==================== dmem_arbiter_flat
Fig. 1: dmem_arbiter_flat, M3 wires
Scale: 2 px per µm. Cells faint in the background.
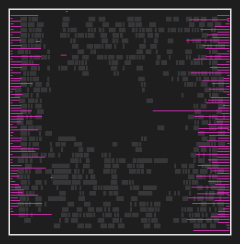

<file path="config.mk">
export PLATFORM = sky130hd
export DESIGN_NAME = dmem_arbiter_flat
export DESIGN_NICKNAME = d
export VERILOG_FILES = /design/src/rtl/dmem_arbiter_if.sv /design/src/rtl/dmem_arbiter.sv /design/src/flat_wrapper.sv
export SDC_FILE = /design/constraint.sdc
export NUM_CORES = 1
export LEC_CHECK = 0
export ABC_AREA = 1
export CAP_MARGIN = 25
export CORE_AREA = 2 2 108 110
export CTS_CLUSTER_SIZE = 40
export DETAILED_ROUTE_END_ITERATION = 10
export DIE_AREA = 0 0 110 112
export PLACE_DENSITY_LB_ADDON = 0.12
export SYNTH_ARGS = -nofsm -noshare
export SYNTH_HDL_FRONTEND = slang
export SYNTH_SLANG_ARGS = --single-unit
</file>
<file path="constraint.sdc">
create_clock -name CLK -period 3.1 [get_ports CLK]
set_clock_uncertainty 0.1 [all_clocks]
set_input_delay 0.62 -clock CLK [delete_from_list [all_inputs] [get_ports CLK]]
set_output_delay 0.62 -clock CLK [all_outputs]
set_load 0.02 [all_outputs]
</file>
<file path="src/rtl/dmem_arbiter_if.sv">
// Bus bundle between the two requesters, the arbiter and the data RAM.
// The slave modport is the arbiter's view; the master modport is the view of
// everything around it (requesters plus the RAM instance).
interface dmem_arbiter_if;
  logic        REQ0;
  logic        REQ1;
  logic        WE0;
  logic        WE1;
  logic [31:0] ADDR0;
  logic [31:0] ADDR1;
  logic [31:0] WDATA0;
  logic [31:0] WDATA1;
  logic [31:0] RDATA0;
  logic [31:0] RDATA1;
  logic        ACK0;
  logic        ACK1;
  logic        ERR0;
  logic        ERR1;
  logic        RAM_READ;
  logic        RAM_WRITE;
  logic [9:0]  RAM_ADDRESS;
  logic [31:0] RAM_DATAIN;
  logic [31:0] RAM_DATAOUT;

  modport slave (
    input  REQ0, REQ1, WE0, WE1, ADDR0, ADDR1, WDATA0, WDATA1, RAM_DATAOUT,
    output RDATA0, RDATA1, ACK0, ACK1, ERR0, ERR1,
           RAM_READ, RAM_WRITE, RAM_ADDRESS, RAM_DATAIN
  );

  modport master (
    output REQ0, REQ1, WE0, WE1, ADDR0, ADDR1, WDATA0, WDATA1, RAM_DATAOUT,
    input  RDATA0, RDATA1, ACK0, ACK1, ERR0, ERR1,
           RAM_READ, RAM_WRITE, RAM_ADDRESS, RAM_DATAIN
  );
endinterface

</file>
<file path="src/rtl/dmem_arbiter.sv">
// Round-robin arbiter sharing a single-port data RAM between the CPU core
// (port 0) and a secondary master (port 1). The grant is registered; the
// access itself (strobes, ACK/ERR, read data) happens combinationally in the
// grant cycle. Misaligned or out-of-range accesses are acknowledged with ERR
// and never reach the RAM.
module dmem_arbiter #(
  parameter logic [31:0] ADDR_LIMIT = 32'h0000_1000
) (
  input  logic           CLK,
  input  logic           RESET_N,
  dmem_arbiter_if.slave  bus
);

  typedef enum logic [1:0] {
    IDLE = 2'd0,
    GNT0 = 2'd1,
    GNT1 = 2'd2
  } state_t;

  state_t r_state;
  state_t w_next;
  logic   r_last;   // most recently served port; 1 after reset so port 0 wins the first tie
  logic   w_bad0;
  logic   w_bad1;
  logic   w_ack0;
  logic   w_ack1;
  logic   w_rd0;
  logic   w_rd1;

  assign w_bad0 = (bus.ADDR0[1:0] != 2'b00) || (bus.ADDR0 >= ADDR_LIMIT);
  assign w_bad1 = (bus.ADDR1[1:0] != 2'b00) || (bus.ADDR1 >= ADDR_LIMIT);

  assign bus.ACK0 = w_ack0;
  assign bus.ACK1 = w_ack1;

  // Grant state and last-served port.
  // NOTE: sequential state uses non-blocking assignments so every flop samples
  // the pre-edge values regardless of process evaluation order.
  always_ff @(posedge CLK or negedge RESET_N) begin
    if (!RESET_N) begin
      r_state <= IDLE;
      r_last  <= 1'b1;
    end else begin
      r_state <= w_next;
      if (w_ack0) begin
        r_last <= 1'b0;
      end else if (w_ack1) begin
        r_last <= 1'b1;
      end
    end
  end

  // Next grant plus the same-cycle access performed by the current owner.
  // NOTE: every output of this block is given a default first, so no path can
  // leave a value unassigned and infer a latch.
  always_comb begin
    w_next          = IDLE;
    w_ack0          = 1'b0;
    w_ack1          = 1'b0;
    w_rd0           = 1'b0;
    w_rd1           = 1'b0;
    bus.ERR0        = 1'b0;
    bus.ERR1        = 1'b0;
    bus.RDATA0      = '0;
    bus.RDATA1      = '0;
    bus.RAM_READ    = 1'b0;
    bus.RAM_WRITE   = 1'b0;
    bus.RAM_ADDRESS = '0;
    bus.RAM_DATAIN  = '0;

    unique case (r_state)
      IDLE: begin
        if (bus.REQ0 && bus.REQ1) begin
          w_next = r_last ? GNT0 : GNT1;
        end else if (bus.REQ0) begin
          w_next = GNT0;
        end else if (bus.REQ1) begin
          w_next = GNT1;
        end
      end

      GNT0: begin
        bus.RAM_ADDRESS = bus.ADDR0[11:2];
        bus.RAM_DATAIN  = bus.WDATA0;
        if (bus.REQ0) begin
          w_ack0        = 1'b1;
          w_rd0         = ~bus.WE0 & ~w_bad0;
          bus.ERR0      = w_bad0;
          bus.RAM_WRITE = bus.WE0 & ~w_bad0;
          bus.RAM_READ  = w_rd0;
          if (w_rd0) begin
            bus.RDATA0 = bus.RAM_DATAOUT;
          end
          // Never hold the RAM twice in a row: hand over or go idle.
          w_next = bus.REQ1 ? GNT1 : IDLE;
        end
      end

      GNT1: begin
        bus.RAM_ADDRESS = bus.ADDR1[11:2];
        bus.RAM_DATAIN  = bus.WDATA1;
        if (bus.REQ1) begin
          w_ack1        = 1'b1;
          w_rd1         = ~bus.WE1 & ~w_bad1;
          bus.ERR1      = w_bad1;
          bus.RAM_WRITE = bus.WE1 & ~w_bad1;
          bus.RAM_READ  = w_rd1;
          if (w_rd1) begin
            bus.RDATA1 = bus.RAM_DATAOUT;
          end
          w_next = bus.REQ0 ? GNT0 : IDLE;
        end
      end

      default: w_next = IDLE;
    endcase
  end

endmodule

</file>
<file path="src/flat_wrapper.sv">
// flat-port wrapper written by rule: the top's interface ports become plain ports
module dmem_arbiter_flat 
#(
  parameter logic [31:0] ADDR_LIMIT = 32'h0000_1000
)
  (CLK, RESET_N, bus_REQ0, bus_REQ1, bus_WE0, bus_WE1, bus_ADDR0, bus_ADDR1, bus_WDATA0, bus_WDATA1, bus_RAM_DATAOUT, bus_RDATA0, bus_RDATA1, bus_ACK0, bus_ACK1, bus_ERR0, bus_ERR1, bus_RAM_READ, bus_RAM_WRITE, bus_RAM_ADDRESS, bus_RAM_DATAIN);
  dmem_arbiter_if bus_i ();
  input  logic CLK;
  input  logic RESET_N;
  input wire logic [$bits(bus_i.REQ0)-1:0] bus_REQ0;
  input wire logic [$bits(bus_i.REQ1)-1:0] bus_REQ1;
  input wire logic [$bits(bus_i.WE0)-1:0] bus_WE0;
  input wire logic [$bits(bus_i.WE1)-1:0] bus_WE1;
  input wire logic [$bits(bus_i.ADDR0)-1:0] bus_ADDR0;
  input wire logic [$bits(bus_i.ADDR1)-1:0] bus_ADDR1;
  input wire logic [$bits(bus_i.WDATA0)-1:0] bus_WDATA0;
  input wire logic [$bits(bus_i.WDATA1)-1:0] bus_WDATA1;
  input wire logic [$bits(bus_i.RAM_DATAOUT)-1:0] bus_RAM_DATAOUT;
  output wire logic [$bits(bus_i.RDATA0)-1:0] bus_RDATA0;
  output wire logic [$bits(bus_i.RDATA1)-1:0] bus_RDATA1;
  output wire logic [$bits(bus_i.ACK0)-1:0] bus_ACK0;
  output wire logic [$bits(bus_i.ACK1)-1:0] bus_ACK1;
  output wire logic [$bits(bus_i.ERR0)-1:0] bus_ERR0;
  output wire logic [$bits(bus_i.ERR1)-1:0] bus_ERR1;
  output wire logic [$bits(bus_i.RAM_READ)-1:0] bus_RAM_READ;
  output wire logic [$bits(bus_i.RAM_WRITE)-1:0] bus_RAM_WRITE;
  output wire logic [$bits(bus_i.RAM_ADDRESS)-1:0] bus_RAM_ADDRESS;
  output wire logic [$bits(bus_i.RAM_DATAIN)-1:0] bus_RAM_DATAIN;
  assign bus_i.REQ0 = bus_REQ0;
  assign bus_i.REQ1 = bus_REQ1;
  assign bus_i.WE0 = bus_WE0;
  assign bus_i.WE1 = bus_WE1;
  assign bus_i.ADDR0 = bus_ADDR0;
  assign bus_i.ADDR1 = bus_ADDR1;
  assign bus_i.WDATA0 = bus_WDATA0;
  assign bus_i.WDATA1 = bus_WDATA1;
  assign bus_i.RAM_DATAOUT = bus_RAM_DATAOUT;
  assign bus_RDATA0 = bus_i.RDATA0;
  assign bus_RDATA1 = bus_i.RDATA1;
  assign bus_ACK0 = bus_i.ACK0;
  assign bus_ACK1 = bus_i.ACK1;
  assign bus_ERR0 = bus_i.ERR0;
  assign bus_ERR1 = bus_i.ERR1;
  assign bus_RAM_READ = bus_i.RAM_READ;
  assign bus_RAM_WRITE = bus_i.RAM_WRITE;
  assign bus_RAM_ADDRESS = bus_i.RAM_ADDRESS;
  assign bus_RAM_DATAIN = bus_i.RAM_DATAIN;
  dmem_arbiter #(.ADDR_LIMIT(ADDR_LIMIT)) u_core (.CLK(CLK), .RESET_N(RESET_N), .bus(bus_i));
endmodule
</file>
==================== uart_tx
<file path="src/rtl/uart_tx.sv">
// uart_tx: serial transmit stage of the UART datapath.
// Pops one byte at a time from the transmit FIFO through the have_next/next
// handshake and shifts it out LSB first as an 8N1 or 8N2 asynchronous frame.
// Every bit is held for exactly CLK_DIV clock cycles. All outputs are registered.

module uart_tx #(
    parameter int CLK_DIV   = 104,
    parameter int STOP_BITS = 1
) (
    input  logic       clk_i,
    input  logic       reset_i,
    input  logic       enable_i,
    input  logic       have_next_i,
    input  logic [7:0] data_i,
    output logic       next_o,
    output logic       tx_o,
    output logic       busy_o
);

    // Baud counter is wide enough to hold CLK_DIV-1; CLK_DIV >= 2 keeps it >= 1 bit.
    localparam int CNT_W = (CLK_DIV > 2) ? $clog2(CLK_DIV) : 1;
    localparam logic [CNT_W-1:0] RELOAD = CNT_W'(CLK_DIV - 1);

    typedef enum logic [1:0] {
        IDLE  = 2'd0,
        START = 2'd1,
        DATA  = 2'd2,
        STOP  = 2'd3
    } state_t;

    state_t           state;
    state_t           state_next;
    logic [7:0]       shift_q;
    logic [7:0]       shift_next;
    logic [2:0]       bit_idx;
    logic [2:0]       bit_idx_next;
    logic             stop_idx;
    logic             stop_idx_next;
    logic [CNT_W-1:0] baud_cnt;
    logic [CNT_W-1:0] baud_cnt_next;
    logic             tx_next;
    logic             pop_next;
    logic             busy_next;

    // A new frame may start only when transmission is enabled and the FIFO has a byte.
    logic             load;
    // Last cycle of the current bit period.
    logic             period_end;
    // Another stop bit still has to follow the one that is ending.
    logic             more_stops;

    assign load       = enable_i && have_next_i;
    assign period_end = (baud_cnt == '0);
    assign more_stops = (int'(stop_idx) + 1) < STOP_BITS;

    // State register; reset drops any frame in flight immediately.
    always_ff @(posedge clk_i or negedge reset_i) begin
        if (!reset_i) begin
            state <= IDLE;
        end else begin
            state <= state_next;
        end
    end

    // Next-state and next-output logic; every target holds unless a rule below changes it.
    always_comb begin
        state_next    = state;
        shift_next    = shift_q;
        bit_idx_next  = bit_idx;
        stop_idx_next = stop_idx;
        baud_cnt_next = baud_cnt;
        tx_next       = tx_o;
        pop_next      = 1'b0;

        if (state != IDLE) begin
            // Bit timing runs in every active state and reloads at each period end.
            baud_cnt_next = period_end ? RELOAD : (baud_cnt - CNT_W'(1));
        end

        case (state)
            IDLE: begin
                tx_next = 1'b1;
                if (load) begin
                    shift_next    = data_i;
                    pop_next      = 1'b1;
                    tx_next       = 1'b0;
                    baud_cnt_next = RELOAD;
                    state_next    = START;
                end
            end

            START: begin
                if (period_end) begin
                    tx_next      = shift_q[0];
                    bit_idx_next = 3'd0;
                    state_next   = DATA;
                end
            end

            DATA: begin
                if (period_end) begin
                    if (bit_idx != 3'd7) begin
                        // Shift right so the next data bit sits in bit 1 of the old value.
                        shift_next   = {1'b0, shift_q[7:1]};
                        tx_next      = shift_q[1];
                        bit_idx_next = bit_idx + 3'd1;
                    end else begin
                        tx_next       = 1'b1;
                        stop_idx_next = 1'b0;
                        state_next    = STOP;
                    end
                end
            end

            STOP: begin
                if (period_end) begin
                    if (more_stops) begin
                        stop_idx_next = 1'b1;
                    end else if (load) begin
                        // Chain straight into the next start bit: no idle gap between frames.
                        shift_next    = data_i;
                        pop_next      = 1'b1;
                        tx_next       = 1'b0;
                        baud_cnt_next = RELOAD;
                        state_next    = START;
                    end else begin
                        tx_next    = 1'b1;
                        state_next = IDLE;
                    end
                end
            end

            default: begin
                tx_next    = 1'b1;
                state_next = IDLE;
            end
        endcase

        busy_next = (state_next != IDLE);
    end

    // Datapath and output registers; reset forces the line high with no partial stop bit.
    always_ff @(posedge clk_i or negedge reset_i) begin
        if (!reset_i) begin
            shift_q  <= 8'h00;
            bit_idx  <= 3'd0;
            stop_idx <= 1'b0;
            baud_cnt <= '0;
            tx_o     <= 1'b1;
            next_o   <= 1'b0;
            busy_o   <= 1'b0;
        end else begin
            shift_q  <= shift_next;
            bit_idx  <= bit_idx_next;
            stop_idx <= stop_idx_next;
            baud_cnt <= baud_cnt_next;
            tx_o     <= tx_next;
            next_o   <= pop_next;
            busy_o   <= busy_next;
        end
    end

endmodule

</file>
<file path="config.mk">
export PLATFORM = sky130hd
export DESIGN_NAME = uart_tx
export DESIGN_NICKNAME = d
export VERILOG_FILES = /design/src/rtl/uart_tx.sv
export SDC_FILE = /design/constraint.sdc
export NUM_CORES = 1
export LEC_CHECK = 0
export ABC_AREA = 1
export CAP_MARGIN = 25
export CORE_MARGIN = 3
export CORE_UTILIZATION = 52
export CTS_BUF_LIST = sky130_fd_sc_hd__clkbuf_8
export CTS_CLUSTER_DIAMETER = 150
export DETAILED_ROUTE_END_ITERATION = 7
export PLACE_DENSITY = 0.78
export SLEW_MARGIN = 15
export SYNTH_ARGS = -nofsm -noshare
export SYNTH_HDL_FRONTEND = slang
export SYNTH_SLANG_ARGS = --single-unit
</file>
<file path="constraint.sdc">
create_clock -name clk_i -period 1.4 [get_ports clk_i]
set_input_delay 0.14 -clock clk_i [delete_from_list [all_inputs] [get_ports clk_i]]
set_output_delay 0.14 -clock clk_i [all_outputs]
set_load 0.02 [all_outputs]
</file>
==================== frame_plotter
File: src/rtl/frame_plotter.sv
// Raster sequencer: sweeps the play field through the background/sprite renderers,
// realigns their registered colours with the coordinates and writes composited pixels to VGA.
module frame_plotter #(
    parameter int X_MAX   = 160,
    parameter int Y_MAX   = 120,
    parameter int LATENCY = 1
) (
    input  logic       clk,
    input  logic       resetn,
    input  logic       start,
    input  logic [2:0] bgColor,
    input  logic [2:0] fgColor,
    input  logic       fgOpaque,
    output logic [7:0] scanX,
    output logic [7:0] scanY,
    output logic [7:0] vgaX,
    output logic [6:0] vgaY,
    output logic [2:0] vgaColor,
    output logic       plot,
    output logic       busy,
    output logic       frameDone
);

    typedef enum logic [1:0] {IDLE = 2'd0, SCAN = 2'd1, DRAIN = 2'd2} state_t;

    localparam logic [7:0] X_LAST     = 8'(X_MAX - 1);
    localparam logic [7:0] Y_LAST     = 8'(Y_MAX - 1);
    localparam logic [2:0] DRAIN_LAST = 3'(LATENCY);

    state_t     state_q;
    logic [7:0] x_q, y_q;
    logic [2:0] cnt_q;
    logic       pending_q, busy_q, done_q;

    // DRAIN spends LATENCY+1 clocks flushing, then one more clock with frameDone high;
    // the next frame (if queued) issues its first coordinate after that clock.
    always_ff @(posedge clk or negedge resetn) begin
        if (!resetn) begin
            state_q   <= IDLE;
            x_q       <= '0;
            y_q       <= '0;
            cnt_q     <= '0;
            pending_q <= 1'b0;
            busy_q    <= 1'b0;
            done_q    <= 1'b0;
        end else begin
            case (state_q)
                IDLE: begin
                    if (start) begin
                        state_q <= SCAN;
                        busy_q  <= 1'b1;
                    end
                end
                SCAN: begin
                    if (start) pending_q <= 1'b1;
                    if (x_q == X_LAST) begin
                        x_q <= '0;
                        if (y_q == Y_LAST) begin
                            y_q     <= '0;
                            cnt_q   <= '0;
                            state_q <= DRAIN;
                        end else begin
                            y_q <= y_q + 8'd1;
                        end
                    end else begin
                        x_q <= x_q + 8'd1;
                    end
                end
                DRAIN: begin
                    if (done_q) begin
                        done_q    <= 1'b0;
                        pending_q <= 1'b0;
                        busy_q    <= pending_q | start;
                        state_q   <= (pending_q | start) ? SCAN : IDLE;
                    end else begin
                        if (start) pending_q <= 1'b1;
                        if (cnt_q == DRAIN_LAST) begin
                            done_q <= 1'b1;
                            busy_q <= pending_q | start;
                        end else begin
                            cnt_q <= cnt_q + 3'd1;
                        end
                    end
                end
                default: state_q <= IDLE;
            endcase
        end
    end

    // Coordinate delay line matching the renderers' read latency.
    logic [LATENCY-1:0]      vld_pipe_q;
    logic [LATENCY-1:0][7:0] xp_q;
    logic [LATENCY-1:0][6:0] yp_q;

    always_ff @(posedge clk or negedge resetn) begin
        if (!resetn) begin
            vld_pipe_q <= '0;
            xp_q       <= '0;
            yp_q       <= '0;
        end else begin
            vld_pipe_q[0] <= (state_q == SCAN);
            xp_q[0]       <= x_q;
            yp_q[0]       <= y_q[6:0];
            for (int i = 1; i < LATENCY; i++) begin
                vld_pipe_q[i] <= vld_pipe_q[i-1];
                xp_q[i]       <= xp_q[i-1];
                yp_q[i]       <= yp_q[i-1];
            end
        end
    end

    logic       plot_q, plot_d;
    logic [7:0] vx_q, vx_d;
    logic [6:0] vy_q, vy_d;
    logic [2:0] col_q, col_d;

    always_comb begin
        plot_d = vld_pipe_q[LATENCY-1];
        vx_d   = vx_q;
        vy_d   = vy_q;
        col_d  = col_q;
        if (plot_d) begin
            vx_d  = xp_q[LATENCY-1];
            vy_d  = yp_q[LATENCY-1];
            col_d = fgOpaque ? fgColor : bgColor;
        end
    end

    always_ff @(posedge clk or negedge resetn) begin
        if (!resetn) begin
            plot_q <= 1'b0;
            vx_q   <= '0;
            vy_q   <= '0;
            col_q  <= '0;
        end else begin
            plot_q <= plot_d;
            vx_q   <= vx_d;
            vy_q   <= vy_d;
            col_q  <= col_d;
        end
    end

    assign scanX     = x_q;
    assign scanY     = y_q;
    assign vgaX      = vx_q;
    assign vgaY      = vy_q;
    assign vgaColor  = col_q;
    assign plot      = plot_q;
    assign busy      = busy_q;
    assign frameDone = done_q;

endmodule

File: config.mk
export PLATFORM = sky130hd
export DESIGN_NAME = frame_plotter
export DESIGN_NICKNAME = d
export VERILOG_FILES = /design/src/rtl/frame_plotter.sv
export SDC_FILE = /design/constraint.sdc
export NUM_CORES = 1
export LEC_CHECK = 0
export ABC_AREA = 1
export CAP_MARGIN = 15
export CORE_UTILIZATION = 44
export DETAILED_ROUTE_END_ITERATION = 16
export PLACE_DENSITY = 0.68
export SYNTH_ARGS = -nofsm -noshare
export SYNTH_HDL_FRONTEND = slang
export SYNTH_SLANG_ARGS = --single-unit
File: constraint.sdc
create_clock -name clk -period 1.35 [get_ports clk]
set_clock_uncertainty 0.1 [all_clocks]
set_input_delay 0.2025 -clock clk [delete_from_list [all_inputs] [get_ports clk]]
set_output_delay 0.2025 -clock clk [all_outputs]
set_load 0.01 [all_outputs]
==================== packet_scheduler
## src/rtl/packet_scheduler.sv

```systemverilog
// Data-island packet scheduler: buffers stereo audio pairs and arbitrates between
// audio, ACR, InfoFrame and null packets for each HDMI packet slot.
module packet_scheduler #(
    parameter int unsigned AUDIO_BIT_WIDTH = 16,
    parameter int unsigned FIFO_DEPTH      = 8,
    parameter int unsigned ACR_PERIOD      = 25200,
    parameter logic [7:0]  INFOFRAME_TYPE  = 8'h82
) (
    input  logic                                   clk_pixel,
    input  logic                                   reset,
    input  logic                                   frame_start,
    input  logic                                   packet_enable,
    input  logic                                   audio_sample_valid,
    input  logic [1:0][AUDIO_BIT_WIDTH-1:0]        audio_sample_word_in,
    output logic [7:0]                             packet_type,
    output logic [1:0][AUDIO_BIT_WIDTH-1:0]        audio_sample_word_out,
    output logic [$clog2(FIFO_DEPTH+1)-1:0]        fifo_level,
    output logic                                   overflow
);

    localparam int unsigned PW = $clog2(FIFO_DEPTH);
    localparam int unsigned LW = $clog2(FIFO_DEPTH + 1);
    localparam int unsigned CW = $clog2(ACR_PERIOD);

    localparam logic [LW-1:0] LVL_FULL = LW'(FIFO_DEPTH);
    localparam logic [LW-1:0] LVL_NEAR = LW'(FIFO_DEPTH - 2);
    localparam logic [CW-1:0] CNT_LAST = CW'(ACR_PERIOD - 1);

    localparam logic [7:0] PKT_NULL  = 8'h00;
    localparam logic [7:0] PKT_ACR   = 8'h01;
    localparam logic [7:0] PKT_AUDIO = 8'h02;

    logic [1:0][AUDIO_BIT_WIDTH-1:0] mem [FIFO_DEPTH];
    logic [PW-1:0] wr_ptr;
    logic [PW-1:0] rd_ptr;
    logic [CW-1:0] acr_cnt;
    logic          acr_pending;
    logic          info_pending;

    logic          pop;
    logic          push;
    logic          drop;
    logic          full;
    logic          acr_wrap;
    logic [LW-1:0] level_next;
    logic          acr_next;
    logic          info_next;
    logic [7:0]    type_next;

    always_comb begin
        full     = (fifo_level == LVL_FULL);
        pop      = packet_enable && (packet_type == PKT_AUDIO) && (fifo_level != '0);
        push     = audio_sample_valid && (!full || pop);
        drop     = audio_sample_valid && full && !pop;
        acr_wrap = (acr_cnt == CNT_LAST);

        level_next = fifo_level;
        if (push && !pop)
            level_next = fifo_level + LW'(1);
        else if (pop && !push)
            level_next = fifo_level - LW'(1);

        // Timer/frame set wins over a same-edge consumption of the request.
        acr_next  = acr_wrap ||
                    (acr_pending && !(packet_enable && packet_type == PKT_ACR));
        info_next = frame_start ||
                    (info_pending && !(packet_enable && packet_type == INFOFRAME_TYPE));

        type_next = PKT_NULL;
        if (level_next >= LVL_NEAR)
            type_next = PKT_AUDIO;
        else if (acr_next)
            type_next = PKT_ACR;
        else if (info_next)
            type_next = INFOFRAME_TYPE;
        else if (level_next != '0)
            type_next = PKT_AUDIO;
    end

    always_ff @(posedge clk_pixel) begin
        if (reset) begin
            wr_ptr       <= '0;
            rd_ptr       <= '0;
            fifo_level   <= '0;
            acr_cnt      <= '0;
            acr_pending  <= 1'b1;
            info_pending <= 1'b0;
            overflow     <= 1'b0;
            packet_type  <= PKT_NULL;
        end else begin
            if (push)
                wr_ptr <= wr_ptr + PW'(1);
            if (pop)
                rd_ptr <= rd_ptr + PW'(1);
            if (drop)
                overflow <= 1'b1;
            acr_cnt      <= acr_wrap ? '0 : acr_cnt + CW'(1);
            fifo_level   <= level_next;
            acr_pending  <= acr_next;
            info_pending <= info_next;
            packet_type  <= type_next;
        end
    end

    always_ff @(posedge clk_pixel) begin
        if (!reset && push)
            mem[wr_ptr] <= audio_sample_word_in;
    end

    assign audio_sample_word_out = (fifo_level == '0) ? '0 : mem[rd_ptr];

endmodule

```

## config.mk

```make
export PLATFORM = sky130hd
export DESIGN_NAME = packet_scheduler
export DESIGN_NICKNAME = d
export VERILOG_FILES = /design/src/rtl/packet_scheduler.sv
export SDC_FILE = /design/constraint.sdc
export NUM_CORES = 1
export LEC_CHECK = 0
export CAP_MARGIN = 20
export CELL_PAD_IN_SITES_DETAIL_PLACEMENT = 2
export CELL_PAD_IN_SITES_GLOBAL_PLACEMENT = 2
export CORE_ASPECT_RATIO = 1.5
export CORE_UTILIZATION = 30
export DETAILED_ROUTE_END_ITERATION = 10
export DONT_BUFFER_PORTS = 1
export GPL_TIMING_DRIVEN = 0
export PLACE_DENSITY_LB_ADDON = 0.1
export SYNTH_ARGS = -nofsm -noshare
export SYNTH_HDL_FRONTEND = slang
export SYNTH_SLANG_ARGS = --single-unit
export TNS_END_PERCENT = 50
```

## constraint.sdc

```tcl
create_clock -name clk_pixel -period 5.2 [get_ports clk_pixel]
set_clock_uncertainty 0.15 [all_clocks]
set_input_delay 0.78 -clock clk_pixel [delete_from_list [all_inputs] [get_ports clk_pixel]]
set_output_delay 0.78 -clock clk_pixel [all_outputs]
set_load 0.03 [all_outputs]
```

==================== rng_arbiter
===== config.mk =====
export PLATFORM = sky130hd
export DESIGN_NAME = rng_arbiter
export DESIGN_NICKNAME = d
export VERILOG_FILES = /design/src/rtl/rng_arbiter.sv
export SDC_FILE = /design/constraint.sdc
export NUM_CORES = 1
export LEC_CHECK = 0
export CORE_MARGIN = 2
export CORE_UTILIZATION = 49
export CTS_BUF_LIST = sky130_fd_sc_hd__clkbuf_8
export DETAILED_ROUTE_END_ITERATION = 6
export PLACE_DENSITY_LB_ADDON = 0.05
export SLEW_MARGIN = 40
export SYNTH_ARGS = -nofsm -noshare
export SYNTH_HDL_FRONTEND = slang
export SYNTH_SLANG_ARGS = --single-unit

===== constraint.sdc =====
create_clock -name clk -period 2.2 [get_ports clk]
set_input_delay 0.55 -clock clk [delete_from_list [all_inputs] [get_ports clk]]
set_output_delay 0.55 -clock clk [all_outputs]
set_load 0.005 [all_outputs]

===== src/rtl/rng_arbiter.sv =====
// rng_arbiter: round-robin arbiter handing out bounded random values
// drawn from a shared 4-bit LFSR, with rejection sampling and fallback.
module rng_arbiter #(
  parameter int unsigned MAX_TRIES = 8
) (
  input  logic        clk,
  input  logic        reset,
  input  logic [3:0]  rand_in,
  input  logic [3:0]  req,
  input  logic [15:0] bound,
  output logic [3:0]  grant,
  output logic [3:0]  value,
  output logic        valid,
  output logic        fail,
  output logic        busy
);

  typedef enum logic [1:0] {
    IDLE = 2'd0,
    DRAW = 2'd1,
    DONE = 2'd2
  } state_e;

  localparam logic [3:0] TRY_LAST = 4'(MAX_TRIES - 1);

  state_e     state_q, state_d;
  logic [1:0] last_q, last_d;
  logic [1:0] idx_q, idx_d;
  logic [3:0] bnd_q, bnd_d;
  logic [3:0] try_q, try_d;
  logic [3:0] grant_q, grant_d;
  logic [3:0] value_q, value_d;
  logic       valid_q, valid_d;
  logic       fail_q, fail_d;

  logic       pick_found;
  logic [1:0] pick_idx;
  logic [1:0] cand;

  // Round-robin pick: scan last+1 .. last+4 (== last), first high wins.
  always_comb begin
    pick_found = 1'b0;
    pick_idx   = last_q;
    cand       = last_q;
    for (int k = 1; k <= 4; k++) begin
      cand = last_q + k[1:0];
      if (!pick_found && req[cand]) begin
        pick_found = 1'b1;
        pick_idx   = cand;
      end
    end
  end

  // Next-state and registered-output logic for IDLE/DRAW/DONE.
  always_comb begin
    state_d = state_q;
    last_d  = last_q;
    idx_d   = idx_q;
    bnd_d   = bnd_q;
    try_d   = try_q;
    grant_d = 4'b0000;
    valid_d = 1'b0;
    fail_d  = 1'b0;
    value_d = value_q;
    unique case (state_q)
      IDLE: begin
        if (pick_found) begin
          idx_d   = pick_idx;
          bnd_d   = bound[{pick_idx, 2'b00} +: 4];
          try_d   = 4'd0;
          state_d = DRAW;
        end
      end
      DRAW: begin
        if (!req[idx_q]) begin
          // withdrawn: drop silently, round-robin pointer untouched
          state_d = IDLE;
        end else if (rand_in <= bnd_q) begin
          value_d = rand_in;
          valid_d = 1'b1;
          grant_d = 4'b0001 << idx_q;
          last_d  = idx_q;
          state_d = DONE;
        end else if (try_q == TRY_LAST) begin
          value_d = 4'd0;
          fail_d  = 1'b1;
          valid_d = 1'b1;
          grant_d = 4'b0001 << idx_q;
          last_d  = idx_q;
          state_d = DONE;
        end else begin
          try_d = try_q + 4'd1;
        end
      end
      DONE: begin
        state_d = IDLE;
      end
      default: begin
        state_d = IDLE;
      end
    endcase
  end

  // State and output registers; reset beats every other event.
  always_ff @(posedge clk) begin
    if (reset) begin
      state_q <= IDLE;
      last_q  <= 2'd3;
      idx_q   <= 2'd0;
      bnd_q   <= 4'd0;
      try_q   <= 4'd0;
      grant_q <= 4'b0000;
      value_q <= 4'd0;
      valid_q <= 1'b0;
      fail_q  <= 1'b0;
    end else begin
      state_q <= state_d;
      last_q  <= last_d;
      idx_q   <= idx_d;
      bnd_q   <= bnd_d;
      try_q   <= try_d;
      grant_q <= grant_d;
      value_q <= value_d;
      valid_q <= valid_d;
      fail_q  <= fail_d;
    end
  end

  assign grant = grant_q;
  assign value = value_q;
  assign valid = valid_q;
  assign fail  = fail_q;
  assign busy  = (state_q != IDLE);

endmodule

Fig. 2: dmem_arbiter_flat, sizing map
Scale: 3 px per µm.
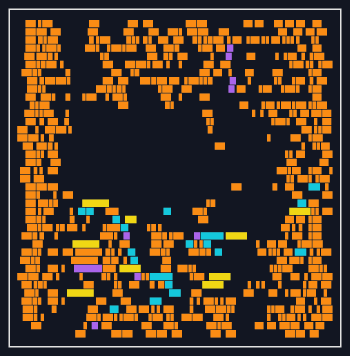
colour	size	cells	share
orange	x1 and smaller	559	94%
yellow	x6 and larger	9	1.5%
cyan	x3 and x4	19	3.2%
purple	x2	9	1.5%

Fig. 3: dmem_arbiter_flat, wire density map
Scale: 3 px per µm. The die is cut into 22 by 22 equal tiles; white is low, dark blue is high, scaled to the fullest tile. Values are wire area over tile area, all layers added.
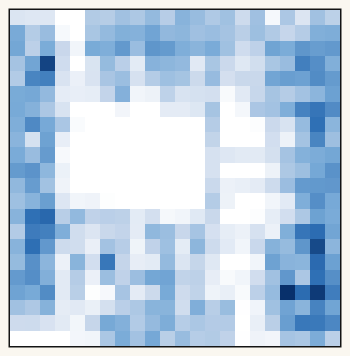
nearly empty tiles	18%
tiles over half the peak	17%
emptiest ninth of the die	centre
mean over tiles	0.13
fullest tile	0.45

About Fig. 1:
wire length on this layer	1150 µm
share of all routed wire	12%
longest straight run	38.1 µm

==> qor.yml, dmem_arbiter_flat <==
outcome: "completed"
pwr-share-seq_pct: 4.6
power.share.switching_pct: 47.5
p_per_area_mw_per_mm2: 349
syn_area_mm2: 0.00157
async_flop_share_pct: 100
peakVddDrop_mv: 0.424
critPathTopFamily: "buffers and inverters"
path_buffers: 3
n_antenna_cell: 0
drive_gt1_share_pct: 6.21
p_sw_w: 0.000751
cts.sinks: 3
ys_cells: 321
synth_adder_area_share_pct: 3.18
ys_top_cells_by_count: "nand2_1 (97), nor2_1 (82), a21oi_1 (44)"
worstSetupEndpoint: "bus_RDATA1[13]"
htree_levels: 1
utilization_pct: 40.5
coreArea_mm2: 0.0112
fp-utilization_pct: 14.1
yosys_area_mm2: 0.00157
simple_gate_area_share_pct: 57.8
die_area_mm2: 0.0123
viasPerCell: 3.94
clkbuf_count: 4
critPathRequiredTime_ps: 2380
most_common_cell: "nand2_1"
pwr-share-clk_pct: 13.0
postCtsSetupBuffers: 0
antenna_found_initial: 0
power_leader: "combinational cells"
reg2reg_from: "u_core.r_state[0]"
tightest_slew_ps: 265
ff2ff_path_depth: 5
ys_sh_aoi_pct: 15.6
area_delta_synth_final_pct: 188
min_path_type: "reg -> reg"
clk_share_pct: 1.74
insertion_delay_ps: 220
syn-num-nets: 491
synth_seq_share_pct: 4.85
cts_buffer_depth: 2
hold_buffers: 0
worst_hold_path.endpoint: "u_core.r_last"
largest_class: "buffers"
setup_violations: 0
logic_area_mm2: 0.00120
comb_share_pct: 26.6
cp_slowest_cell: "clkdlybuf4s50_1"
-- dmem_arbiter_flat: per-layer routing --
layer / global-route usage, % / up-vias / routed length (µm) / share of wire [%]
met2: 28.6 / 158 / 5050 / 53
met4: 2.03 / 0 / 40 / 0.42
met1: 13.1 / 1238 / 3210 / 34
li1: - / 1509 / - / -
met5: 0 / - / 0 / 0
met3: 3.81 / 4 / 1150 / 12
-- dmem_arbiter_flat: registers in the layout, indices dropped and copies added (netlist names) --
signal	count
u_core.r_last	1
u_core.r_state	2
Fig. 4: frame_plotter, register map, names as in the netlist
Scale: 4 px per µm.
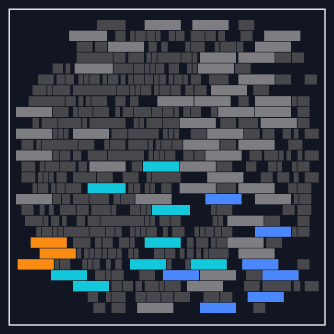
colour	signal	placed flops
blue	vgaY	7
orange	cnt_q	3
cyan	scanY	8
not coloured	41

==> qor.yml, frame_plotter <==
busiest_layer: "met2"
use_met3_pct: 5.12
slew_viol_final: 0
area_delta_synth_final_pct: 55.4
power.share.switching_pct: 34.9
synthFlopType: "dfrtp_1"
remaining_drc_errors: 0
p_comb_share_pct: 44.6
rows: 27
outcome: "finished, violations left"
fin_nets: 390
fin_ws_ps: -129
ys_cells: 258
coreArea_mm2: 0.00557
setup_violations: 18
violations: "negative setup slack"
## frame_plotter: per-stage QoR
stage | setup TNS [ps] | area, µm² | power, W
finish | -1550 | 4010 | 0.00754
global route | -2960 | 4010 | 0.00795
global placement | -1290 | 3480 | 0.00512
floorplan | -798 | 2620 | 0.00376
CTS | -867 | 3880 | 0.00718
detailed placement | -1610 | 3480 | 0.00516
## frame_plotter: critical path, delay by kind of cell, from the launching register on
kind / cells / cell delay, ps
DFF: 1 / 410
and+or+nand+nor: 3 / 290
buffers and inverters: 2 / 260
adders and majority gates: 1 / 190
AOI/OAI and AO/OA: 1 / 150
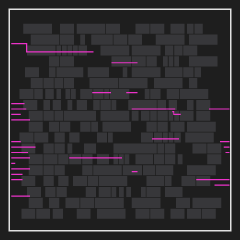
Fig. 5. M3 wires (rng_arbiter).
Scale: 4 px per µm. Cells faint in the background.
main direction	horizontal
share of all routed wire	4.6%
nets with wire on the layer	25

Fig. 6: rng_arbiter, cells coloured by class
Scale: 8 px per µm.
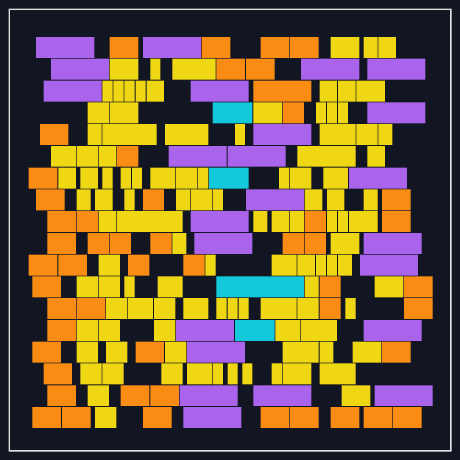
colour	class	cells	share of their area
orange	remaining buffers and delay cells	51	27%
purple	registers	24	27%
yellow	remaining logic cells	109	43%
cyan	clock drivers and dummy loads	4	3.9%

==> qor.yml, rng_arbiter <==
grt_use_total_pct: 20.4
drt-total-wl_mm: 2.89
slew_viol_final: 0
n_antenna_cell: 0
synth_cell_types: 35
timing.final.hold_violations: 0
maxCapViolations: 0
grt_max_degree: 19
post-dp-hpwl_mm: 2.34
drive_gt1_share_pct: 16.5
outcome: "completed"
largest_class: "multi-input combinational cells"
startpoint: "rand_in[3]"
ys_top_cells_by_count: "dfxtp_1 (24), nor2_1 (15), nand2_1 (10)"
remaining_drc_errors: 0
postCtsSetupBuffers: 0
met3_length_um: 132
gr-usage-met2_pct: 36.9
rows: 18
buffers: 51
pwr-share-clk_pct: 31.2
worstSetupEndpoint: "try_q[1]"
area_leaders: "dfxtp_1 (38%), a211oi_1 (5.3%), ha_1 (4.9%)"
yosys_area_mm2: 0.00127
min_from: "bnd_q[3]"
synth_seq_share_pct: 37.7
simple_gate_area_share_pct: 24.2
p_sw_w: 0.000334
grt_pass1_vias: 1052
tightest_slew_ps: 474
grt_pass1_wl_mm: 4.38
power.share.switching_pct: 26.9
xor_share_pct: 0
first_pass_iters: 4
synthMuxAreaShare_pct: 5.69
htree_levels: 1
coreArea_mm2: 0.00248
cts_buffer_depth: 2
most_common_cell: "dfxtp_1"
rng_arbiter: per-stage QoR:
step                std cells  setup TNS, ps  worst slack (ps)  area, µm²  power (W)
floorplan                 137              0               147       1270   0.000700
global placement          214          -2610              -212       1780   0.000849
detailed placement        214          -3690              -289       1780   0.000863
CTS                       218              0              11.6       1850    0.00124
global route              218          -13.6             -13.6       1850    0.00130
finish                    218              0              37.3       1850    0.00124
rng_arbiter: critical path, stage by stage:
cell	delay, ps
clkdlybuf4s50_1	420
ha_1	330
and4_1	230
buf_4	140
a211oi_4	270
nand2_2	130
a41o_1	260
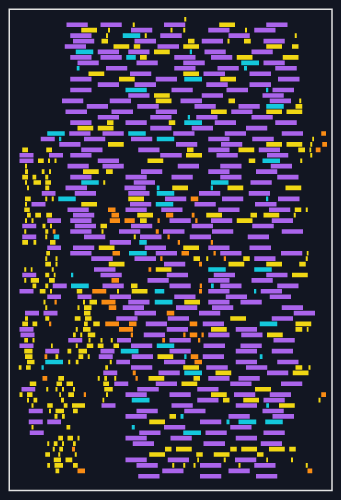
Fig. 7. Cells coloured by class (packet_scheduler).
Scale: 2 px per µm.
colour	class	cells	share of their area
orange	remaining buffers and delay cells	54	3.5%
yellow	remaining logic cells	281	23%
purple	registers	290	67%
cyan	clock drivers and dummy loads	53	7.1%

==> qor.yml, packet_scheduler <==
fp-utilization_pct: 30.6
final_cell_area_mm2: 0.0131
pwr-share-clk_pct: 37.9
n_antenna_cell: 0
cts_buffer_depth: 3
synth_warnings: 0
hold_buffers: 0
min_path_type: "in -> reg"
lay_top_cells: "edfxtp_1 (256), nor2_1 (67), mux4_2 (64), dfxtp_1 (34), mux2i_1 (33)"
fill_cells: 3685
p_sw_w: 0.00136
grt_use_total_pct: 14.8
synth_adder_area_share_pct: 0.553
top_layer: "met4"
setup_violations: 0
critPathRequiredTime_ps: 4270
outcome: "completed"
numCtsBuffers: 29
critPathTopFamily: "buffers and inverters"
fin_nets: 698
area_leaders: "edfxtp_1 (68%), mux4_2 (13%), dfxtp_1 (6.0%)"
cp.depth: 5
slew_headroom_pct: 33.7
path_buffers: 2
crit_top_cell: "clkbuf_1"
vias: 5492
cp_slowest_cell: "clkbuf_1"
worst-setup-path-type: "reg -> out"
fin_ws_ps: 1270
busiest_layer: "met2"
post-dp-hpwl_mm: 18.3
ios: 82
worstSetupEndpoint: "audio_sample_word_out[26]"
synthMuxAreaShare_pct: 15.6
p_int_w: 0.00387
top_cell_area_share_pct: 67.9
r2r_end: "mem[4][6]"
async_flop_share_pct: 0
reg_top3: "mem (256), acr_cnt (15), fifo_level (4)"
top_register: "mem"
final_common_cell: "edfxtp_1"
cp-end-kind: "output pin"
timing.final.hold_violations: 0
drt-total-wl_mm: 27.2
die_y_um: 240
utilization_pct: 35.5
pwr-share-seq_pct: 50.7
coreArea_mm2: 0.0370
power.share.switching_pct: 26.0
tightest_slew_ps: 994
pg_seq_w: 0.00265
leakage_nw: 4.06
cp_max_fo: 10
## packet_scheduler: area by class of cell
class / count / share of cell area [%]
Clock buffer: 39 / 5.96
Tap cell: 484 / 4.61
Timing Repair Buffer: 20 / 2.04
Sequential cell: 290 / 63.7
Buffer: 34 / 1.29
Inverter: 6 / 0.171
Multi-Input combinational cell: 275 / 21.5
Clock inverter: 14 / 0.780
Fig. 8: uart_tx, M3 wires
Scale: 4 px per µm. Cells faint in the background.
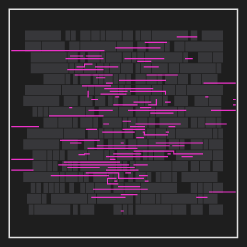
longest straight run	23.0 µm
share of all routed wire	9.9%

Fig. 9: uart_tx, cells coloured by class
Scale: 8 px per µm.
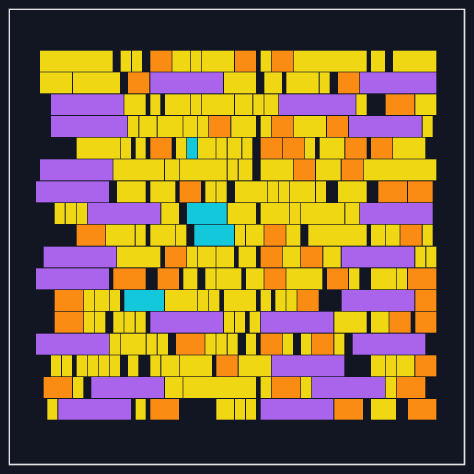
colour	class	cells	share of their area
yellow	remaining logic cells	158	51%
orange	remaining buffers and delay cells	47	19%
purple	registers	23	28%
cyan	clock drivers and dummy loads	4	2.2%

==> qor.yml, uart_tx <==
portBuffers: 14
min_period_ps: 1660
post_cts_resized: 55
setup_violations: 23
grt_use_total_pct: 27.5
remaining_drc_errors: 0
slew_viol_final: 0
path_clk_slew_ps: 90
power.share.switching_pct: 49.5
fin_ws_ps: -255
post-dp-hpwl_mm: 2.22
cp-start-kind: "register"
outcome: "finished, violations left"
maxCapViolations: 0
violations: "negative setup slack"
==> uart_tx: final cells by class <==
| class | instances | area, µm² |
|---|---|---|
| Clock buffer | 3 | 41.3 |
| Multi-Input combinational cell | 135 | 948 |
| Clock inverter | 1 | 3.75 |
| Inverter | 23 | 104 |
| Sequential cell | 23 | 579 |
| Fill cell | 90 | 216 |
| Timing Repair Buffer | 47 | 390 |
| Tap cell | 28 | 35.0 |
==> uart_tx: layer usage <==
metal | track usage [%] | part of all wire [%]
met1 | 35.1 | 36
met2 | 45.9 | 49
met3 | 4.14 | 9.9
met4 | 11.9 | 5.3
met5 | 0 | 0

==================== uart_tx_fsm
Fig. 10: uart_tx_fsm, cells coloured by class
Scale: 6 px per µm.
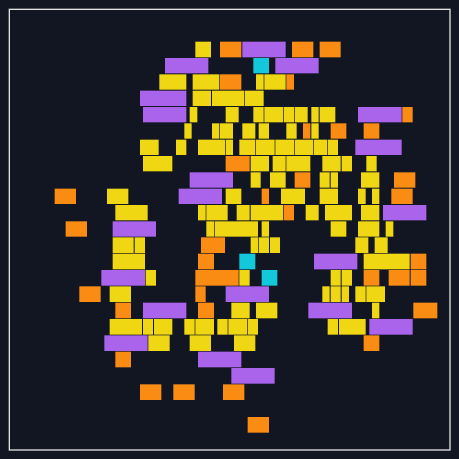

<file path="config.mk">
export PLATFORM = sky130hd
export DESIGN_NAME = uart_tx_fsm
export DESIGN_NICKNAME = d
export VERILOG_FILES = /design/src/rtl/uart_pkg.sv /design/src/rtl/uart_tx_fsm.sv
export SDC_FILE = /design/constraint.sdc
export NUM_CORES = 1
export LEC_CHECK = 0
export CAP_MARGIN = 20
export CORE_MARGIN = 1.5
export CORE_UTILIZATION = 25
export CTS_BUF_LIST = sky130_fd_sc_hd__clkbuf_4
export CTS_CLUSTER_SIZE = 25
export DETAILED_ROUTE_END_ITERATION = 6
export GPL_TIMING_DRIVEN = 0
export PLACE_DENSITY = 0.54
export SYNTH_ARGS = -nofsm -noshare
export SYNTH_HDL_FRONTEND = slang
export SYNTH_SLANG_ARGS = --single-unit
</file>
<file path="constraint.sdc">
create_clock -name clk -period 1.8 [get_ports clk]
set_input_delay 0.27 -clock clk [delete_from_list [all_inputs] [get_ports clk]]
set_output_delay 0.27 -clock clk [all_outputs]
set_load 0.02 [all_outputs]
</file>
<file path="src/rtl/uart_pkg.sv">
// Shared UART definitions: transmitter state encoding and default oversample ratio.
// The PARITY state exists only when UART_TX_PARITY_EN is defined.
package uart_pkg;

  localparam int UART_OVERSAMPLE = 16;

  typedef enum logic [2:0] {
    ST_IDLE   = 3'd0,
    ST_START  = 3'd1,
    ST_DATA   = 3'd2,
`ifdef UART_TX_PARITY_EN
    ST_PARITY = 3'd3,
`endif
    ST_STOP   = 3'd4
  } uart_tx_state_e;

endpackage

</file>
<file path="src/rtl/uart_tx_fsm.sv">
// UART transmitter: 8N1/8N2 framing, LSB first, timed by an external oversample tick.
// Define UART_TX_PARITY_EN to insert an even-parity bit between data and stop.
module uart_tx_fsm
  import uart_pkg::*;
#(
  parameter int OVERSAMPLE = UART_OVERSAMPLE,
  parameter int STOP_BITS  = 1
) (
  input  logic       clk,
  input  logic       rst_n,
  input  logic       tx_en,
  input  logic       baud_tick,
  input  logic       tx_start,
  input  logic [7:0] data_in,
  output logic       tx,
  output logic       busy,
  output logic       baud_en,
  output logic       done
);

  localparam logic [3:0] TICK_LAST = 4'(OVERSAMPLE - 1);
  localparam logic [2:0] STOP_LAST = 3'(STOP_BITS - 1);

  uart_tx_state_e state_q, state_d;
  logic [3:0]     tick_q, tick_d;
  logic [2:0]     bit_q, bit_d;
  logic [7:0]     shift_q, shift_d;
  logic           tx_q, tx_d;
  logic           done_q, done_d;
  logic           bit_end;
`ifdef UART_TX_PARITY_EN
  logic           parity_q, parity_d;
`endif

  assign bit_end = baud_tick && (tick_q == TICK_LAST);

  always_comb begin
    state_d = state_q;
    tick_d  = tick_q;
    bit_d   = bit_q;
    shift_d = shift_q;
    tx_d    = tx_q;
    done_d  = 1'b0;
`ifdef UART_TX_PARITY_EN
    parity_d = parity_q;
`endif
    if (state_q != ST_IDLE && baud_tick) begin
      tick_d = bit_end ? 4'd0 : tick_q + 4'd1;
    end
    case (state_q)
      ST_IDLE: begin
        tx_d = 1'b1;
        if (tx_start && tx_en) begin
          state_d = ST_START;
          shift_d = data_in;
          tick_d  = 4'd0;
          bit_d   = 3'd0;
          tx_d    = 1'b0;
`ifdef UART_TX_PARITY_EN
          parity_d = ^data_in;
`endif
        end
      end
      ST_START: begin
        if (bit_end) begin
          state_d = ST_DATA;
          tx_d    = shift_q[0];
        end
      end
      ST_DATA: begin
        if (bit_end) begin
          if (bit_q == 3'd7) begin
            // bit counter is reused to count stop bits
            bit_d = 3'd0;
`ifdef UART_TX_PARITY_EN
            state_d = ST_PARITY;
            tx_d    = parity_q;
`else
            state_d = ST_STOP;
            tx_d    = 1'b1;
`endif
          end else begin
            bit_d   = bit_q + 3'd1;
            shift_d = {1'b0, shift_q[7:1]};
            tx_d    = shift_q[1];
          end
        end
      end
`ifdef UART_TX_PARITY_EN
      ST_PARITY: begin
        if (bit_end) begin
          state_d = ST_STOP;
          tx_d    = 1'b1;
        end
      end
`endif
      ST_STOP: begin
        if (bit_end) begin
          if (bit_q == STOP_LAST) begin
            state_d = ST_IDLE;
            bit_d   = 3'd0;
            done_d  = 1'b1;
          end else begin
            bit_d = bit_q + 3'd1;
          end
        end
      end
      default: begin
        state_d = ST_IDLE;
        tick_d  = 4'd0;
        bit_d   = 3'd0;
        tx_d    = 1'b1;
      end
    endcase
  end

  always_ff @(posedge clk) begin
    if (rst_n) begin
      state_q  <= ST_IDLE;
      tick_q   <= 4'd0;
      bit_q    <= 3'd0;
      shift_q  <= 8'd0;
      tx_q     <= 1'b1;
      done_q   <= 1'b0;
`ifdef UART_TX_PARITY_EN
      parity_q <= 1'b0;
`endif
    end else begin
      state_q  <= state_d;
      tick_q   <= tick_d;
      bit_q    <= bit_d;
      shift_q  <= shift_d;
      tx_q     <= tx_d;
      done_q   <= done_d;
`ifdef UART_TX_PARITY_EN
      parity_q <= parity_d;
`endif
    end
  end

  assign tx      = tx_q;
  assign busy    = (state_q != ST_IDLE);
  assign baud_en = busy;
  assign done    = done_q;

endmodule

</file>
==================== stopwatch_ctrl
[src/rtl/stopwatch_ctrl.sv]
// Stopwatch sequencer: FSM, 1/100 s tick divider, BCD MM:SS.CC counter, lap capture; DISP/STATE are
// direct register muxes (no added latency), OVF is a registered one-cycle pulse; no backpressure, presses are fire-and-forget.
module stopwatch_ctrl #(
    parameter int TICK_DIV = 500000
) (
    input  logic        CLK,
    input  logic        RST,
    input  logic [2:0]  BTN,
    output logic [23:0] DISP,
    output logic [1:0]  STATE,
    output logic        OVF
);

    localparam int DIV_W = $clog2(TICK_DIV);
    localparam logic [DIV_W-1:0] DIV_LAST = DIV_W'(TICK_DIV - 1);

    typedef enum logic [1:0] {
        S_IDLE = 2'b00,
        S_RUN  = 2'b01,
        S_LAP  = 2'b10,
        S_STOP = 2'b11
    } state_t;

    state_t             state_q;
    logic [DIV_W-1:0]   div_q;
    logic [23:0]        tm_q;
    logic [23:0]        lap_q;
    logic               ovf_q;

    logic               counting;
    logic               tick;
    logic [23:0]        tm_inc;
    logic               wrap;
    logic               carry;

    function automatic logic [3:0] dig_max(input int idx);
        // Digit order from LSB: C0, C1, S0, S1, M0, M1; the tens of seconds/minutes stop at 5.
        return (idx == 3 || idx == 5) ? 4'd5 : 4'd9;
    endfunction

    assign counting = (state_q == S_RUN) || (state_q == S_LAP);
    assign tick     = counting && (div_q == DIV_LAST);

    always_comb begin
        tm_inc = tm_q;
        carry  = 1'b1;
        for (int i = 0; i < 6; i++) begin
            if (carry) begin
                if (tm_q[4*i +: 4] >= dig_max(i)) begin
                    tm_inc[4*i +: 4] = 4'd0;
                end else begin
                    tm_inc[4*i +: 4] = tm_q[4*i +: 4] + 4'd1;
                    carry            = 1'b0;
                end
            end
        end
        wrap = carry;
    end

    always_ff @(posedge CLK) begin
        if (!RST) begin
            state_q <= S_IDLE;
            div_q   <= '0;
            tm_q    <= '0;
            lap_q   <= '0;
            ovf_q   <= 1'b0;
        end else begin
            ovf_q <= tick && wrap;
            tm_q  <= tick ? tm_inc : tm_q;
            if (counting) begin
                div_q <= tick ? '0 : div_q + 1'b1;
            end

            // Only presses honored in the current state are looked at, in priority order.
            unique case (state_q)
                S_IDLE: begin
                    if (BTN[0]) begin
                        state_q <= S_RUN;
                    end
                end
                S_RUN: begin
                    if (BTN[0]) begin
                        state_q <= S_STOP;
                    end else if (BTN[1]) begin
                        state_q <= S_LAP;
                        lap_q   <= tm_q;
                    end
                end
                S_LAP: begin
                    if (BTN[0]) begin
                        state_q <= S_STOP;
                    end else if (BTN[1]) begin
                        state_q <= S_RUN;
                    end
                end
                S_STOP: begin
                    if (BTN[2]) begin
                        state_q <= S_IDLE;
                        tm_q    <= '0;
                        lap_q   <= '0;
                        div_q   <= '0;
                    end else if (BTN[0]) begin
                        state_q <= S_RUN;
                    end
                end
                default: state_q <= S_IDLE;
            endcase
        end
    end

    assign STATE = state_q;
    assign DISP  = (state_q == S_LAP) ? lap_q : tm_q;
    assign OVF   = ovf_q;

endmodule

[config.mk]
export PLATFORM = sky130hd
export DESIGN_NAME = stopwatch_ctrl
export DESIGN_NICKNAME = d
export VERILOG_FILES = /design/src/rtl/stopwatch_ctrl.sv
export SDC_FILE = /design/constraint.sdc
export NUM_CORES = 1
export LEC_CHECK = 0
export CORE_MARGIN = 2
export CORE_UTILIZATION = 62
export DETAILED_ROUTE_END_ITERATION = 12
export PLACE_DENSITY = 0.94
export SYNTH_ARGS = -nofsm -noshare
export SYNTH_HDL_FRONTEND = slang
export SYNTH_SLANG_ARGS = --single-unit
export TNS_END_PERCENT = 10
[constraint.sdc]
create_clock -name CLK -period 6.7 [get_ports CLK]
set_clock_uncertainty 0.15 [all_clocks]
set_input_delay 1.005 -clock CLK [delete_from_list [all_inputs] [get_ports CLK]]
set_output_delay 1.005 -clock CLK [all_outputs]
set_load 0.05 [all_outputs]
==================== ula_sequenciador_4bits
<file path="src/rtl/ula_pkg.sv">
// ---------------------------------------------------------------------------
// ula_pkg
// Shared definitions for the sequenced 4-bit ALU (ula_sequenciador_4bits).
//   WIDTH_DEFAULT : default operand/result width
//   OP_*          : 3-bit opcode encodings
//   state_t       : FSM state encoding (IDLE, EXEC, MUL, DONE)
// ---------------------------------------------------------------------------
package ula_pkg;

  localparam int WIDTH_DEFAULT = 4;

  localparam logic [2:0] OP_ADD = 3'b000;
  localparam logic [2:0] OP_SUB = 3'b001;
  localparam logic [2:0] OP_AND = 3'b010;
  localparam logic [2:0] OP_OR  = 3'b011;
  localparam logic [2:0] OP_XOR = 3'b100;
  localparam logic [2:0] OP_NOT = 3'b101;
  localparam logic [2:0] OP_MUL = 3'b110;
  localparam logic [2:0] OP_ILL = 3'b111;

  typedef enum logic [1:0] {
    IDLE = 2'b00,
    EXEC = 2'b01,
    MUL  = 2'b10,
    DONE = 2'b11
  } state_t;

endpackage

</file>
<file path="src/rtl/ula_mul_shift_add.sv">
// ---------------------------------------------------------------------------
// ula_mul_shift_add
// Iterative shift-add multiplier: one partial product per enabled step.
// The whole module only exists when the ULA_MUL_EN macro is defined.
//   clk     : rising-edge clock
//   reset   : asynchronous, active-low reset
//   load    : capture a/b and clear the accumulator
//   step    : perform one shift-add iteration
//   a, b    : multiplicand / multiplier (WIDTH bits)
//   product : 2*WIDTH-bit accumulator, final after WIDTH steps
// ---------------------------------------------------------------------------
`ifdef ULA_MUL_EN
module ula_mul_shift_add
  import ula_pkg::*;
#(
  parameter int WIDTH = WIDTH_DEFAULT
) (
  input  logic                 clk,
  input  logic                 reset,
  input  logic                 load,
  input  logic                 step,
  input  logic [WIDTH-1:0]     a,
  input  logic [WIDTH-1:0]     b,
  output logic [2*WIDTH-1:0]   product
);

  logic [2*WIDTH-1:0] acc;
  logic [2*WIDTH-1:0] mcand;
  logic [WIDTH-1:0]   mplier;

  // The multiplicand shifts left and the multiplier shifts right each step,
  // so the multiplier LSB always selects whether the current partial
  // product is added.
  always_ff @(posedge clk or negedge reset) begin
    if (!reset) begin
      acc    <= '0;
      mcand  <= '0;
      mplier <= '0;
    end else if (load) begin
      acc    <= '0;
      mcand  <= {{WIDTH{1'b0}}, a};
      mplier <= b;
    end else if (step) begin
      if (mplier[0]) begin
        acc <= acc + mcand;
      end
      mcand  <= mcand << 1;
      mplier <= mplier >> 1;
    end
  end

  assign product = acc;

endmodule
`endif

</file>
<file path="src/rtl/ula_sequenciador_4bits.sv">
// ---------------------------------------------------------------------------
// ula_sequenciador_4bits
// Sequenced ALU stage with a start/busy/done handshake. Operands are
// captured on an accepted start, single-cycle ops resolve in EXEC, and
// (when ULA_MUL_EN is defined) MUL runs a WIDTH-step shift-add multiplier.
// Result and flags are registered and change only on the edge that raises
// done, so a downstream register can load on done alone.
// Optional feature macro: ULA_MUL_EN (multiply support; otherwise op 110 is
// reported as illegal).
//   clk     : rising-edge clock
//   reset   : asynchronous, active-low reset
//   start   : request strobe, sampled in IDLE or DONE only
//   op      : 3-bit opcode, sampled with start
//   a, b    : operands, sampled with start
//   busy    : high in EXEC and MUL
//   done    : one-cycle strobe, result/flags valid
//   result  : registered result
//   carry   : carry / borrow / multiply overflow
//   zero    : result == 0
//   ovf     : signed overflow (ADD/SUB)
//   illegal : unsupported opcode
// ---------------------------------------------------------------------------
module ula_sequenciador_4bits
  import ula_pkg::*;
#(
  parameter int WIDTH = WIDTH_DEFAULT
) (
  input  logic              clk,
  input  logic              reset,
  input  logic              start,
  input  logic [2:0]        op,
  input  logic [WIDTH-1:0]  a,
  input  logic [WIDTH-1:0]  b,
  output logic              busy,
  output logic              done,
  output logic [WIDTH-1:0]  result,
  output logic              carry,
  output logic              zero,
  output logic              ovf,
  output logic              illegal
);

  state_t             state;
  state_t             state_next;
  state_t             start_target;
  logic               accept;

  logic [2:0]         op_q;
  logic [WIDTH-1:0]   a_q;
  logic [WIDTH-1:0]   b_q;

  logic [WIDTH:0]     sum_ext;
  logic [WIDTH:0]     diff_ext;
  logic [WIDTH-1:0]   alu_res;
  logic               alu_carry;
  logic               alu_ovf;
  logic               alu_ill;

  // A request is only taken when the stage is idle or finishing; start
  // during EXEC/MUL is dropped, not queued.
  assign accept = start && ((state == IDLE) || (state == DONE));

`ifdef ULA_MUL_EN
  localparam int CW = $clog2(WIDTH + 1);

  logic [CW-1:0]       mul_cnt;
  logic                mul_load;
  logic                mul_step;
  logic                mul_last;
  logic [2*WIDTH-1:0]  mul_product;

  assign start_target = (op == OP_MUL) ? MUL : EXEC;

  // The multiplier loads straight from the inputs on the accepting edge, so
  // MUL spends WIDTH cycles stepping plus one cycle registering the product.
  assign mul_load = accept && (op == OP_MUL);
  assign mul_last = (mul_cnt == CW'(WIDTH));
  assign mul_step = (state == MUL) && !mul_last;

  always_ff @(posedge clk or negedge reset) begin
    if (!reset) begin
      mul_cnt <= '0;
    end else if (mul_load) begin
      mul_cnt <= '0;
    end else if (mul_step) begin
      mul_cnt <= mul_cnt + 1'b1;
    end
  end

  ula_mul_shift_add #(
    .WIDTH (WIDTH)
  ) u_mul (
    .clk     (clk),
    .reset   (reset),
    .load    (mul_load),
    .step    (mul_step),
    .a       (a),
    .b       (b),
    .product (mul_product)
  );
`else
  assign start_target = EXEC;
`endif

  // State register
  always_ff @(posedge clk or negedge reset) begin
    if (!reset) begin
      state <= IDLE;
    end else begin
      state <= state_next;
    end
  end

  // Next-state logic; DONE accepts a new start exactly like IDLE so
  // single-cycle ops can stream at one per two cycles.
  always_comb begin
    state_next = state;
    case (state)
      IDLE: begin
        if (start) begin
          state_next = start_target;
        end
      end
      EXEC: begin
        state_next = DONE;
      end
      MUL: begin
`ifdef ULA_MUL_EN
        if (mul_last) begin
          state_next = DONE;
        end
`else
        state_next = IDLE;
`endif
      end
      DONE: begin
        state_next = start ? start_target : IDLE;
      end
      default: begin
        state_next = IDLE;
      end
    endcase
  end

  // Output decode
  always_comb begin
    busy = (state == EXEC) || (state == MUL);
    done = (state == DONE);
  end

  // Operand capture
  always_ff @(posedge clk or negedge reset) begin
    if (!reset) begin
      op_q <= '0;
      a_q  <= '0;
      b_q  <= '0;
    end else if (accept) begin
      op_q <= op;
      a_q  <= a;
      b_q  <= b;
    end
  end

  // Single-cycle ALU on the captured operands. MUL never reaches EXEC when
  // multiply is compiled in, so OP_MUL falls into the illegal default here.
  always_comb begin
    sum_ext   = {1'b0, a_q} + {1'b0, b_q};
    diff_ext  = {1'b0, a_q} - {1'b0, b_q};
    alu_res   = '0;
    alu_carry = 1'b0;
    alu_ovf   = 1'b0;
    alu_ill   = 1'b0;
    case (op_q)
      OP_ADD: begin
        alu_res   = sum_ext[WIDTH-1:0];
        alu_carry = sum_ext[WIDTH];
        alu_ovf   = (a_q[WIDTH-1] == b_q[WIDTH-1]) &&
                    (sum_ext[WIDTH-1] != a_q[WIDTH-1]);
      end
      OP_SUB: begin
        alu_res   = diff_ext[WIDTH-1:0];
        alu_carry = diff_ext[WIDTH];
        alu_ovf   = (a_q[WIDTH-1] != b_q[WIDTH-1]) &&
                    (diff_ext[WIDTH-1] != a_q[WIDTH-1]);
      end
      OP_AND: alu_res = a_q & b_q;
      OP_OR:  alu_res = a_q | b_q;
      OP_XOR: alu_res = a_q ^ b_q;
      OP_NOT: alu_res = ~a_q;
      default: begin
        alu_ill = 1'b1;
      end
    endcase
  end

  // Result/flag registers; written only on the edge that enters DONE.
  always_ff @(posedge clk or negedge reset) begin
    if (!reset) begin
      result  <= '0;
      carry   <= 1'b0;
      zero    <= 1'b0;
      ovf     <= 1'b0;
      illegal <= 1'b0;
    end else if (state == EXEC) begin
      result  <= alu_res;
      carry   <= alu_carry;
      zero    <= (alu_res == '0);
      ovf     <= alu_ovf;
      illegal <= alu_ill;
    end
`ifdef ULA_MUL_EN
    else if ((state == MUL) && mul_last) begin
      result  <= mul_product[WIDTH-1:0];
      carry   <= |mul_product[2*WIDTH-1:WIDTH];
      zero    <= (mul_product[WIDTH-1:0] == '0);
      ovf     <= 1'b0;
      illegal <= 1'b0;
    end
`endif
  end

endmodule

</file>
<file path="config.mk">
export PLATFORM = sky130hd
export DESIGN_NAME = ula_sequenciador_4bits
export DESIGN_NICKNAME = d
export VERILOG_FILES = /design/src/rtl/ula_pkg.sv /design/src/rtl/ula_mul_shift_add.sv /design/src/rtl/ula_sequenciador_4bits.sv
export SDC_FILE = /design/constraint.sdc
export NUM_CORES = 1
export LEC_CHECK = 0
export CAP_MARGIN = 20
export CORE_MARGIN = 2
export CORE_UTILIZATION = 52
export DETAILED_ROUTE_END_ITERATION = 10
export PLACE_DENSITY = 0.89
export RECOVER_POWER = 25
export SLEW_MARGIN = 5
export SYNTH_ARGS = -nofsm -noshare
export SYNTH_HDL_FRONTEND = slang
export SYNTH_SLANG_ARGS = --single-unit
</file>
<file path="constraint.sdc">
create_clock -name clk -period 2.4 [get_ports clk]
set_input_delay 0.24 -clock clk [delete_from_list [all_inputs] [get_ports clk]]
set_output_delay 0.24 -clock clk [all_outputs]
set_load 0.01 [all_outputs]
</file>
==================== switch_debouncer
[src/rtl/switch_debouncer.sv]
// switch_debouncer: per-bit tick-sampled debounce of 16 DIP + 5 switch bits with edge pulses
module switch_debouncer #(
    parameter int SAMPLE_DIV     = 5000,
    parameter int STABLE_SAMPLES = 8,
    parameter bit RESET_LEVEL    = 1'b1,
    parameter bit SW_ACTIVE_LOW  = 1'b1
) (
    input  logic        i_CLK,
    input  logic        i_RESET,
    input  logic [15:0] i_DIP16,
    input  logic [4:0]  i_Switch5,
    output logic [15:0] o_DIP16,
    output logic [4:0]  o_Switch5,
    output logic [4:0]  o_Press5,
    output logic [4:0]  o_Release5,
    output logic        o_DIPChanged,
    output logic        o_Tick
);
    localparam int DW = $clog2(SAMPLE_DIV);
    logic [DW-1:0] div;
    logic [3:0]    cnt [21];
    logic [20:0]   raw, deb, upd;
    logic          tick;
    assign tick = div == DW'(SAMPLE_DIV - 1);
    assign raw = {i_Switch5, i_DIP16};
    assign {o_Switch5, o_DIP16} = deb;
    always_comb begin
        upd = '0;
        for (int i = 0; i < 21; i++)
            upd[i] = tick && raw[i] != deb[i] && cnt[i] == 4'(STABLE_SAMPLES - 1);
    end
    always_ff @(posedge i_CLK or negedge i_RESET) begin
        if (!i_RESET) begin
            div          <= '0;
            deb          <= {21{RESET_LEVEL}};
            o_Press5     <= '0;
            o_Release5   <= '0;
            o_DIPChanged <= 1'b0;
            o_Tick       <= 1'b0;
            for (int i = 0; i < 21; i++)
                cnt[i] <= '0;
        end else begin
            div          <= tick ? '0 : div + 1'b1;
            o_Tick       <= tick;
            deb          <= deb ^ upd;
            o_Press5     <= upd[20:16] & (SW_ACTIVE_LOW ? ~raw[20:16] : raw[20:16]);
            o_Release5   <= upd[20:16] & (SW_ACTIVE_LOW ? raw[20:16] : ~raw[20:16]);
            o_DIPChanged <= |upd[15:0];
            for (int i = 0; i < 21; i++)
                if (tick)
                    cnt[i] <= (raw[i] == deb[i] || upd[i]) ? 4'd0 : cnt[i] + 4'd1;
        end
    end
endmodule
[config.mk]
export PLATFORM = sky130hd
export DESIGN_NAME = switch_debouncer
export DESIGN_NICKNAME = d
export VERILOG_FILES = /design/src/rtl/switch_debouncer.sv
export SDC_FILE = /design/constraint.sdc
export NUM_CORES = 1
export LEC_CHECK = 0
export CAP_MARGIN = 20
export CORE_MARGIN = 8
export CORE_UTILIZATION = 43
export DETAILED_ROUTE_END_ITERATION = 10
export MAX_ROUTING_LAYER = met4
export PLACE_DENSITY = 0.73
export SLEW_MARGIN = 30
export SYNTH_ARGS = -nofsm -noshare
export SYNTH_HDL_FRONTEND = slang
export SYNTH_SLANG_ARGS = --single-unit
[constraint.sdc]
create_clock -name i_CLK -period 3 [get_ports i_CLK]
set_clock_uncertainty 0.05 [all_clocks]
set_input_delay 0.6 -clock i_CLK [delete_from_list [all_inputs] [get_ports i_CLK]]
set_output_delay 0.6 -clock i_CLK [all_outputs]
set_load 0.01 [all_outputs]
Fig. 11: ula_sequenciador_4bits, cell outlines without signal wires
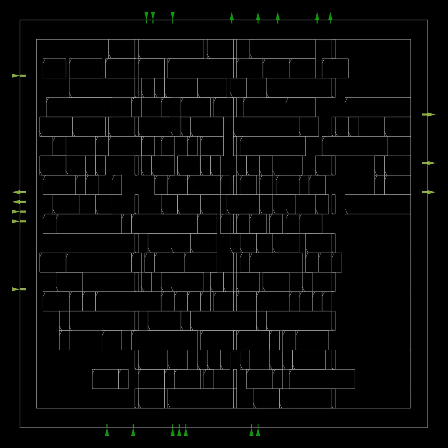
sequential cell area share: 30.3%
Flops: 21

==> qor.yml, ula_sequenciador_4bits <==
synth_cell_types: 36
utilization_pct: 63.9
clkbuf_count: 4
remaining_drc_errors: 0
first_iter_violations: 37
p_per_area_mw_per_mm2: 1510
path_clk_slew_ps: 120
die_w_um: 57.1
cts_buffer_depth: 2
busiest_layer: "met2"
placed_area_mm2: 0.00171
maxCapViolations: 0
wl_per_cell_um: 14.8
drt-total-wl_mm: 3.16
outcome: "completed"
postSynthCellCount: 159
inv_count: 22
clk_share_pct: 1.52
edf_count: 0
grt_pass1_vias: 1208
ula_sequenciador_4bits: registers in the layout, summed over array words and instances, names as in the netlist, 2 cells and up:
name    count
state       2
op_q        3
a_q         4
b_q         4
result      4
ula_sequenciador_4bits: critical path: stages, from the launching register on:
cell and delay, ps:
dfrtp_1 410, inv_1 110, ha_1 180, inv_1 50
fa_1 380, nand2b_1 150, a31oi_1 160, a21oi_1 60
o31a_1 280, o41ai_2 300
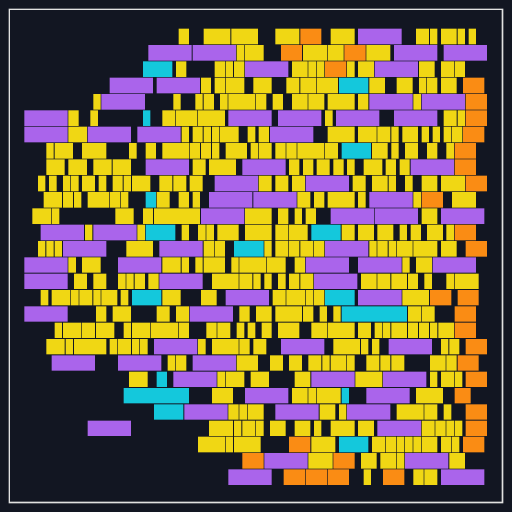
Fig. 12. Cells coloured by class (stopwatch_ctrl).
Scale: 6 px per µm.
colour	class	cells	share of their area
purple	registers	70	33%
cyan	clock drivers and dummy loads	16	5.1%
yellow	remaining logic cells	358	54%
orange	remaining buffers and delay cells	32	7.5%

Fig. 13: stopwatch_ctrl, sizing map
Scale: 4 px per µm.
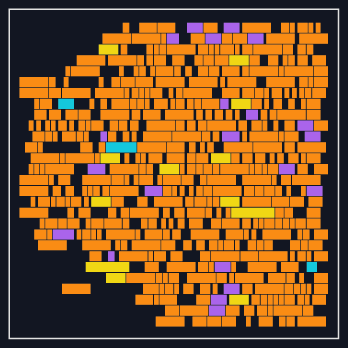
colour	size	cells	share
yellow	x6 and larger	12	2.5%
orange	x1 and smaller	440	92%
cyan	x3 and x4	3	0.63%
purple	x2	21	4.4%

==> qor.yml, stopwatch_ctrl <==
drive_gt1_share_pct: 7.56
most_common_cell: "dfxtp_1"
maxCapViolations: 0
tns_ps: 0
first_iter_violations: 270
wl_met2_mm: 4.07
ff2ff_path_depth: 7
wl_per_cell_um: 15.3
fill_cells: 417
peakVddDrop_mv: 0.149
cp_cell_sequence: "inv_1 > ha_1 > buf_4 > mux2_2 > clkdlybuf4s50_1"
synthMuxAreaShare_pct: 4.68
timing.final.hold_violations: 0
reg2reg_from: "STATE[0]"
synth_adder_area_share_pct: 7.64
reg2reg_slack_ps: 3660
whs_ps: 317
min_path_type: "reg -> reg"
cp.depth: 5
top_layer: "met4"
p_per_area_mw_per_mm2: 196
synth_seq_share_pct: 37.2
critPathRequiredTime_ps: 5540
reg_top3: "lap_q (24), tm_q (24), div_q (19)"
synthFlopType: "dfxtp_1"
grtUsageMet1_pct: 33.4
simple_gate_area_share_pct: 28.6
die_y_um: 82.0
numCtsBuffers: 9
rsz0062_at_grt: "no"
cp-end-kind: "output pin"
fp-utilization_pct: 64.0
dpl_worst_slack_ps: 3120
seq_area_mm2: 0.00140
edf_count: 0
ys_sh_aoi_pct: 13.6
grt_pass1_wl_mm: 13.9
busiest_layer: "met2"
p_total_w: 0.000847
outcome: "completed"
antenna_found_initial: 0
grt_max_degree: 37
ys_top_cells_by_count: "dfxtp_1 (70), nand2_1 (57), nor2_1 (36)"
clk_share_pct: 4.98
syn-num-nets: 476
logic_area_mm2: 0.00220
met3_length_um: 320
ios: 32
cts.sinks: 70
-- stopwatch_ctrl: cells by family (layout without fill, tap and decap cells) --
logic type	Yosys count	count (layout)
AOI/OAI and AO/OA	81	81
xor gates and xnor gates	17	17
adders and majority gates	23	23
buffers and inverters	43	71
DFF	70	70
muxes	16	16
and+or+nand+nor	198	198
-- stopwatch_ctrl: where the power goes --
group | switching (W) | internal, W
clock | 0.000155 | 0.000219
combinational | 0.0000365 | 0.0000155
sequential | 0.00000285 | 0.000418
total | 0.000194 | 0.000653
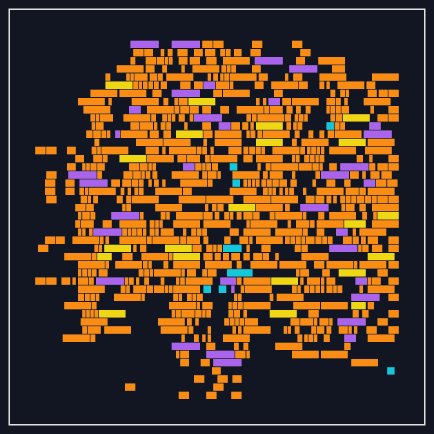
Fig. 14. Sizing map (switch_debouncer).
Scale: 3 px per µm.
colour	size	cells	share	most used
purple	x2	34	4.7%	dfstp_2
orange	x1 and smaller	664	91%	dfrtp_1
yellow	x6 and larger	21	2.9%	clkbuf_16
cyan	x3 and x4	8	1.1%	buf_4

==> qor.yml, switch_debouncer <==
vias: 4989
root_buffer: "clkbuf_16"
n_antenna_cell: 0
synthFlopType: "dfrtp_1"
ys_top_cells_by_count: "dfrtp_1 (109), nand2_1 (96), o21ai_0 (76)"
grt_pass1_wl_mm: 22.8
nMultiInputCombCells: 488
synthMuxAreaShare_pct: 1.76
max_stage_delay_ps: 400
tool_warnings: 26
gp_congestion: 0.808
wl_met1_mm: 5.85
cp.depth: 7
synth_seq_share_pct: 51.3
flops: 130
min_period_ps: 2360
max_freq_mhz: 424
fin_nets: 759
peakVddDrop_mv: 0.408
top_layer: "met4"
die_area_mm2: 0.0190
timing.final.hold_violations: 0
gr-usage-met2_pct: 24.8
fin_crit_sh_pct: 78.6
simple_gate_area_share_pct: 22.7
dp_cells: 879
first_iter_violations: 390
hold_buffers: 0
use_met3_pct: 4.38
ios: 56
wl_met2_mm: 6.49
final_cell_area_mm2: 0.00767
remaining_drc_errors: 0
first_pass_iters: 4
outcome: "completed"
setup_violations: 0
antenna_left: 0
final_common_cell: "dfrtp_1"
most_common_cell: "dfrtp_1"
tns_ps: 0
logic_area_mm2: 0.00298
htree_levels: 4
dpl_worst_slack_ps: 617
tightest_slew_ps: 586
grt_use_total_pct: 15.3
ys_cells: 652
## switch_debouncer: power by group through the flow
stage	Sequential [W]	Clock, W	Combinational (W)
floorplan	0.00179	0	0.0000405
global placement	0.00179	0	0.000122
detailed placement	0.00179	0	0.000127
CTS	0.00176	0.00182	0.000128
global route	0.00176	0.00191	0.000141
finish	0.00176	0.00178	0.000124
## switch_debouncer: state kept, by name (all words and copies together) (netlist names)
name,count
deb,21
div,13
cnt,84
o_DIPChanged,1
o_Tick,1
o_Release5,5
o_Press5,5
Fig. 15: uart_tx_fsm, sizing map
Scale: 4 px per µm.
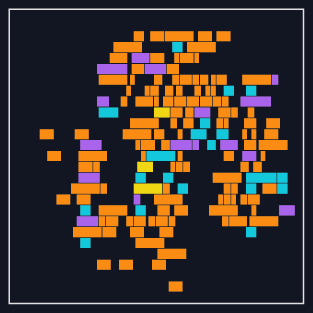
colour	size	cells	share
orange	x1 and smaller	119	75%
cyan	x3 and x4	20	13%
yellow	x6 and larger	3	1.9%
purple	x2	16	10%

## Picture notes: Fig. 10
colour	class	cells	share of their area
orange	remaining buffers and delay cells	35	20%
yellow	remaining logic cells	100	51%
cyan	clock-net drivers	3	1.5%
purple	registers	20	27%

==> qor.yml, uart_tx_fsm <==
tns_ps: 0
inv_count: 4
post-dp-hpwl_mm: 1.94
wl_met1_mm: 1.31
drive_gt1_share_pct: 24.7
wl_per_cell_um: 12.3
antenna_left: 0
clkbuf_count: 3
die_w_um: 73.2
min_period_ps: 1710
top_logic_kind: "AND-OR/OR-AND gates"
cp-start-kind: "register"
synth_adder_area_share_pct: 4.06
post_cts_resized: 11
placed_area_mm2: 0.00148
final_common_cell: "dfxtp_1"
path_clk_slew_ps: 110
worstSetupEndpoint: "busy"
outcome: "completed"
xor_share_pct: 1.42
cts.sinks: 20
reg2reg_slack_ps: 130
area_leaders: "dfxtp_1 (32%), a21oi_1 (6.9%), mux2i_1 (6.5%)"
max_stage_delay_ps: 320
ios: 17
min_path_type: "reg -> reg"
dp_cells: 214
cp_max_fo: 10
startpoint: "state_q[2]"
crit_top_cell: "buf_4"
fin_skew_ps: 4.02
setup_violations: 0
min_from: "bit_q[1]"
r2r_end: "shift_q[1]"
maxCapViolations: 0
async_flop_share_pct: 0
slew_viol_final: 0
whs_ps: 486
==> uart_tx_fsm: how the worst min path moves through the flow <==
stage	endpoint	slack [ps]	cells after the start
2_1_floorplan	tick_q[1]	420	2
3_5_place_dp	tick_q[1]	480	2
6_report	bit_q[1]	490	2
5_1_grt	bit_q[1]	510	2
4_1_cts	tick_q[1]	490	2
3_3_place_gp	tick_q[1]	470	2
==> uart_tx_fsm: report_power, final <==
group | total, W | switching [W] | internal, W
combinational | 0.000717 | 0.000356 | 0.000361
sequential | 0.000546 | 0.0000507 | 0.000496
clock | 0.000217 | 0.000139 | 0.0000783
total | 0.00148 | 0.000545 | 0.000935

==> layout pictures side by side <==
M3 wires.
shot_01.png
Scale: 2 px per µm. Cells faint in the background.
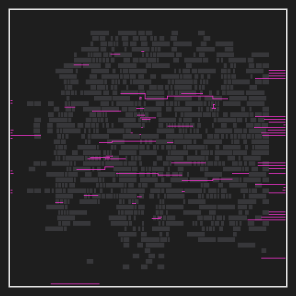
shot_02.png
Scale: 4 px per µm. Cells faint in the background.
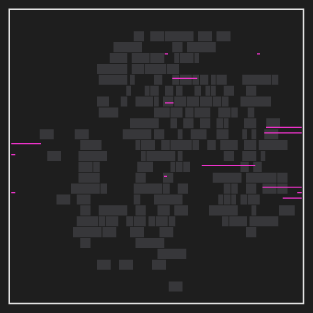
shot_03.png
Scale: 4 px per µm. Cells faint in the background.
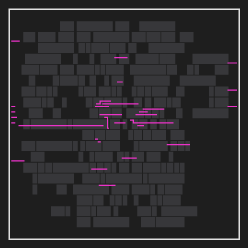
shot_04.png
Scale: 3 px per µm. Cells faint in the background.
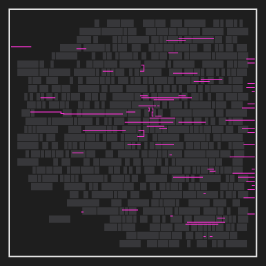
shot_04.png -> stopwatch_ctrl
shot_01.png -> switch_debouncer
shot_02.png -> uart_tx_fsm
shot_03.png -> ula_sequenciador_4bits

Key to shot_03.png:
share of all routed wire	3.4%
longest straight run	20.9 µm
nets with wire on the layer	22
wire length on this layer	109 µm


==================== seg_scan_display
Fig. 16: seg_scan_display, sizing map
Scale: 4 px per µm.
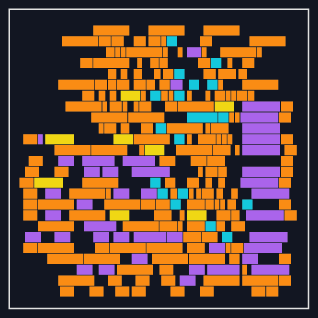

**src/rtl/seg_scan_display.sv**
```systemverilog
`default_nettype none
// ============================================================================
// Module      : seg_scan_display
// Description : Multiplexed seven-segment display driver. Scans DIGITS hex
//               digits, each with its own decimal point, onto a shared
//               cathode bus. value/dp are captured into shadow registers on
//               load; the scan reads only the shadow copy.
// Ports       : clk   - system clock, rising edge
//               rst   - asynchronous reset, active-high
//               value - 4*DIGITS hex nibbles, digit 0 in bits [3:0]
//               dp    - decimal point per digit
//               load  - capture value/dp into the shadow registers
//               en    - display enable (scan holds and outputs blank when 0)
//               an    - one-hot digit select (polarity per ACTIVE_LOW)
//               cat   - {dp, g..a} segment drive (polarity per ACTIVE_LOW)
// Options     : SEG_LEADING_ZERO_BLANK_EN - blank leading zero digits (k>0)
// Revision    : 1.0 - initial release
// ============================================================================
module seg_scan_display #(
    parameter int DIGITS     = 4,
    parameter int CLK_DIV    = 50000,
    parameter int ACTIVE_LOW = 1
) (
    input  logic                  clk,
    input  logic                  rst,
    input  logic [4*DIGITS-1:0]   value,
    input  logic [DIGITS-1:0]     dp,
    input  logic                  load,
    input  logic                  en,
    output logic [DIGITS-1:0]     an,
    output logic [7:0]            cat
);

    localparam int PW = (CLK_DIV > 1) ? $clog2(CLK_DIV) : 1;
    localparam int IW = (DIGITS  > 1) ? $clog2(DIGITS)  : 1;

    localparam logic [PW-1:0] c_PRESC_LAST = PW'(CLK_DIV - 1);
    localparam logic [IW-1:0] c_IDX_LAST   = IW'(DIGITS - 1);
    localparam logic          c_AL         = (ACTIVE_LOW != 0);

    logic [PW-1:0]          presc_q, presc_d;
    logic [IW-1:0]          idx_q,   idx_d;
    logic [4*DIGITS-1:0]    val_q,   val_d;
    logic [DIGITS-1:0]      dp_q,    dp_d;
    logic [DIGITS-1:0]      an_q,    an_d;
    logic [7:0]             cat_q,   cat_d;

    logic                   w_tick;
    logic [3:0]             w_nib;
    logic                   w_dp_cur;
    logic                   w_blank;
    logic [DIGITS-1:0]      w_an_hi;
    logic [7:0]             w_cat_hi;

    // Hex to active-high gfedcba segment pattern.
    function automatic logic [6:0] hex7(input logic [3:0] n);
        case (n)
            4'h0: hex7 = 7'h3F;
            4'h1: hex7 = 7'h06;
            4'h2: hex7 = 7'h5B;
            4'h3: hex7 = 7'h4F;
            4'h4: hex7 = 7'h66;
            4'h5: hex7 = 7'h6D;
            4'h6: hex7 = 7'h7D;
            4'h7: hex7 = 7'h07;
            4'h8: hex7 = 7'h7F;
            4'h9: hex7 = 7'h6F;
            4'hA: hex7 = 7'h77;
            4'hB: hex7 = 7'h7C;
            4'hC: hex7 = 7'h39;
            4'hD: hex7 = 7'h5E;
            4'hE: hex7 = 7'h79;
            default: hex7 = 7'h71;
        endcase
    endfunction

    assign w_tick = (presc_q == c_PRESC_LAST) && en;

    always_comb begin
        presc_d = presc_q;
        idx_d   = idx_q;
        if (en) begin
            presc_d = w_tick ? '0 : presc_q + 1'b1;
        end
        if (w_tick) begin
            idx_d = (idx_q == c_IDX_LAST) ? '0 : idx_q + 1'b1;
        end
    end

    // Shadow copy; the scan sees the new data from the edge after load.
    assign val_d = load ? value : val_q;
    assign dp_d  = load ? dp    : dp_q;

    assign w_nib    = val_q[{idx_q, 2'b00} +: 4];
    assign w_dp_cur = dp_q[idx_q];

`ifdef SEG_LEADING_ZERO_BLANK_EN
    // w_lead_zero[k] is set when digit k and every digit above it show a
    // zero nibble with no decimal point. Digit 0 is always displayed.
    logic [DIGITS-1:0] w_lead_zero;
    logic              w_run;

    always_comb begin
        w_lead_zero = '0;
        w_run       = 1'b1;
        for (int k = DIGITS - 1; k >= 1; k--) begin
            w_run          = w_run && (val_q[4*k +: 4] == 4'h0) && !dp_q[k];
            w_lead_zero[k] = w_run;
        end
    end

    assign w_blank = w_lead_zero[idx_q];
`else
    assign w_blank = 1'b0;
`endif

    // Build the active-high view first, then apply output polarity once.
    always_comb begin
        w_an_hi  = '0;
        w_cat_hi = '0;
        if (en && !w_blank) begin
            w_an_hi[idx_q] = 1'b1;
            w_cat_hi       = {w_dp_cur, hex7(w_nib)};
        end
    end

    assign an_d  = w_an_hi  ^ {DIGITS{c_AL}};
    assign cat_d = w_cat_hi ^ {8{c_AL}};

    always_ff @(posedge clk or posedge rst) begin
        if (rst) begin
            presc_q <= '0;
            idx_q   <= '0;
            val_q   <= '0;
            dp_q    <= '0;
            an_q    <= {DIGITS{c_AL}};
            cat_q   <= {8{c_AL}};
        end else begin
            presc_q <= presc_d;
            idx_q   <= idx_d;
            val_q   <= val_d;
            dp_q    <= dp_d;
            an_q    <= an_d;
            cat_q   <= cat_d;
        end
    end

    assign an  = an_q;
    assign cat = cat_q;

endmodule
`default_nettype wire

```
**config.mk**
```make
export PLATFORM = sky130hd
export DESIGN_NAME = seg_scan_display
export DESIGN_NICKNAME = d
export VERILOG_FILES = /design/src/rtl/seg_scan_display.sv
export SDC_FILE = /design/constraint.sdc
export NUM_CORES = 1
export LEC_CHECK = 0
export CAP_MARGIN = 20
export CORE_MARGIN = 2
export CORE_UTILIZATION = 48
export DETAILED_ROUTE_END_ITERATION = 10
export HOLD_SLACK_MARGIN = 0.02
export PLACE_DENSITY = 0.75
export SYNTH_ARGS = -nofsm -noshare
export SYNTH_HDL_FRONTEND = slang
export SYNTH_SLANG_ARGS = --single-unit
```
**constraint.sdc**
```tcl
create_clock -name clk -period 2.2 [get_ports clk]
set_clock_uncertainty 0.2 [all_clocks]
set_input_delay 0.66 -clock clk [delete_from_list [all_inputs] [get_ports clk]]
set_output_delay 0.66 -clock clk [all_outputs]
set_load 0.02 [all_outputs]
```
==================== unary_result_encoder
==> src/rtl/unary_pkg.sv <==
// ----------------------------------------------------------------------------
// unary_pkg
// Shared definitions for the unary adder result path:
//   enc_state_t - control states of unary_result_encoder
//   enc_width   - binary/Gray output width for an N-operand unary adder
//                 (2N-bit thermometer input, values 0..2N)
//   bin2gray    - reflected binary-to-Gray conversion (32-bit; callers
//                 truncate to their own width)
// ----------------------------------------------------------------------------
package unary_pkg;

    typedef enum logic [1:0] {
        ST_IDLE   = 2'd0,
        ST_SCAN   = 2'd1,
        ST_ENCODE = 2'd2,
        ST_DONE   = 2'd3
    } enc_state_t;

    function automatic int unsigned enc_width(input int unsigned n);
        return $clog2(2 * n + 1);
    endfunction

    function automatic logic [31:0] bin2gray(input logic [31:0] b);
        return b ^ (b >> 1);
    endfunction

endpackage : unary_pkg

==> src/rtl/thermo_scan_counter.sv <==
// ----------------------------------------------------------------------------
// thermo_scan_counter
// Serial thermometer-code scanner. On load the input word is captured into a
// shadow register and the scan state is cleared; each step examines one bit,
// LSB first, counting leading ones and flagging any 1 seen above a 0.
//
// Ports:
//   clk, rst  - clock, synchronous active-high reset
//   load      - capture data_in, clear cnt/idx/seen_zero/err
//   step      - process shadow bit sh[idx], advance idx
//   data_in   - 2N-bit thermometer code
//   cnt       - leading-ones count so far
//   err       - bubble detected (1 above a 0)
//   last      - idx points at the final bit (2N-1)
// ----------------------------------------------------------------------------
module thermo_scan_counter
    import unary_pkg::*;
#(
    parameter  int unsigned N  = 8,
    localparam int unsigned W  = enc_width(N),
    localparam int unsigned IW = $clog2(2 * N)
) (
    input  logic           clk,
    input  logic           rst,
    input  logic           load,
    input  logic           step,
    input  logic [2*N-1:0] data_in,
    output logic [W-1:0]   cnt,
    output logic           err,
    output logic           last
);

    localparam logic [IW-1:0] LAST_IDX = IW'(2 * N - 1);

    logic [2*N-1:0] sh_q, sh_d;
    logic [IW-1:0]  idx_q, idx_d;
    logic [W-1:0]   cnt_q, cnt_d;
    logic           seen_zero_q, seen_zero_d;
    logic           err_q, err_d;

    always_comb begin
        sh_d        = sh_q;
        idx_d       = idx_q;
        cnt_d       = cnt_q;
        seen_zero_d = seen_zero_q;
        err_d       = err_q;

        if (load) begin
            sh_d        = data_in;
            idx_d       = '0;
            cnt_d       = '0;
            seen_zero_d = 1'b0;
            err_d       = 1'b0;
        end else if (step) begin
            if (sh_q[idx_q]) begin
                // A 1 after a 0 is a bubble: flag it, but do not count it.
                if (seen_zero_q) begin
                    err_d = 1'b1;
                end else begin
                    cnt_d = cnt_q + W'(1);
                end
            end else begin
                seen_zero_d = 1'b1;
            end
            idx_d = idx_q + IW'(1);
        end
    end

    always_ff @(posedge clk) begin
        if (rst) begin
            sh_q        <= '0;
            idx_q       <= '0;
            cnt_q       <= '0;
            seen_zero_q <= 1'b0;
            err_q       <= 1'b0;
        end else begin
            sh_q        <= sh_d;
            idx_q       <= idx_d;
            cnt_q       <= cnt_d;
            seen_zero_q <= seen_zero_d;
            err_q       <= err_d;
        end
    end

    assign cnt  = cnt_q;
    assign err  = err_q;
    assign last = (idx_q == LAST_IDX);

endmodule : thermo_scan_counter

==> src/rtl/unary_result_encoder.sv <==
// ----------------------------------------------------------------------------
// unary_result_encoder
// Converts the 2N-bit thermometer-coded sum of the unary adder into binary
// and reflected Gray code, flagging thermometer bubbles. Start/done
// handshake; fixed latency of 2N+1 cycles from an accepted start.
//
// Ports:
//   clk      - clock, rising edge
//   rst      - synchronous active-high reset
//   start    - one-cycle request, honoured only in IDLE or DONE
//   data_in  - 2N-bit thermometer code (bit 0 = LSB)
//   bin_out  - leading-ones count in binary
//   gray_out - bin_out in reflected Gray code
//   err      - a 1 was found above a 0
//   busy     - scan/encode in progress
//   done     - result valid; held until the next accepted start or rst
// ----------------------------------------------------------------------------
module unary_result_encoder
    import unary_pkg::*;
#(
    parameter  int unsigned N = 8,
    localparam int unsigned W = enc_width(N)
) (
    input  logic           clk,
    input  logic           rst,
    input  logic           start,
    input  logic [2*N-1:0] data_in,
    output logic [W-1:0]   bin_out,
    output logic [W-1:0]   gray_out,
    output logic           err,
    output logic           busy,
    output logic           done
);

    enc_state_t state_q, state_d;

    logic [W-1:0] bin_q, bin_d;
    logic [W-1:0] gray_q, gray_d;
    logic         err_q, err_d;

    logic         load;
    logic         step;
    logic [W-1:0] scan_cnt;
    logic         scan_err;
    logic         scan_last;

    thermo_scan_counter #(
        .N (N)
    ) u_scan (
        .clk     (clk),
        .rst     (rst),
        .load    (load),
        .step    (step),
        .data_in (data_in),
        .cnt     (scan_cnt),
        .err     (scan_err),
        .last    (scan_last)
    );

    always_comb begin
        state_d = state_q;
        load    = 1'b0;
        step    = 1'b0;
        bin_d   = bin_q;
        gray_d  = gray_q;
        err_d   = err_q;

        unique case (state_q)
            ST_IDLE: begin
                if (start) begin
                    load    = 1'b1;
                    state_d = ST_SCAN;
                end
            end
            ST_SCAN: begin
                step = 1'b1;
                if (scan_last) begin
                    state_d = ST_ENCODE;
                end
            end
            ST_ENCODE: begin
                bin_d   = scan_cnt;
                gray_d  = W'(bin2gray(32'(scan_cnt)));
                err_d   = scan_err;
                state_d = ST_DONE;
            end
            ST_DONE: begin
                // Previous result stays visible while the next one is scanned.
                if (start) begin
                    load    = 1'b1;
                    state_d = ST_SCAN;
                end
            end
            default: state_d = ST_IDLE;
        endcase
    end

    always_ff @(posedge clk) begin
        if (rst) begin
            state_q <= ST_IDLE;
            bin_q   <= '0;
            gray_q  <= '0;
            err_q   <= 1'b0;
        end else begin
            state_q <= state_d;
            bin_q   <= bin_d;
            gray_q  <= gray_d;
            err_q   <= err_d;
        end
    end

    assign bin_out  = bin_q;
    assign gray_out = gray_q;
    assign err      = err_q;
    assign busy     = (state_q == ST_SCAN) || (state_q == ST_ENCODE);
    assign done     = (state_q == ST_DONE);

endmodule : unary_result_encoder
==> config.mk <==
export PLATFORM = sky130hd
export DESIGN_NAME = unary_result_encoder
export DESIGN_NICKNAME = d
export VERILOG_FILES = /design/src/rtl/unary_pkg.sv /design/src/rtl/thermo_scan_counter.sv /design/src/rtl/unary_result_encoder.sv
export SDC_FILE = /design/constraint.sdc
export NUM_CORES = 1
export LEC_CHECK = 0
export ABC_AREA = 1
export CAP_MARGIN = 5
export CORE_MARGIN = 5
export CORE_UTILIZATION = 44
export DETAILED_ROUTE_END_ITERATION = 8
export PLACE_DENSITY = 0.67
export SKIP_CTS_REPAIR_TIMING = 1
export SYNTH_ARGS = -nofsm -noshare
export SYNTH_HDL_FRONTEND = slang
export SYNTH_HIERARCHICAL = 1
export SYNTH_SLANG_ARGS = --single-unit
==> constraint.sdc <==
create_clock -name clk -period 2.2 [get_ports clk]
set_input_delay 0.44 -clock clk [delete_from_list [all_inputs] [get_ports clk]]
set_output_delay 0.44 -clock clk [all_outputs]
set_load 0.05 [all_outputs]
==================== l1_tag_lookup_ctrl
## src/rtl/l1_tag_lookup_ctrl.sv

```systemverilog
// l1_tag_lookup_ctrl: lookup/refill controller for the L1 tag+valid RAM.
// Splits a request address into {tag, idx, off}, reads the tag RAM at the accept
// edge, compares in LOOKUP, and on a miss handshakes a block refill with the next
// level before writing {tag, valid} back. Sweeps every entry to invalid after
// reset and on a flush.
// Ports:
//   clk_i, rst_ni          clock, synchronous active-low reset
//   req_*                  core request (valid/ready, byte address)
//   flush_i                invalidate-all request, honoured in IDLE
//   resp_*                 one-cycle lookup result (hit flag, line index)
//   mem_req_*              refill request to the next level
//   mem_resp_valid_i       refill delivered pulse
//   tgv_*                  tag RAM port (1-cycle sync read, write data {tag,valid})
//   busy_o                 controller not idle
module l1_tag_lookup_ctrl #(
  parameter int unsigned TAG_W = 9,
  parameter int unsigned IDX_W = 6,
  parameter int unsigned OFF_W = 4,
  localparam int unsigned ADDR_W = TAG_W + IDX_W + OFF_W
) (
  input  logic                   clk_i,
  input  logic                   rst_ni,
  input  logic                   req_valid_i,
  output logic                   req_ready_o,
  input  logic [ADDR_W-1:0]      req_addr_i,
  input  logic                   flush_i,
  output logic                   resp_valid_o,
  output logic                   resp_hit_o,
  output logic [IDX_W-1:0]       resp_idx_o,
  output logic                   mem_req_valid_o,
  input  logic                   mem_req_ready_i,
  output logic [TAG_W+IDX_W-1:0] mem_req_addr_o,
  input  logic                   mem_resp_valid_i,
  output logic                   tgv_we_o,
  output logic [IDX_W-1:0]       tgv_addr_o,
  output logic [TAG_W:0]         tgv_data_o,
  input  logic [TAG_W:0]         tgv_data_i,
  output logic                   busy_o
);

  typedef enum logic [2:0] {
    ST_INIT,
    ST_IDLE,
    ST_LOOKUP,
    ST_MISS_REQ,
    ST_MISS_WAIT,
    ST_FILL,
    ST_RESP,
    ST_FLUSH
  } state_e;

  state_e           state;
  logic [IDX_W-1:0] cnt;
  logic [TAG_W-1:0] tag_q;
  logic [IDX_W-1:0] idx_q;
  logic [IDX_W-1:0] tgv_addr_q;

  logic [TAG_W-1:0] req_tag;
  logic [IDX_W-1:0] req_idx;
  logic [OFF_W-1:0] unused_off;
  logic             lookup_hit;

  // Address split; the byte offset is irrelevant to the tag array.
  assign req_tag    = req_addr_i[ADDR_W-1 -: TAG_W];
  assign req_idx    = req_addr_i[OFF_W +: IDX_W];
  assign unused_off = req_addr_i[OFF_W-1:0];

  // Entry matches when valid and the stored tag equals the latched tag.
  assign lookup_hit = tgv_data_i[0] && (tgv_data_i[TAG_W:1] == tag_q);

  // A held flush blocks acceptance so flush always wins over a request.
  assign req_ready_o = (state == ST_IDLE) && !flush_i;

  // In IDLE the RAM address follows the request so the read launches at the accept edge.
  assign tgv_addr_o = (state == ST_IDLE) ? req_idx : tgv_addr_q;

  // Control FSM; every output register holds the value for the state being entered.
  always_ff @(posedge clk_i) begin
    if (!rst_ni) begin
      state           <= ST_INIT;
      cnt             <= '0;
      tag_q           <= '0;
      idx_q           <= '0;
      tgv_addr_q      <= '0;
      tgv_we_o        <= 1'b0;
      tgv_data_o      <= '0;
      mem_req_valid_o <= 1'b0;
      mem_req_addr_o  <= '0;
      resp_valid_o    <= 1'b0;
      resp_hit_o      <= 1'b0;
      resp_idx_o      <= '0;
      busy_o          <= 1'b1;
    end else begin
      resp_valid_o <= 1'b0;
      resp_hit_o   <= 1'b0;
      resp_idx_o   <= '0;
      case (state)
        ST_INIT, ST_FLUSH: begin
          // After reset the write enable is still low: start presenting entry cnt.
          if (!tgv_we_o) begin
            tgv_we_o   <= 1'b1;
            tgv_addr_q <= cnt;
            tgv_data_o <= '0;
          end else if (&cnt) begin
            state      <= ST_IDLE;
            cnt        <= '0;
            tgv_we_o   <= 1'b0;
            tgv_addr_q <= '0;
            busy_o     <= 1'b0;
          end else begin
            cnt        <= cnt + IDX_W'(1);
            tgv_addr_q <= cnt + IDX_W'(1);
          end
        end
        ST_IDLE: begin
          if (flush_i) begin
            state      <= ST_FLUSH;
            busy_o     <= 1'b1;
            cnt        <= '0;
            tgv_we_o   <= 1'b1;
            tgv_addr_q <= '0;
            tgv_data_o <= '0;
          end else if (req_valid_i) begin
            state      <= ST_LOOKUP;
            busy_o     <= 1'b1;
            tag_q      <= req_tag;
            idx_q      <= req_idx;
            tgv_addr_q <= req_idx;
          end
        end
        ST_LOOKUP: begin
          if (lookup_hit) begin
            state        <= ST_RESP;
            resp_valid_o <= 1'b1;
            resp_hit_o   <= 1'b1;
            resp_idx_o   <= idx_q;
          end else begin
            state           <= ST_MISS_REQ;
            mem_req_valid_o <= 1'b1;
            mem_req_addr_o  <= {tag_q, idx_q};
          end
        end
        ST_MISS_REQ: begin
          if (mem_req_ready_i) begin
            state           <= ST_MISS_WAIT;
            mem_req_valid_o <= 1'b0;
            mem_req_addr_o  <= '0;
          end
        end
        ST_MISS_WAIT: begin
          if (mem_resp_valid_i) begin
            state      <= ST_FILL;
            tgv_we_o   <= 1'b1;
            tgv_addr_q <= idx_q;
            tgv_data_o <= {tag_q, 1'b1};
          end
        end
        ST_FILL: begin
          state        <= ST_RESP;
          tgv_we_o     <= 1'b0;
          tgv_data_o   <= '0;
          resp_valid_o <= 1'b1;
          resp_hit_o   <= 1'b0;
          resp_idx_o   <= idx_q;
        end
        ST_RESP: begin
          state  <= ST_IDLE;
          busy_o <= 1'b0;
        end
        default: begin
          state    <= ST_INIT;
          cnt      <= '0;
          tgv_we_o <= 1'b0;
          busy_o   <= 1'b1;
        end
      endcase
    end
  end

endmodule

```

## config.mk

```make
export PLATFORM = sky130hd
export DESIGN_NAME = l1_tag_lookup_ctrl
export DESIGN_NICKNAME = d
export VERILOG_FILES = /design/src/rtl/l1_tag_lookup_ctrl.sv
export SDC_FILE = /design/constraint.sdc
export NUM_CORES = 1
export LEC_CHECK = 0
export CAP_MARGIN = 0
export CELL_PAD_IN_SITES_DETAIL_PLACEMENT = 0
export CELL_PAD_IN_SITES_GLOBAL_PLACEMENT = 1
export CORE_UTILIZATION = 39
export DETAILED_ROUTE_END_ITERATION = 8
export PLACE_DENSITY_LB_ADDON = 0.1
export SLEW_MARGIN = 20
export SYNTH_ARGS = -nofsm -noshare
export SYNTH_HDL_FRONTEND = slang
export SYNTH_SLANG_ARGS = --single-unit
```

## constraint.sdc

```tcl
create_clock -name clk_i -period 2.9 [get_ports clk_i]
set_clock_uncertainty 0.15 [all_clocks]
set_input_delay 0.435 -clock clk_i [delete_from_list [all_inputs] [get_ports clk_i]]
set_output_delay 0.435 -clock clk_i [all_outputs]
set_load 0.02 [all_outputs]
```

==================== packet_detector_ctrl_flat
$ cat src/rtl/packet_detector_ctrl_if.sv
// Sample-in, ALU and result bundle of the packet detector sequencer.
// slave: the sequencer itself; master: the surrounding front end / ALU / framing.
interface packet_detector_ctrl_if;
   logic         in_valid_i;
   logic         in_ready_o;
   logic [15:0]  in_i_i;
   logic [15:0]  in_q_i;
   logic [2:0]   alu_mode_o;
   logic [367:0] alu_samples_o;
   logic [15:0]  alu_res_i;
   logic         out_valid_o;
   logic [15:0]  power_o;
   logic [15:0]  level_o;
   logic         hit_o;
   logic         pkt_det_o;

   modport slave (
      input  in_valid_i, in_i_i, in_q_i, alu_res_i,
      output in_ready_o, alu_mode_o, alu_samples_o,
             out_valid_o, power_o, level_o, hit_o, pkt_det_o
   );

   modport master (
      output in_valid_i, in_i_i, in_q_i, alu_res_i,
      input  in_ready_o, alu_mode_o, alu_samples_o,
             out_valid_o, power_o, level_o, hit_o, pkt_det_o
   );
endinterface

$ cat src/rtl/packet_detector_ctrl.sv
// Packet detector sequencer: time-shares an external ALU to compute power,
// 23-tap window sum, average and scaled threshold for each accepted I/Q
// sample, then decides hit / packet start with hit and hold-off counters.
module packet_detector_ctrl #(
   parameter int unsigned HITS    = 3,
   parameter int unsigned HOLDOFF = 32
) (
   input  logic                  clk,
   input  logic                  rst,
   input  logic                  en_i,
   input  logic                  clear_i,
   input  logic [15:0]           thresh_i,
   output logic                  busy_o,
   packet_detector_ctrl_if.slave bus
);
   localparam int unsigned TAPS      = 23;
   localparam logic [4:0]  FILL_MAX  = 5'(TAPS);
   localparam logic [3:0]  HITS_C    = 4'(HITS);
   localparam logic [7:0]  HOLDOFF_C = 8'(HOLDOFF);

   typedef enum logic [2:0] {
      S_IDLE, S_POW, S_SUM, S_AVG, S_SCALE, S_DECIDE
   } state_t;

   typedef enum logic [2:0] {
      OP_SUM  = 3'd0,
      OP_POW  = 3'd1,
      OP_MULT = 3'd2,
      OP_SHR  = 3'd3,
      OP_IDLE = 3'd4
   } alu_op_t;

   state_t              state, state_nxt;
   alu_op_t             alu_op;
   logic [16*TAPS-1:0]  samples;
   logic                ready, accept;

   logic [15:0]         win [TAPS];
   logic [15:0]         samp_i, samp_q;
   logic [15:0]         pwr, sum, avg, level;
   logic [4:0]          fill;
   logic [3:0]          hit_cnt, hit_cnt_inc;
   logic [7:0]          holdoff;
   logic                hit, det;

   logic                out_valid, hit_q, det_q;
   logic [15:0]         power_q, level_q;

   // State register
   always_ff @(posedge clk) begin
      if (!rst) begin
         state <= S_IDLE;
      end else begin
         state <= state_nxt;
      end
   end

   // Next state, ALU opcode/operands and sample handshake
   always_comb begin
      state_nxt = state;
      alu_op    = OP_IDLE;
      samples   = '0;
      ready     = 1'b0;
      accept    = 1'b0;
      case (state)
         S_IDLE: begin
            ready  = en_i & ~clear_i & rst;
            accept = bus.in_valid_i & ready;
            if (accept) begin
               state_nxt = S_POW;
            end
         end
         S_POW: begin
            alu_op         = OP_POW;
            samples[15:0]  = samp_i;
            samples[31:16] = samp_q;
            state_nxt      = S_SUM;
         end
         S_SUM: begin
            alu_op = OP_SUM;
            for (int unsigned k = 0; k < TAPS; k++) begin
               samples[16*k +: 16] = win[k];
            end
            state_nxt = S_AVG;
         end
         S_AVG: begin
            alu_op        = OP_SHR;
            samples[15:0] = sum;
            state_nxt     = S_SCALE;
         end
         S_SCALE: begin
            alu_op         = OP_MULT;
            samples[15:0]  = thresh_i;
            samples[31:16] = avg;
            state_nxt      = S_DECIDE;
         end
         S_DECIDE: begin
            state_nxt = S_IDLE;
         end
         default: begin
            state_nxt = S_IDLE;
         end
      endcase
      if (clear_i) begin
         state_nxt = S_IDLE;
      end
   end

   // Decision on the current sample: hit only once the window is full
   always_comb begin
      hit         = (fill == FILL_MAX) && ($signed(pwr) > $signed(level));
      hit_cnt_inc = hit_cnt + 4'd1;
      det         = (holdoff == '0) && hit && (hit_cnt_inc == HITS_C);
   end

   // Datapath: capture sample, register ALU results, window and counters
   always_ff @(posedge clk) begin
      if (!rst) begin
         for (int unsigned k = 0; k < TAPS; k++) begin
            win[k] <= '0;
         end
         fill    <= '0;
         hit_cnt <= '0;
         holdoff <= '0;
         sum     <= '0;
         avg     <= '0;
         pwr     <= '0;
         level   <= '0;
         samp_i  <= '0;
         samp_q  <= '0;
      end else if (clear_i) begin
         for (int unsigned k = 0; k < TAPS; k++) begin
            win[k] <= '0;
         end
         fill    <= '0;
         hit_cnt <= '0;
         holdoff <= '0;
      end else begin
         case (state)
            S_IDLE: begin
               if (accept) begin
                  samp_i <= bus.in_i_i;
                  samp_q <= bus.in_q_i;
               end
            end
            S_POW: begin
               pwr    <= bus.alu_res_i;
               win[0] <= bus.alu_res_i;
               for (int unsigned k = 1; k < TAPS; k++) begin
                  win[k] <= win[k-1];
               end
               if (fill != FILL_MAX) begin
                  fill <= fill + 5'd1;
               end
            end
            S_SUM:   sum   <= bus.alu_res_i;
            S_AVG:   avg   <= bus.alu_res_i;
            S_SCALE: level <= bus.alu_res_i;
            S_DECIDE: begin
               if (holdoff != '0) begin
                  holdoff <= holdoff - 8'd1;
                  hit_cnt <= '0;
               end else if (hit) begin
                  if (det) begin
                     hit_cnt <= '0;
                     holdoff <= HOLDOFF_C;
                  end else begin
                     hit_cnt <= hit_cnt_inc;
                  end
               end else begin
                  hit_cnt <= '0;
               end
            end
            default: ;
         endcase
      end
   end

   // Result registers: one-cycle strobe after DECIDE, power/level hold otherwise
   always_ff @(posedge clk) begin
      if (!rst) begin
         out_valid <= 1'b0;
         hit_q     <= 1'b0;
         det_q     <= 1'b0;
         power_q   <= '0;
         level_q   <= '0;
      end else begin
         out_valid <= 1'b0;
         hit_q     <= 1'b0;
         det_q     <= 1'b0;
         if ((state == S_DECIDE) && !clear_i) begin
            out_valid <= 1'b1;
            hit_q     <= hit;
            det_q     <= det;
            power_q   <= pwr;
            level_q   <= level;
         end
      end
   end

   assign busy_o            = (state != S_IDLE);
   assign bus.in_ready_o    = ready;
   assign bus.alu_mode_o    = alu_op;
   assign bus.alu_samples_o = samples;
   assign bus.out_valid_o   = out_valid;
   assign bus.power_o       = power_q;
   assign bus.level_o       = level_q;
   assign bus.hit_o         = hit_q;
   assign bus.pkt_det_o     = det_q;
endmodule

$ cat src/flat_wrapper.sv
// flat-port wrapper written by rule: the top's interface ports become plain ports
module packet_detector_ctrl_flat 
#(
   parameter int unsigned HITS    = 3,
   parameter int unsigned HOLDOFF = 32
)
  (clk, rst, en_i, clear_i, thresh_i, busy_o, bus_in_valid_i, bus_in_i_i, bus_in_q_i, bus_alu_res_i, bus_in_ready_o, bus_alu_mode_o, bus_alu_samples_o, bus_out_valid_o, bus_power_o, bus_level_o, bus_hit_o, bus_pkt_det_o);
  packet_detector_ctrl_if bus_i ();
  input  logic clk;
  input  logic rst;
  input  logic en_i;
  input  logic clear_i;
  input  logic [15:0] thresh_i;
  output logic busy_o;
  input wire logic [$bits(bus_i.in_valid_i)-1:0] bus_in_valid_i;
  input wire logic [$bits(bus_i.in_i_i)-1:0] bus_in_i_i;
  input wire logic [$bits(bus_i.in_q_i)-1:0] bus_in_q_i;
  input wire logic [$bits(bus_i.alu_res_i)-1:0] bus_alu_res_i;
  output wire logic [$bits(bus_i.in_ready_o)-1:0] bus_in_ready_o;
  output wire logic [$bits(bus_i.alu_mode_o)-1:0] bus_alu_mode_o;
  output wire logic [$bits(bus_i.alu_samples_o)-1:0] bus_alu_samples_o;
  output wire logic [$bits(bus_i.out_valid_o)-1:0] bus_out_valid_o;
  output wire logic [$bits(bus_i.power_o)-1:0] bus_power_o;
  output wire logic [$bits(bus_i.level_o)-1:0] bus_level_o;
  output wire logic [$bits(bus_i.hit_o)-1:0] bus_hit_o;
  output wire logic [$bits(bus_i.pkt_det_o)-1:0] bus_pkt_det_o;
  assign bus_i.in_valid_i = bus_in_valid_i;
  assign bus_i.in_i_i = bus_in_i_i;
  assign bus_i.in_q_i = bus_in_q_i;
  assign bus_i.alu_res_i = bus_alu_res_i;
  assign bus_in_ready_o = bus_i.in_ready_o;
  assign bus_alu_mode_o = bus_i.alu_mode_o;
  assign bus_alu_samples_o = bus_i.alu_samples_o;
  assign bus_out_valid_o = bus_i.out_valid_o;
  assign bus_power_o = bus_i.power_o;
  assign bus_level_o = bus_i.level_o;
  assign bus_hit_o = bus_i.hit_o;
  assign bus_pkt_det_o = bus_i.pkt_det_o;
  packet_detector_ctrl #(.HITS(HITS), .HOLDOFF(HOLDOFF)) u_core (.clk(clk), .rst(rst), .en_i(en_i), .clear_i(clear_i), .thresh_i(thresh_i), .busy_o(busy_o), .bus(bus_i));
endmodule
$ cat config.mk
export PLATFORM = sky130hd
export DESIGN_NAME = packet_detector_ctrl_flat
export DESIGN_NICKNAME = d
export VERILOG_FILES = /design/src/rtl/packet_detector_ctrl_if.sv /design/src/rtl/packet_detector_ctrl.sv /design/src/flat_wrapper.sv
export SDC_FILE = /design/constraint.sdc
export NUM_CORES = 1
export LEC_CHECK = 0
export CAP_MARGIN = 20
export CORE_ASPECT_RATIO = 1.1
export CORE_MARGIN = 2
export CORE_UTILIZATION = 47
export DETAILED_ROUTE_END_ITERATION = 8
export GPL_ROUTABILITY_DRIVEN = 0
export PLACE_DENSITY = 0.77
export SLEW_MARGIN = 30
export SYNTH_ARGS = -nofsm -noshare
export SYNTH_HDL_FRONTEND = slang
export SYNTH_SLANG_ARGS = --single-unit
$ cat constraint.sdc
create_clock -name clk -period 11 [get_ports clk]
set_clock_uncertainty 0.15 [all_clocks]
set_input_delay 1.1 -clock clk [delete_from_list [all_inputs] [get_ports clk]]
set_output_delay 1.1 -clock clk [all_outputs]
set_load 0.05 [all_outputs]
Fig. 17: unary_result_encoder, sizing map
Scale: 4 px per µm.
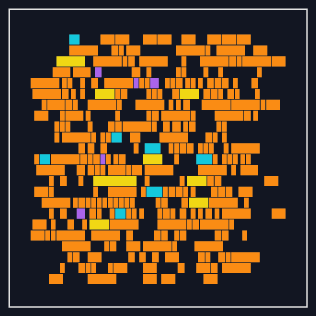
colour	size	cells	share
yellow	x6 and larger	8	2.7%
orange	x1 and smaller	275	93%
purple	x2	5	1.7%
cyan	x3 and x4	7	2.4%

==> qor.yml, unary_result_encoder <==
cp_cell_sequence: "clkdlybuf4s50_1"
power_leader: "combinational cells"
wl_met2_mm: 1.55
cts.sinks: 39
die_area_mm2: 0.00548
outcome: "completed"
seq_area_um2: 781
yosys_area_mm2: 0.00180
cp.depth: 1
logic_area_um2: 828
min_from: "u_scan/err"
crit_arrival_ps: 1450
pg_comb_w: 0.00101
die_y_um: 74.0
tns_ps: 0
path_clk_slew_ps: 70
peakVddDrop_mv: 0.680
num_tap_cells: 50
remaining_drc_errors: 0
xor_share_pct: 0
simple_gate_area_share_pct: 29.5
reg2reg_from: "state_q[0]"
clkbuf_count: 6
p_sw_w: 0.000990
tool_warnings: 29
fp-utilization_pct: 45.1
flops: 39
nMultiInputCombCells: 173
root_buffer: "clkbuf_8"
grt-ovfl-total: 0
r2r_end: "u_scan/cnt[4]"
synth_seq_share_pct: 43.3
min_path_type: "reg -> reg"
most_common_cell: "nand2_1"
buffers: 34
coreArea_mm2: 0.00400
powerClk_w: 0.000613
sh_seq_area_pct: 34.2
pwr-share-clk_pct: 23.7
edf_count: 0
ios: 32
top_register: "u_scan/sh_q"
ys_top_cells_by_count: "nand2_1 (55), dfxtp_1 (39), inv_1 (39)"
-- unary_result_encoder: per-layer routing --
layer  global-route usage [%]  vias up
li1                         -      881
met1                     20.5      710
met2                     23.3       34
met3                     4.59        7
met4                     5.43        0
met5                        0        -
-- unary_result_encoder: metrics by stage --
step | hold WS [ps] | instance area (µm²) | power, W | cells
floorplan | 430 | 1800 | 0.00170 | 259
global placement | 444 | 2170 | 0.00197 | 337
detailed placement | 451 | 2170 | 0.00199 | 337
CTS | 463 | 2280 | 0.00261 | 345
global route | 491 | 2280 | 0.00280 | 345
finish | 457 | 2280 | 0.00258 | 345
Fig. 18: packet_detector_ctrl_flat, sizing map
Scale: 1.5 px per µm.
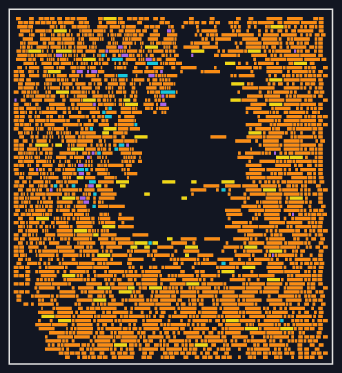
colour	size	cells	share	most used
orange	x1 and smaller	2345	95%	clkdlybuf4s50_1
cyan	x3 and x4	24	0.97%	buf_4
purple	x2	30	1.2%	clkinv_2
yellow	x6 and larger	72	2.9%	clkbuf_16

==> qor.yml, packet_detector_ctrl_flat <==
outcome: "completed"
comb_share_pct: 27.4
ios: 477
lay_top_cells: "clkdlybuf4s50_1 (475), and3_1 (369), edfxtp_1 (368), and2_1 (339), nand2_1 (274)"
flops: 519
post_cts_resized: 0
cp-end-kind: "output pin"
min_from: "u_core.samp_q[15]"
yosys_area_mm2: 0.0229
sh_seq_area_pct: 47.4
setup_violations: 0
powerClk_w: 0.00171
numCtsBuffers: 52
drt-total-wl_mm: 66.4
met3_length_mm: 5.48
antenna_left: 0
synthFlopType: "edfxtp_1"
p_total_w: 0.00409
rsz0062_at_grt: "no"
[packet_detector_ctrl_flat: how the worst max path moves through the flow]
stage,to,depth (start not counted),startpoint
after floorplan,u_core.win[0][0],5,rst
after global placement,bus_alu_samples_o[256],6,u_core.state[1]
after detailed placement,bus_alu_samples_o[256],6,u_core.state[1]
after CTS,bus_alu_samples_o[256],6,u_core.state[1]
after global routing,bus_alu_samples_o[238],6,u_core.state[1]
final,bus_alu_samples_o[238],6,u_core.state[1]
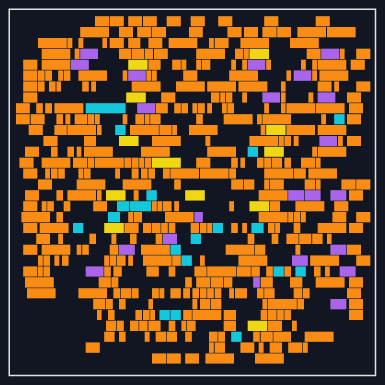
Fig. 19. Sizing map (l1_tag_lookup_ctrl).
Scale: 4 px per µm.
colour	size	cells	share	most used
purple	x2	22	4.9%	o22ai_2
cyan	x3 and x4	19	4.2%	buf_4
orange	x1 and smaller	396	88%	clkdlybuf4s50_1
yellow	x6 and larger	12	2.7%	clkbuf_8

Fig. 20: l1_tag_lookup_ctrl, cells coloured by class
Scale: 4 px per µm.
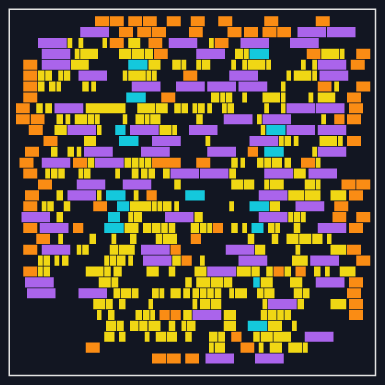
colour	class	cells	share of their area
yellow	remaining logic cells	280	41%
orange	remaining buffers and delay cells	87	21%
cyan	clock drivers and dummy loads	16	4.7%
purple	registers	66	33%

==> qor.yml, l1_tag_lookup_ctrl <==
die_y_um: 91.2
logic_area_mm2: 0.00163
drt-total-wl_mm: 8.61
slew_headroom_pct: 57.5
grt_pass1_wl_mm: 13.7
slew_viol_final: 0
ios: 78
nMultiInputCombCells: 272
fin_cells: 551
n_antenna_cell: 0
min_from: "tgv_data_o[0]"
comb_share_pct: 39.3
tightest_slew_ps: 636
largest_class: "multi-input combinational cells"
cp.depth: 4
p_total_w: 0.00286
coreArea_mm2: 0.00773
syn-num-nets: 409
ys_sh_aoi_pct: 25.3
setup_violations: 0
final_cell_area_mm2: 0.00415
viasPerCell: 5.38
pwr-share-seq_pct: 36.2
path_clk_slew_ps: 70
worst_hold_path.endpoint: "tgv_data_o[0]"
seq_area_mm2: 0.00132
drive_gt1_share_pct: 11.8
p_per_area_mw_per_mm2: 690
buffers: 87
ys_top_cells_by_count: "dfxtp_1 (66), nand2_1 (65), a21oi_1 (38)"
wl_per_cell_um: 15.6
fin_nets: 480
tool_warnings: 30
synth_warnings: 0
insertion_delay_ps: 340
most_common_cell: "dfxtp_1"
whs_ps: 309
ff2ff_path_depth: 6
grt_max_degree: 35
ys_cells: 373
reg2reg_slack_ps: 760
maxCapViolations: 0
hold_buffers: 0
leakage_nw: 1.45
cp_max_fo: 7
max_freq_mhz: 372
dpl_worst_slack_ps: 356
cts_tree: "yes"
simple_gate_area_share_pct: 20.9
cts.sinks: 66
worst-setup-path-type: "reg -> out"
grt_pass1_vias: 2694
min_path_type: "reg -> reg"
synthMuxAreaShare_pct: 2.82
synth_flops: 66
outcome: "completed"
xor_share_pct: 3.10
portBuffers: 73
placed_area_mm2: 0.00396
antenna_found_initial: 0
power_leader: "combinational cells"
peakVddDrop_mv: 0.336
-- l1_tag_lookup_ctrl: registers in the layout (all words and copies together) (netlist names), 3 cells and up --
name	count
state	3
tgv_addr_q	6
tgv_data_o	10
mem_req_addr_o	15
resp_idx_o	6
cnt	6
idx_q	6
tag_q	9
-- l1_tag_lookup_ctrl: layer usage --
metal / share of wire (%) / global-route usage [%] / vias up
li1: - / - / 1481
met1: 47 / 28.5 / 1392
met2: 48 / 33.5 / 91
met3: 5.0 / 4.52 / 2
met4: 0.44 / 7.54 / 0
met5: 0 / 0 / -
Fig. 21: seg_scan_display, register map, names as in the netlist
Scale: 4 px per µm.
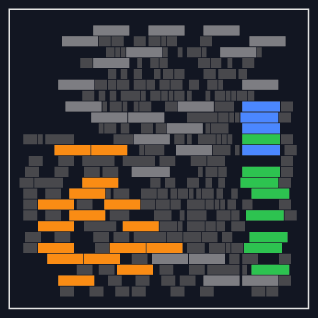
colour	signal	placed flops
green	cat	8
orange	val_q	16
blue	an	4

About Fig. 16:
colour	size	cells	share	most used
cyan	x3 and x4	18	7.3%	buf_4
orange	x1 and smaller	180	73%	dfrtp_1
yellow	x6 and larger	8	3.2%	clkbuf_8
purple	x2	41	17%	mux2_2

==> qor.yml, seg_scan_display <==
outcome: "completed"
grtUsageMet1_pct: 24.0
p_total_w: 0.00203
fin_cells: 314
cts_buffer_depth: 2
cp_max_fo: 8
synthFlopType: "dfrtp_1"
hold_buffers: 0
grt_max_degree: 51
ff2ff_path_depth: 4
fp-utilization_pct: 50.1
max_stage_delay_ps: 590
area_delta_synth_final_pct: 27.4
synth_warnings: 0
reg2reg_slack_ps: 120
grt_pass1_vias: 1651
min_from: "val_q[3]"
critPathTopFamily: "multiplexers"
crit_arrival_ps: 2100
synthMuxAreaShare_pct: 16.4
lay_top_cells: "dfrtp_1 (37), clkdlybuf4s50_1 (22), mux2_2 (20), nand2_1 (18), buf_4 (17)"
wl_met2_mm: 2.11
drt-total-wl_mm: 4.30
power.share.switching_pct: 26.3
timing.final.hold_violations: 0
postCtsSetupBuffers: 0
slew_viol_final: 0
p_int_w: 0.00150
cts_tree: "yes"
antenna_found_initial: 0
peakVddDrop_mv: 0.371
pwr-share-seq_pct: 54.7
insertion_delay_ps: 290
worstSetupEndpoint: "cat[3]"
postSynthCellCount: 195
rsz0062_at_grt: "no"
synth_cell_types: 35
dpl_worst_slack_ps: -416
fill_cells: 385
fin_ws_ps: 116
r2r_end: "cat[3]"
yosys_area_mm2: 0.00238
clk_share_pct: 2.97
most_common_cell: "dfrtp_1"
busiest_layer: "met2"
coreArea_mm2: 0.00475
maxCapViolations: 0
met3_length_um: 117
post_cts_resized: 14
gp_congestion: 0.809
path_buffers: 1
top_logic_kind: "multiplexers"
seq_area_mm2: 0.00127
cp_slowest_cell: "mux4_2"
buffers: 54
syn-num-nets: 230
cp-end-kind: "register"
top_layer: "met4"
setup_violations: 0
min_period_ps: 2080
simple_gate_area_share_pct: 11.8
tightest_slew_ps: 377
utilization_pct: 63.9
pwr-share-clk_pct: 26.3
synth_flops: 50
portBuffers: 35
syn_area_mm2: 0.00238
post-dp-hpwl_mm: 3.09
-- seg_scan_display: registers in the layout, summed over array words and instances (netlist names) --
signal   flops
an           4
cat          8
dp_q         4
idx_q        2
presc_q     16
val_q       16
-- seg_scan_display: power groups by stage --
stage | Sequential (W) | Combinational (W) | Clock [W]
2_1_floorplan | 0.00114 | 0.000213 | 0
3_3_place_gp | 0.00112 | 0.000392 | 0
3_5_place_dp | 0.00113 | 0.000399 | 0
4_1_cts | 0.00111 | 0.000388 | 0.000555
5_1_grt | 0.00112 | 0.000430 | 0.000592
6_report | 0.00111 | 0.000386 | 0.000534

==> gallery <==
M3 wires.
panel A
Scale: 3 px per µm. Cells faint in the background.
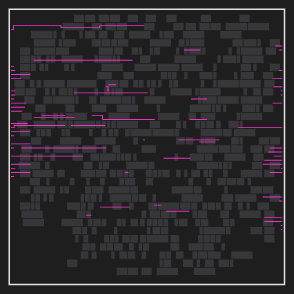
panel B
Scale: 4 px per µm. Cells faint in the background.
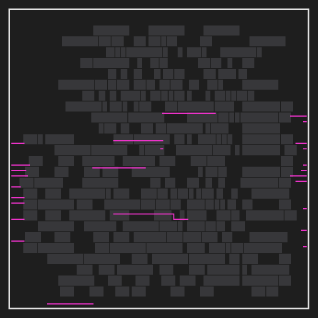
panel C
Scale: 1 px per µm. Cells faint in the background.
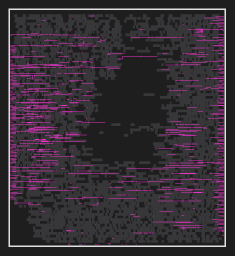
panel D
Scale: 4 px per µm. Cells faint in the background.
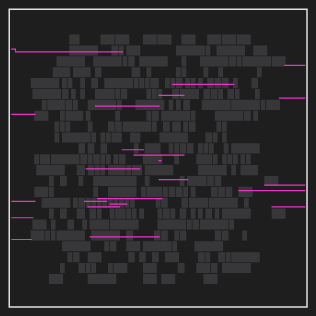
panel A -> l1_tag_lookup_ctrl
panel C -> packet_detector_ctrl_flat
panel D -> unary_result_encoder
panel B -> seg_scan_display
The one with the largest die is panel C.

Key to panel D:
wire length on this layer	222 µm
share of all routed wire	6.1%
main direction	horizontal
nets with wire on the layer	18



==> gallery <==
Register map, names as in the netlist.
Plate I
Scale: 1.5 px per µm.
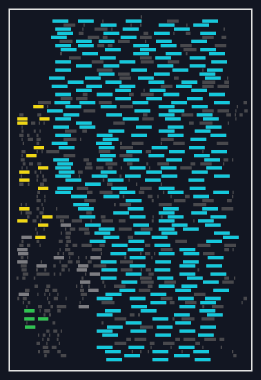
Plate II
Scale: 4 px per µm.
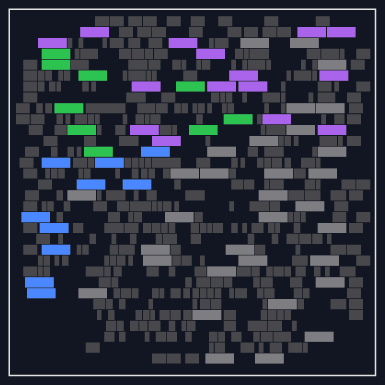
Plate III
Scale: 6 px per µm.
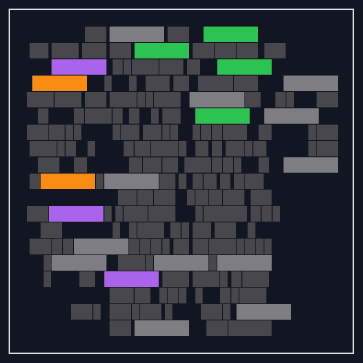
Plate IV
Scale: 4 px per µm.
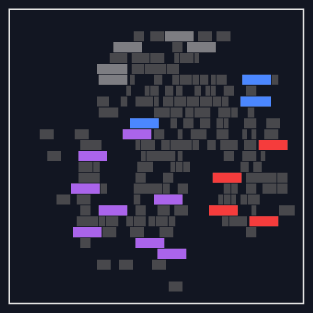
Plate V
Scale: 4 px per µm.
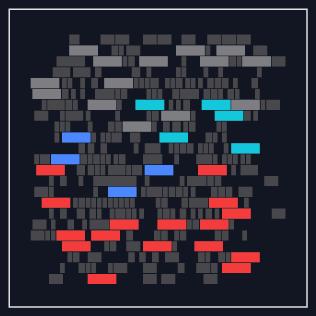
Plate VI
Scale: 4 px per µm.
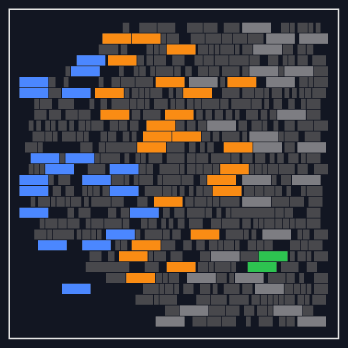
| picture | from |
|---|---|
| Plate II | l1_tag_lookup_ctrl |
| Plate IV | uart_tx_fsm |
| Plate I | packet_scheduler |
| Plate V | unary_result_encoder |
| Plate VI | stopwatch_ctrl |
| Plate III | ula_sequenciador_4bits |

Key to Plate III:
colour	signal	placed flops
green	result	4
orange	state	2
purple	op_q	3
not coloured	12


## Gallery

Cells coloured by class.
picture 1
Scale: 6 px per µm.
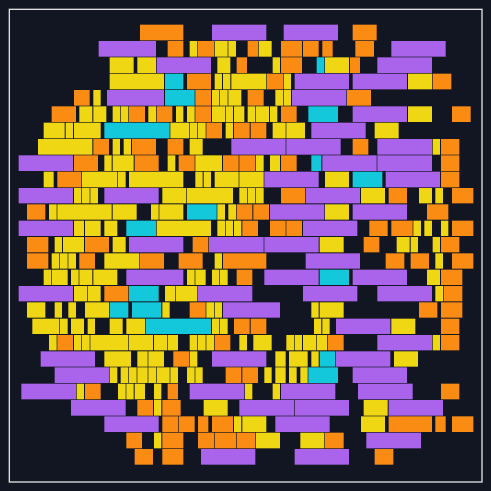
picture 2
Scale: 3 px per µm.
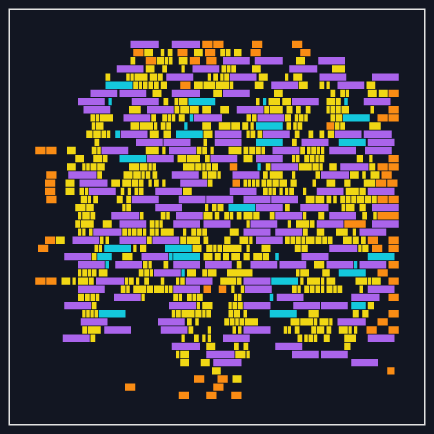
picture 3
Scale: 6 px per µm.
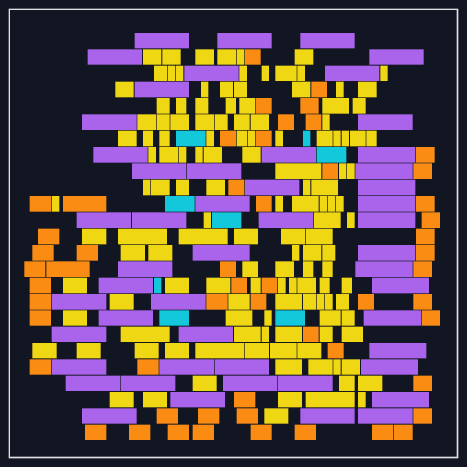
picture 4
Scale: 4 px per µm.
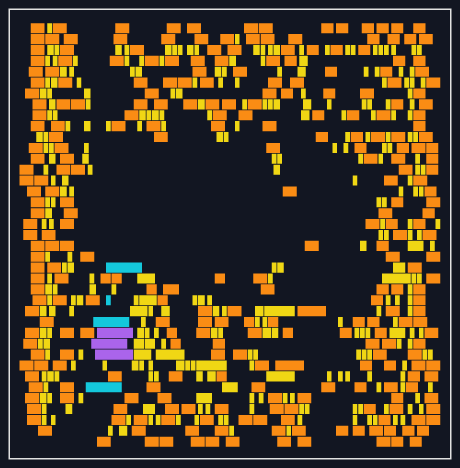
picture 5
Scale: 8 px per µm.
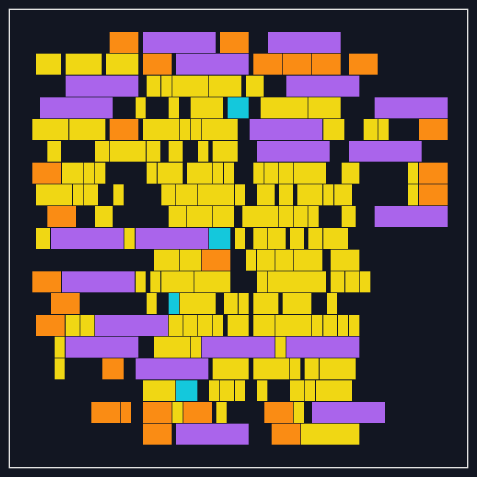
picture 6
Scale: 6 px per µm.
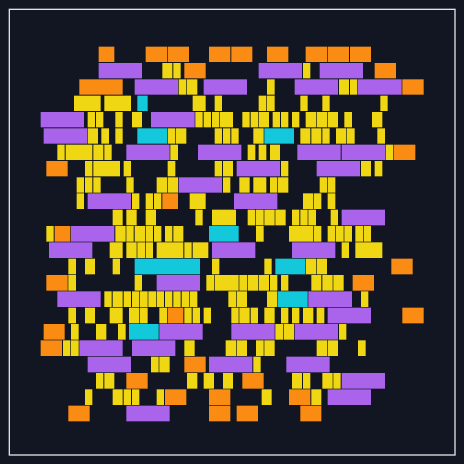
Of these, smallest die: picture 5
Of these, fewest cells: picture 5
| picture | from |
|---|---|
| picture 4 | dmem_arbiter_flat |
| picture 6 | unary_result_encoder |
| picture 3 | seg_scan_display |
| picture 1 | frame_plotter |
| picture 2 | switch_debouncer |
| picture 5 | ula_sequenciador_4bits |

Key to picture 2:
colour	class	cells	share of their area
yellow	remaining logic cells	503	41%
cyan	clock drivers and dummy loads	32	6.8%
purple	registers	130	44%
orange	remaining buffers and delay cells	62	8.4%

Power figures rest on the tool's default switching activity, not on a simulated workload.
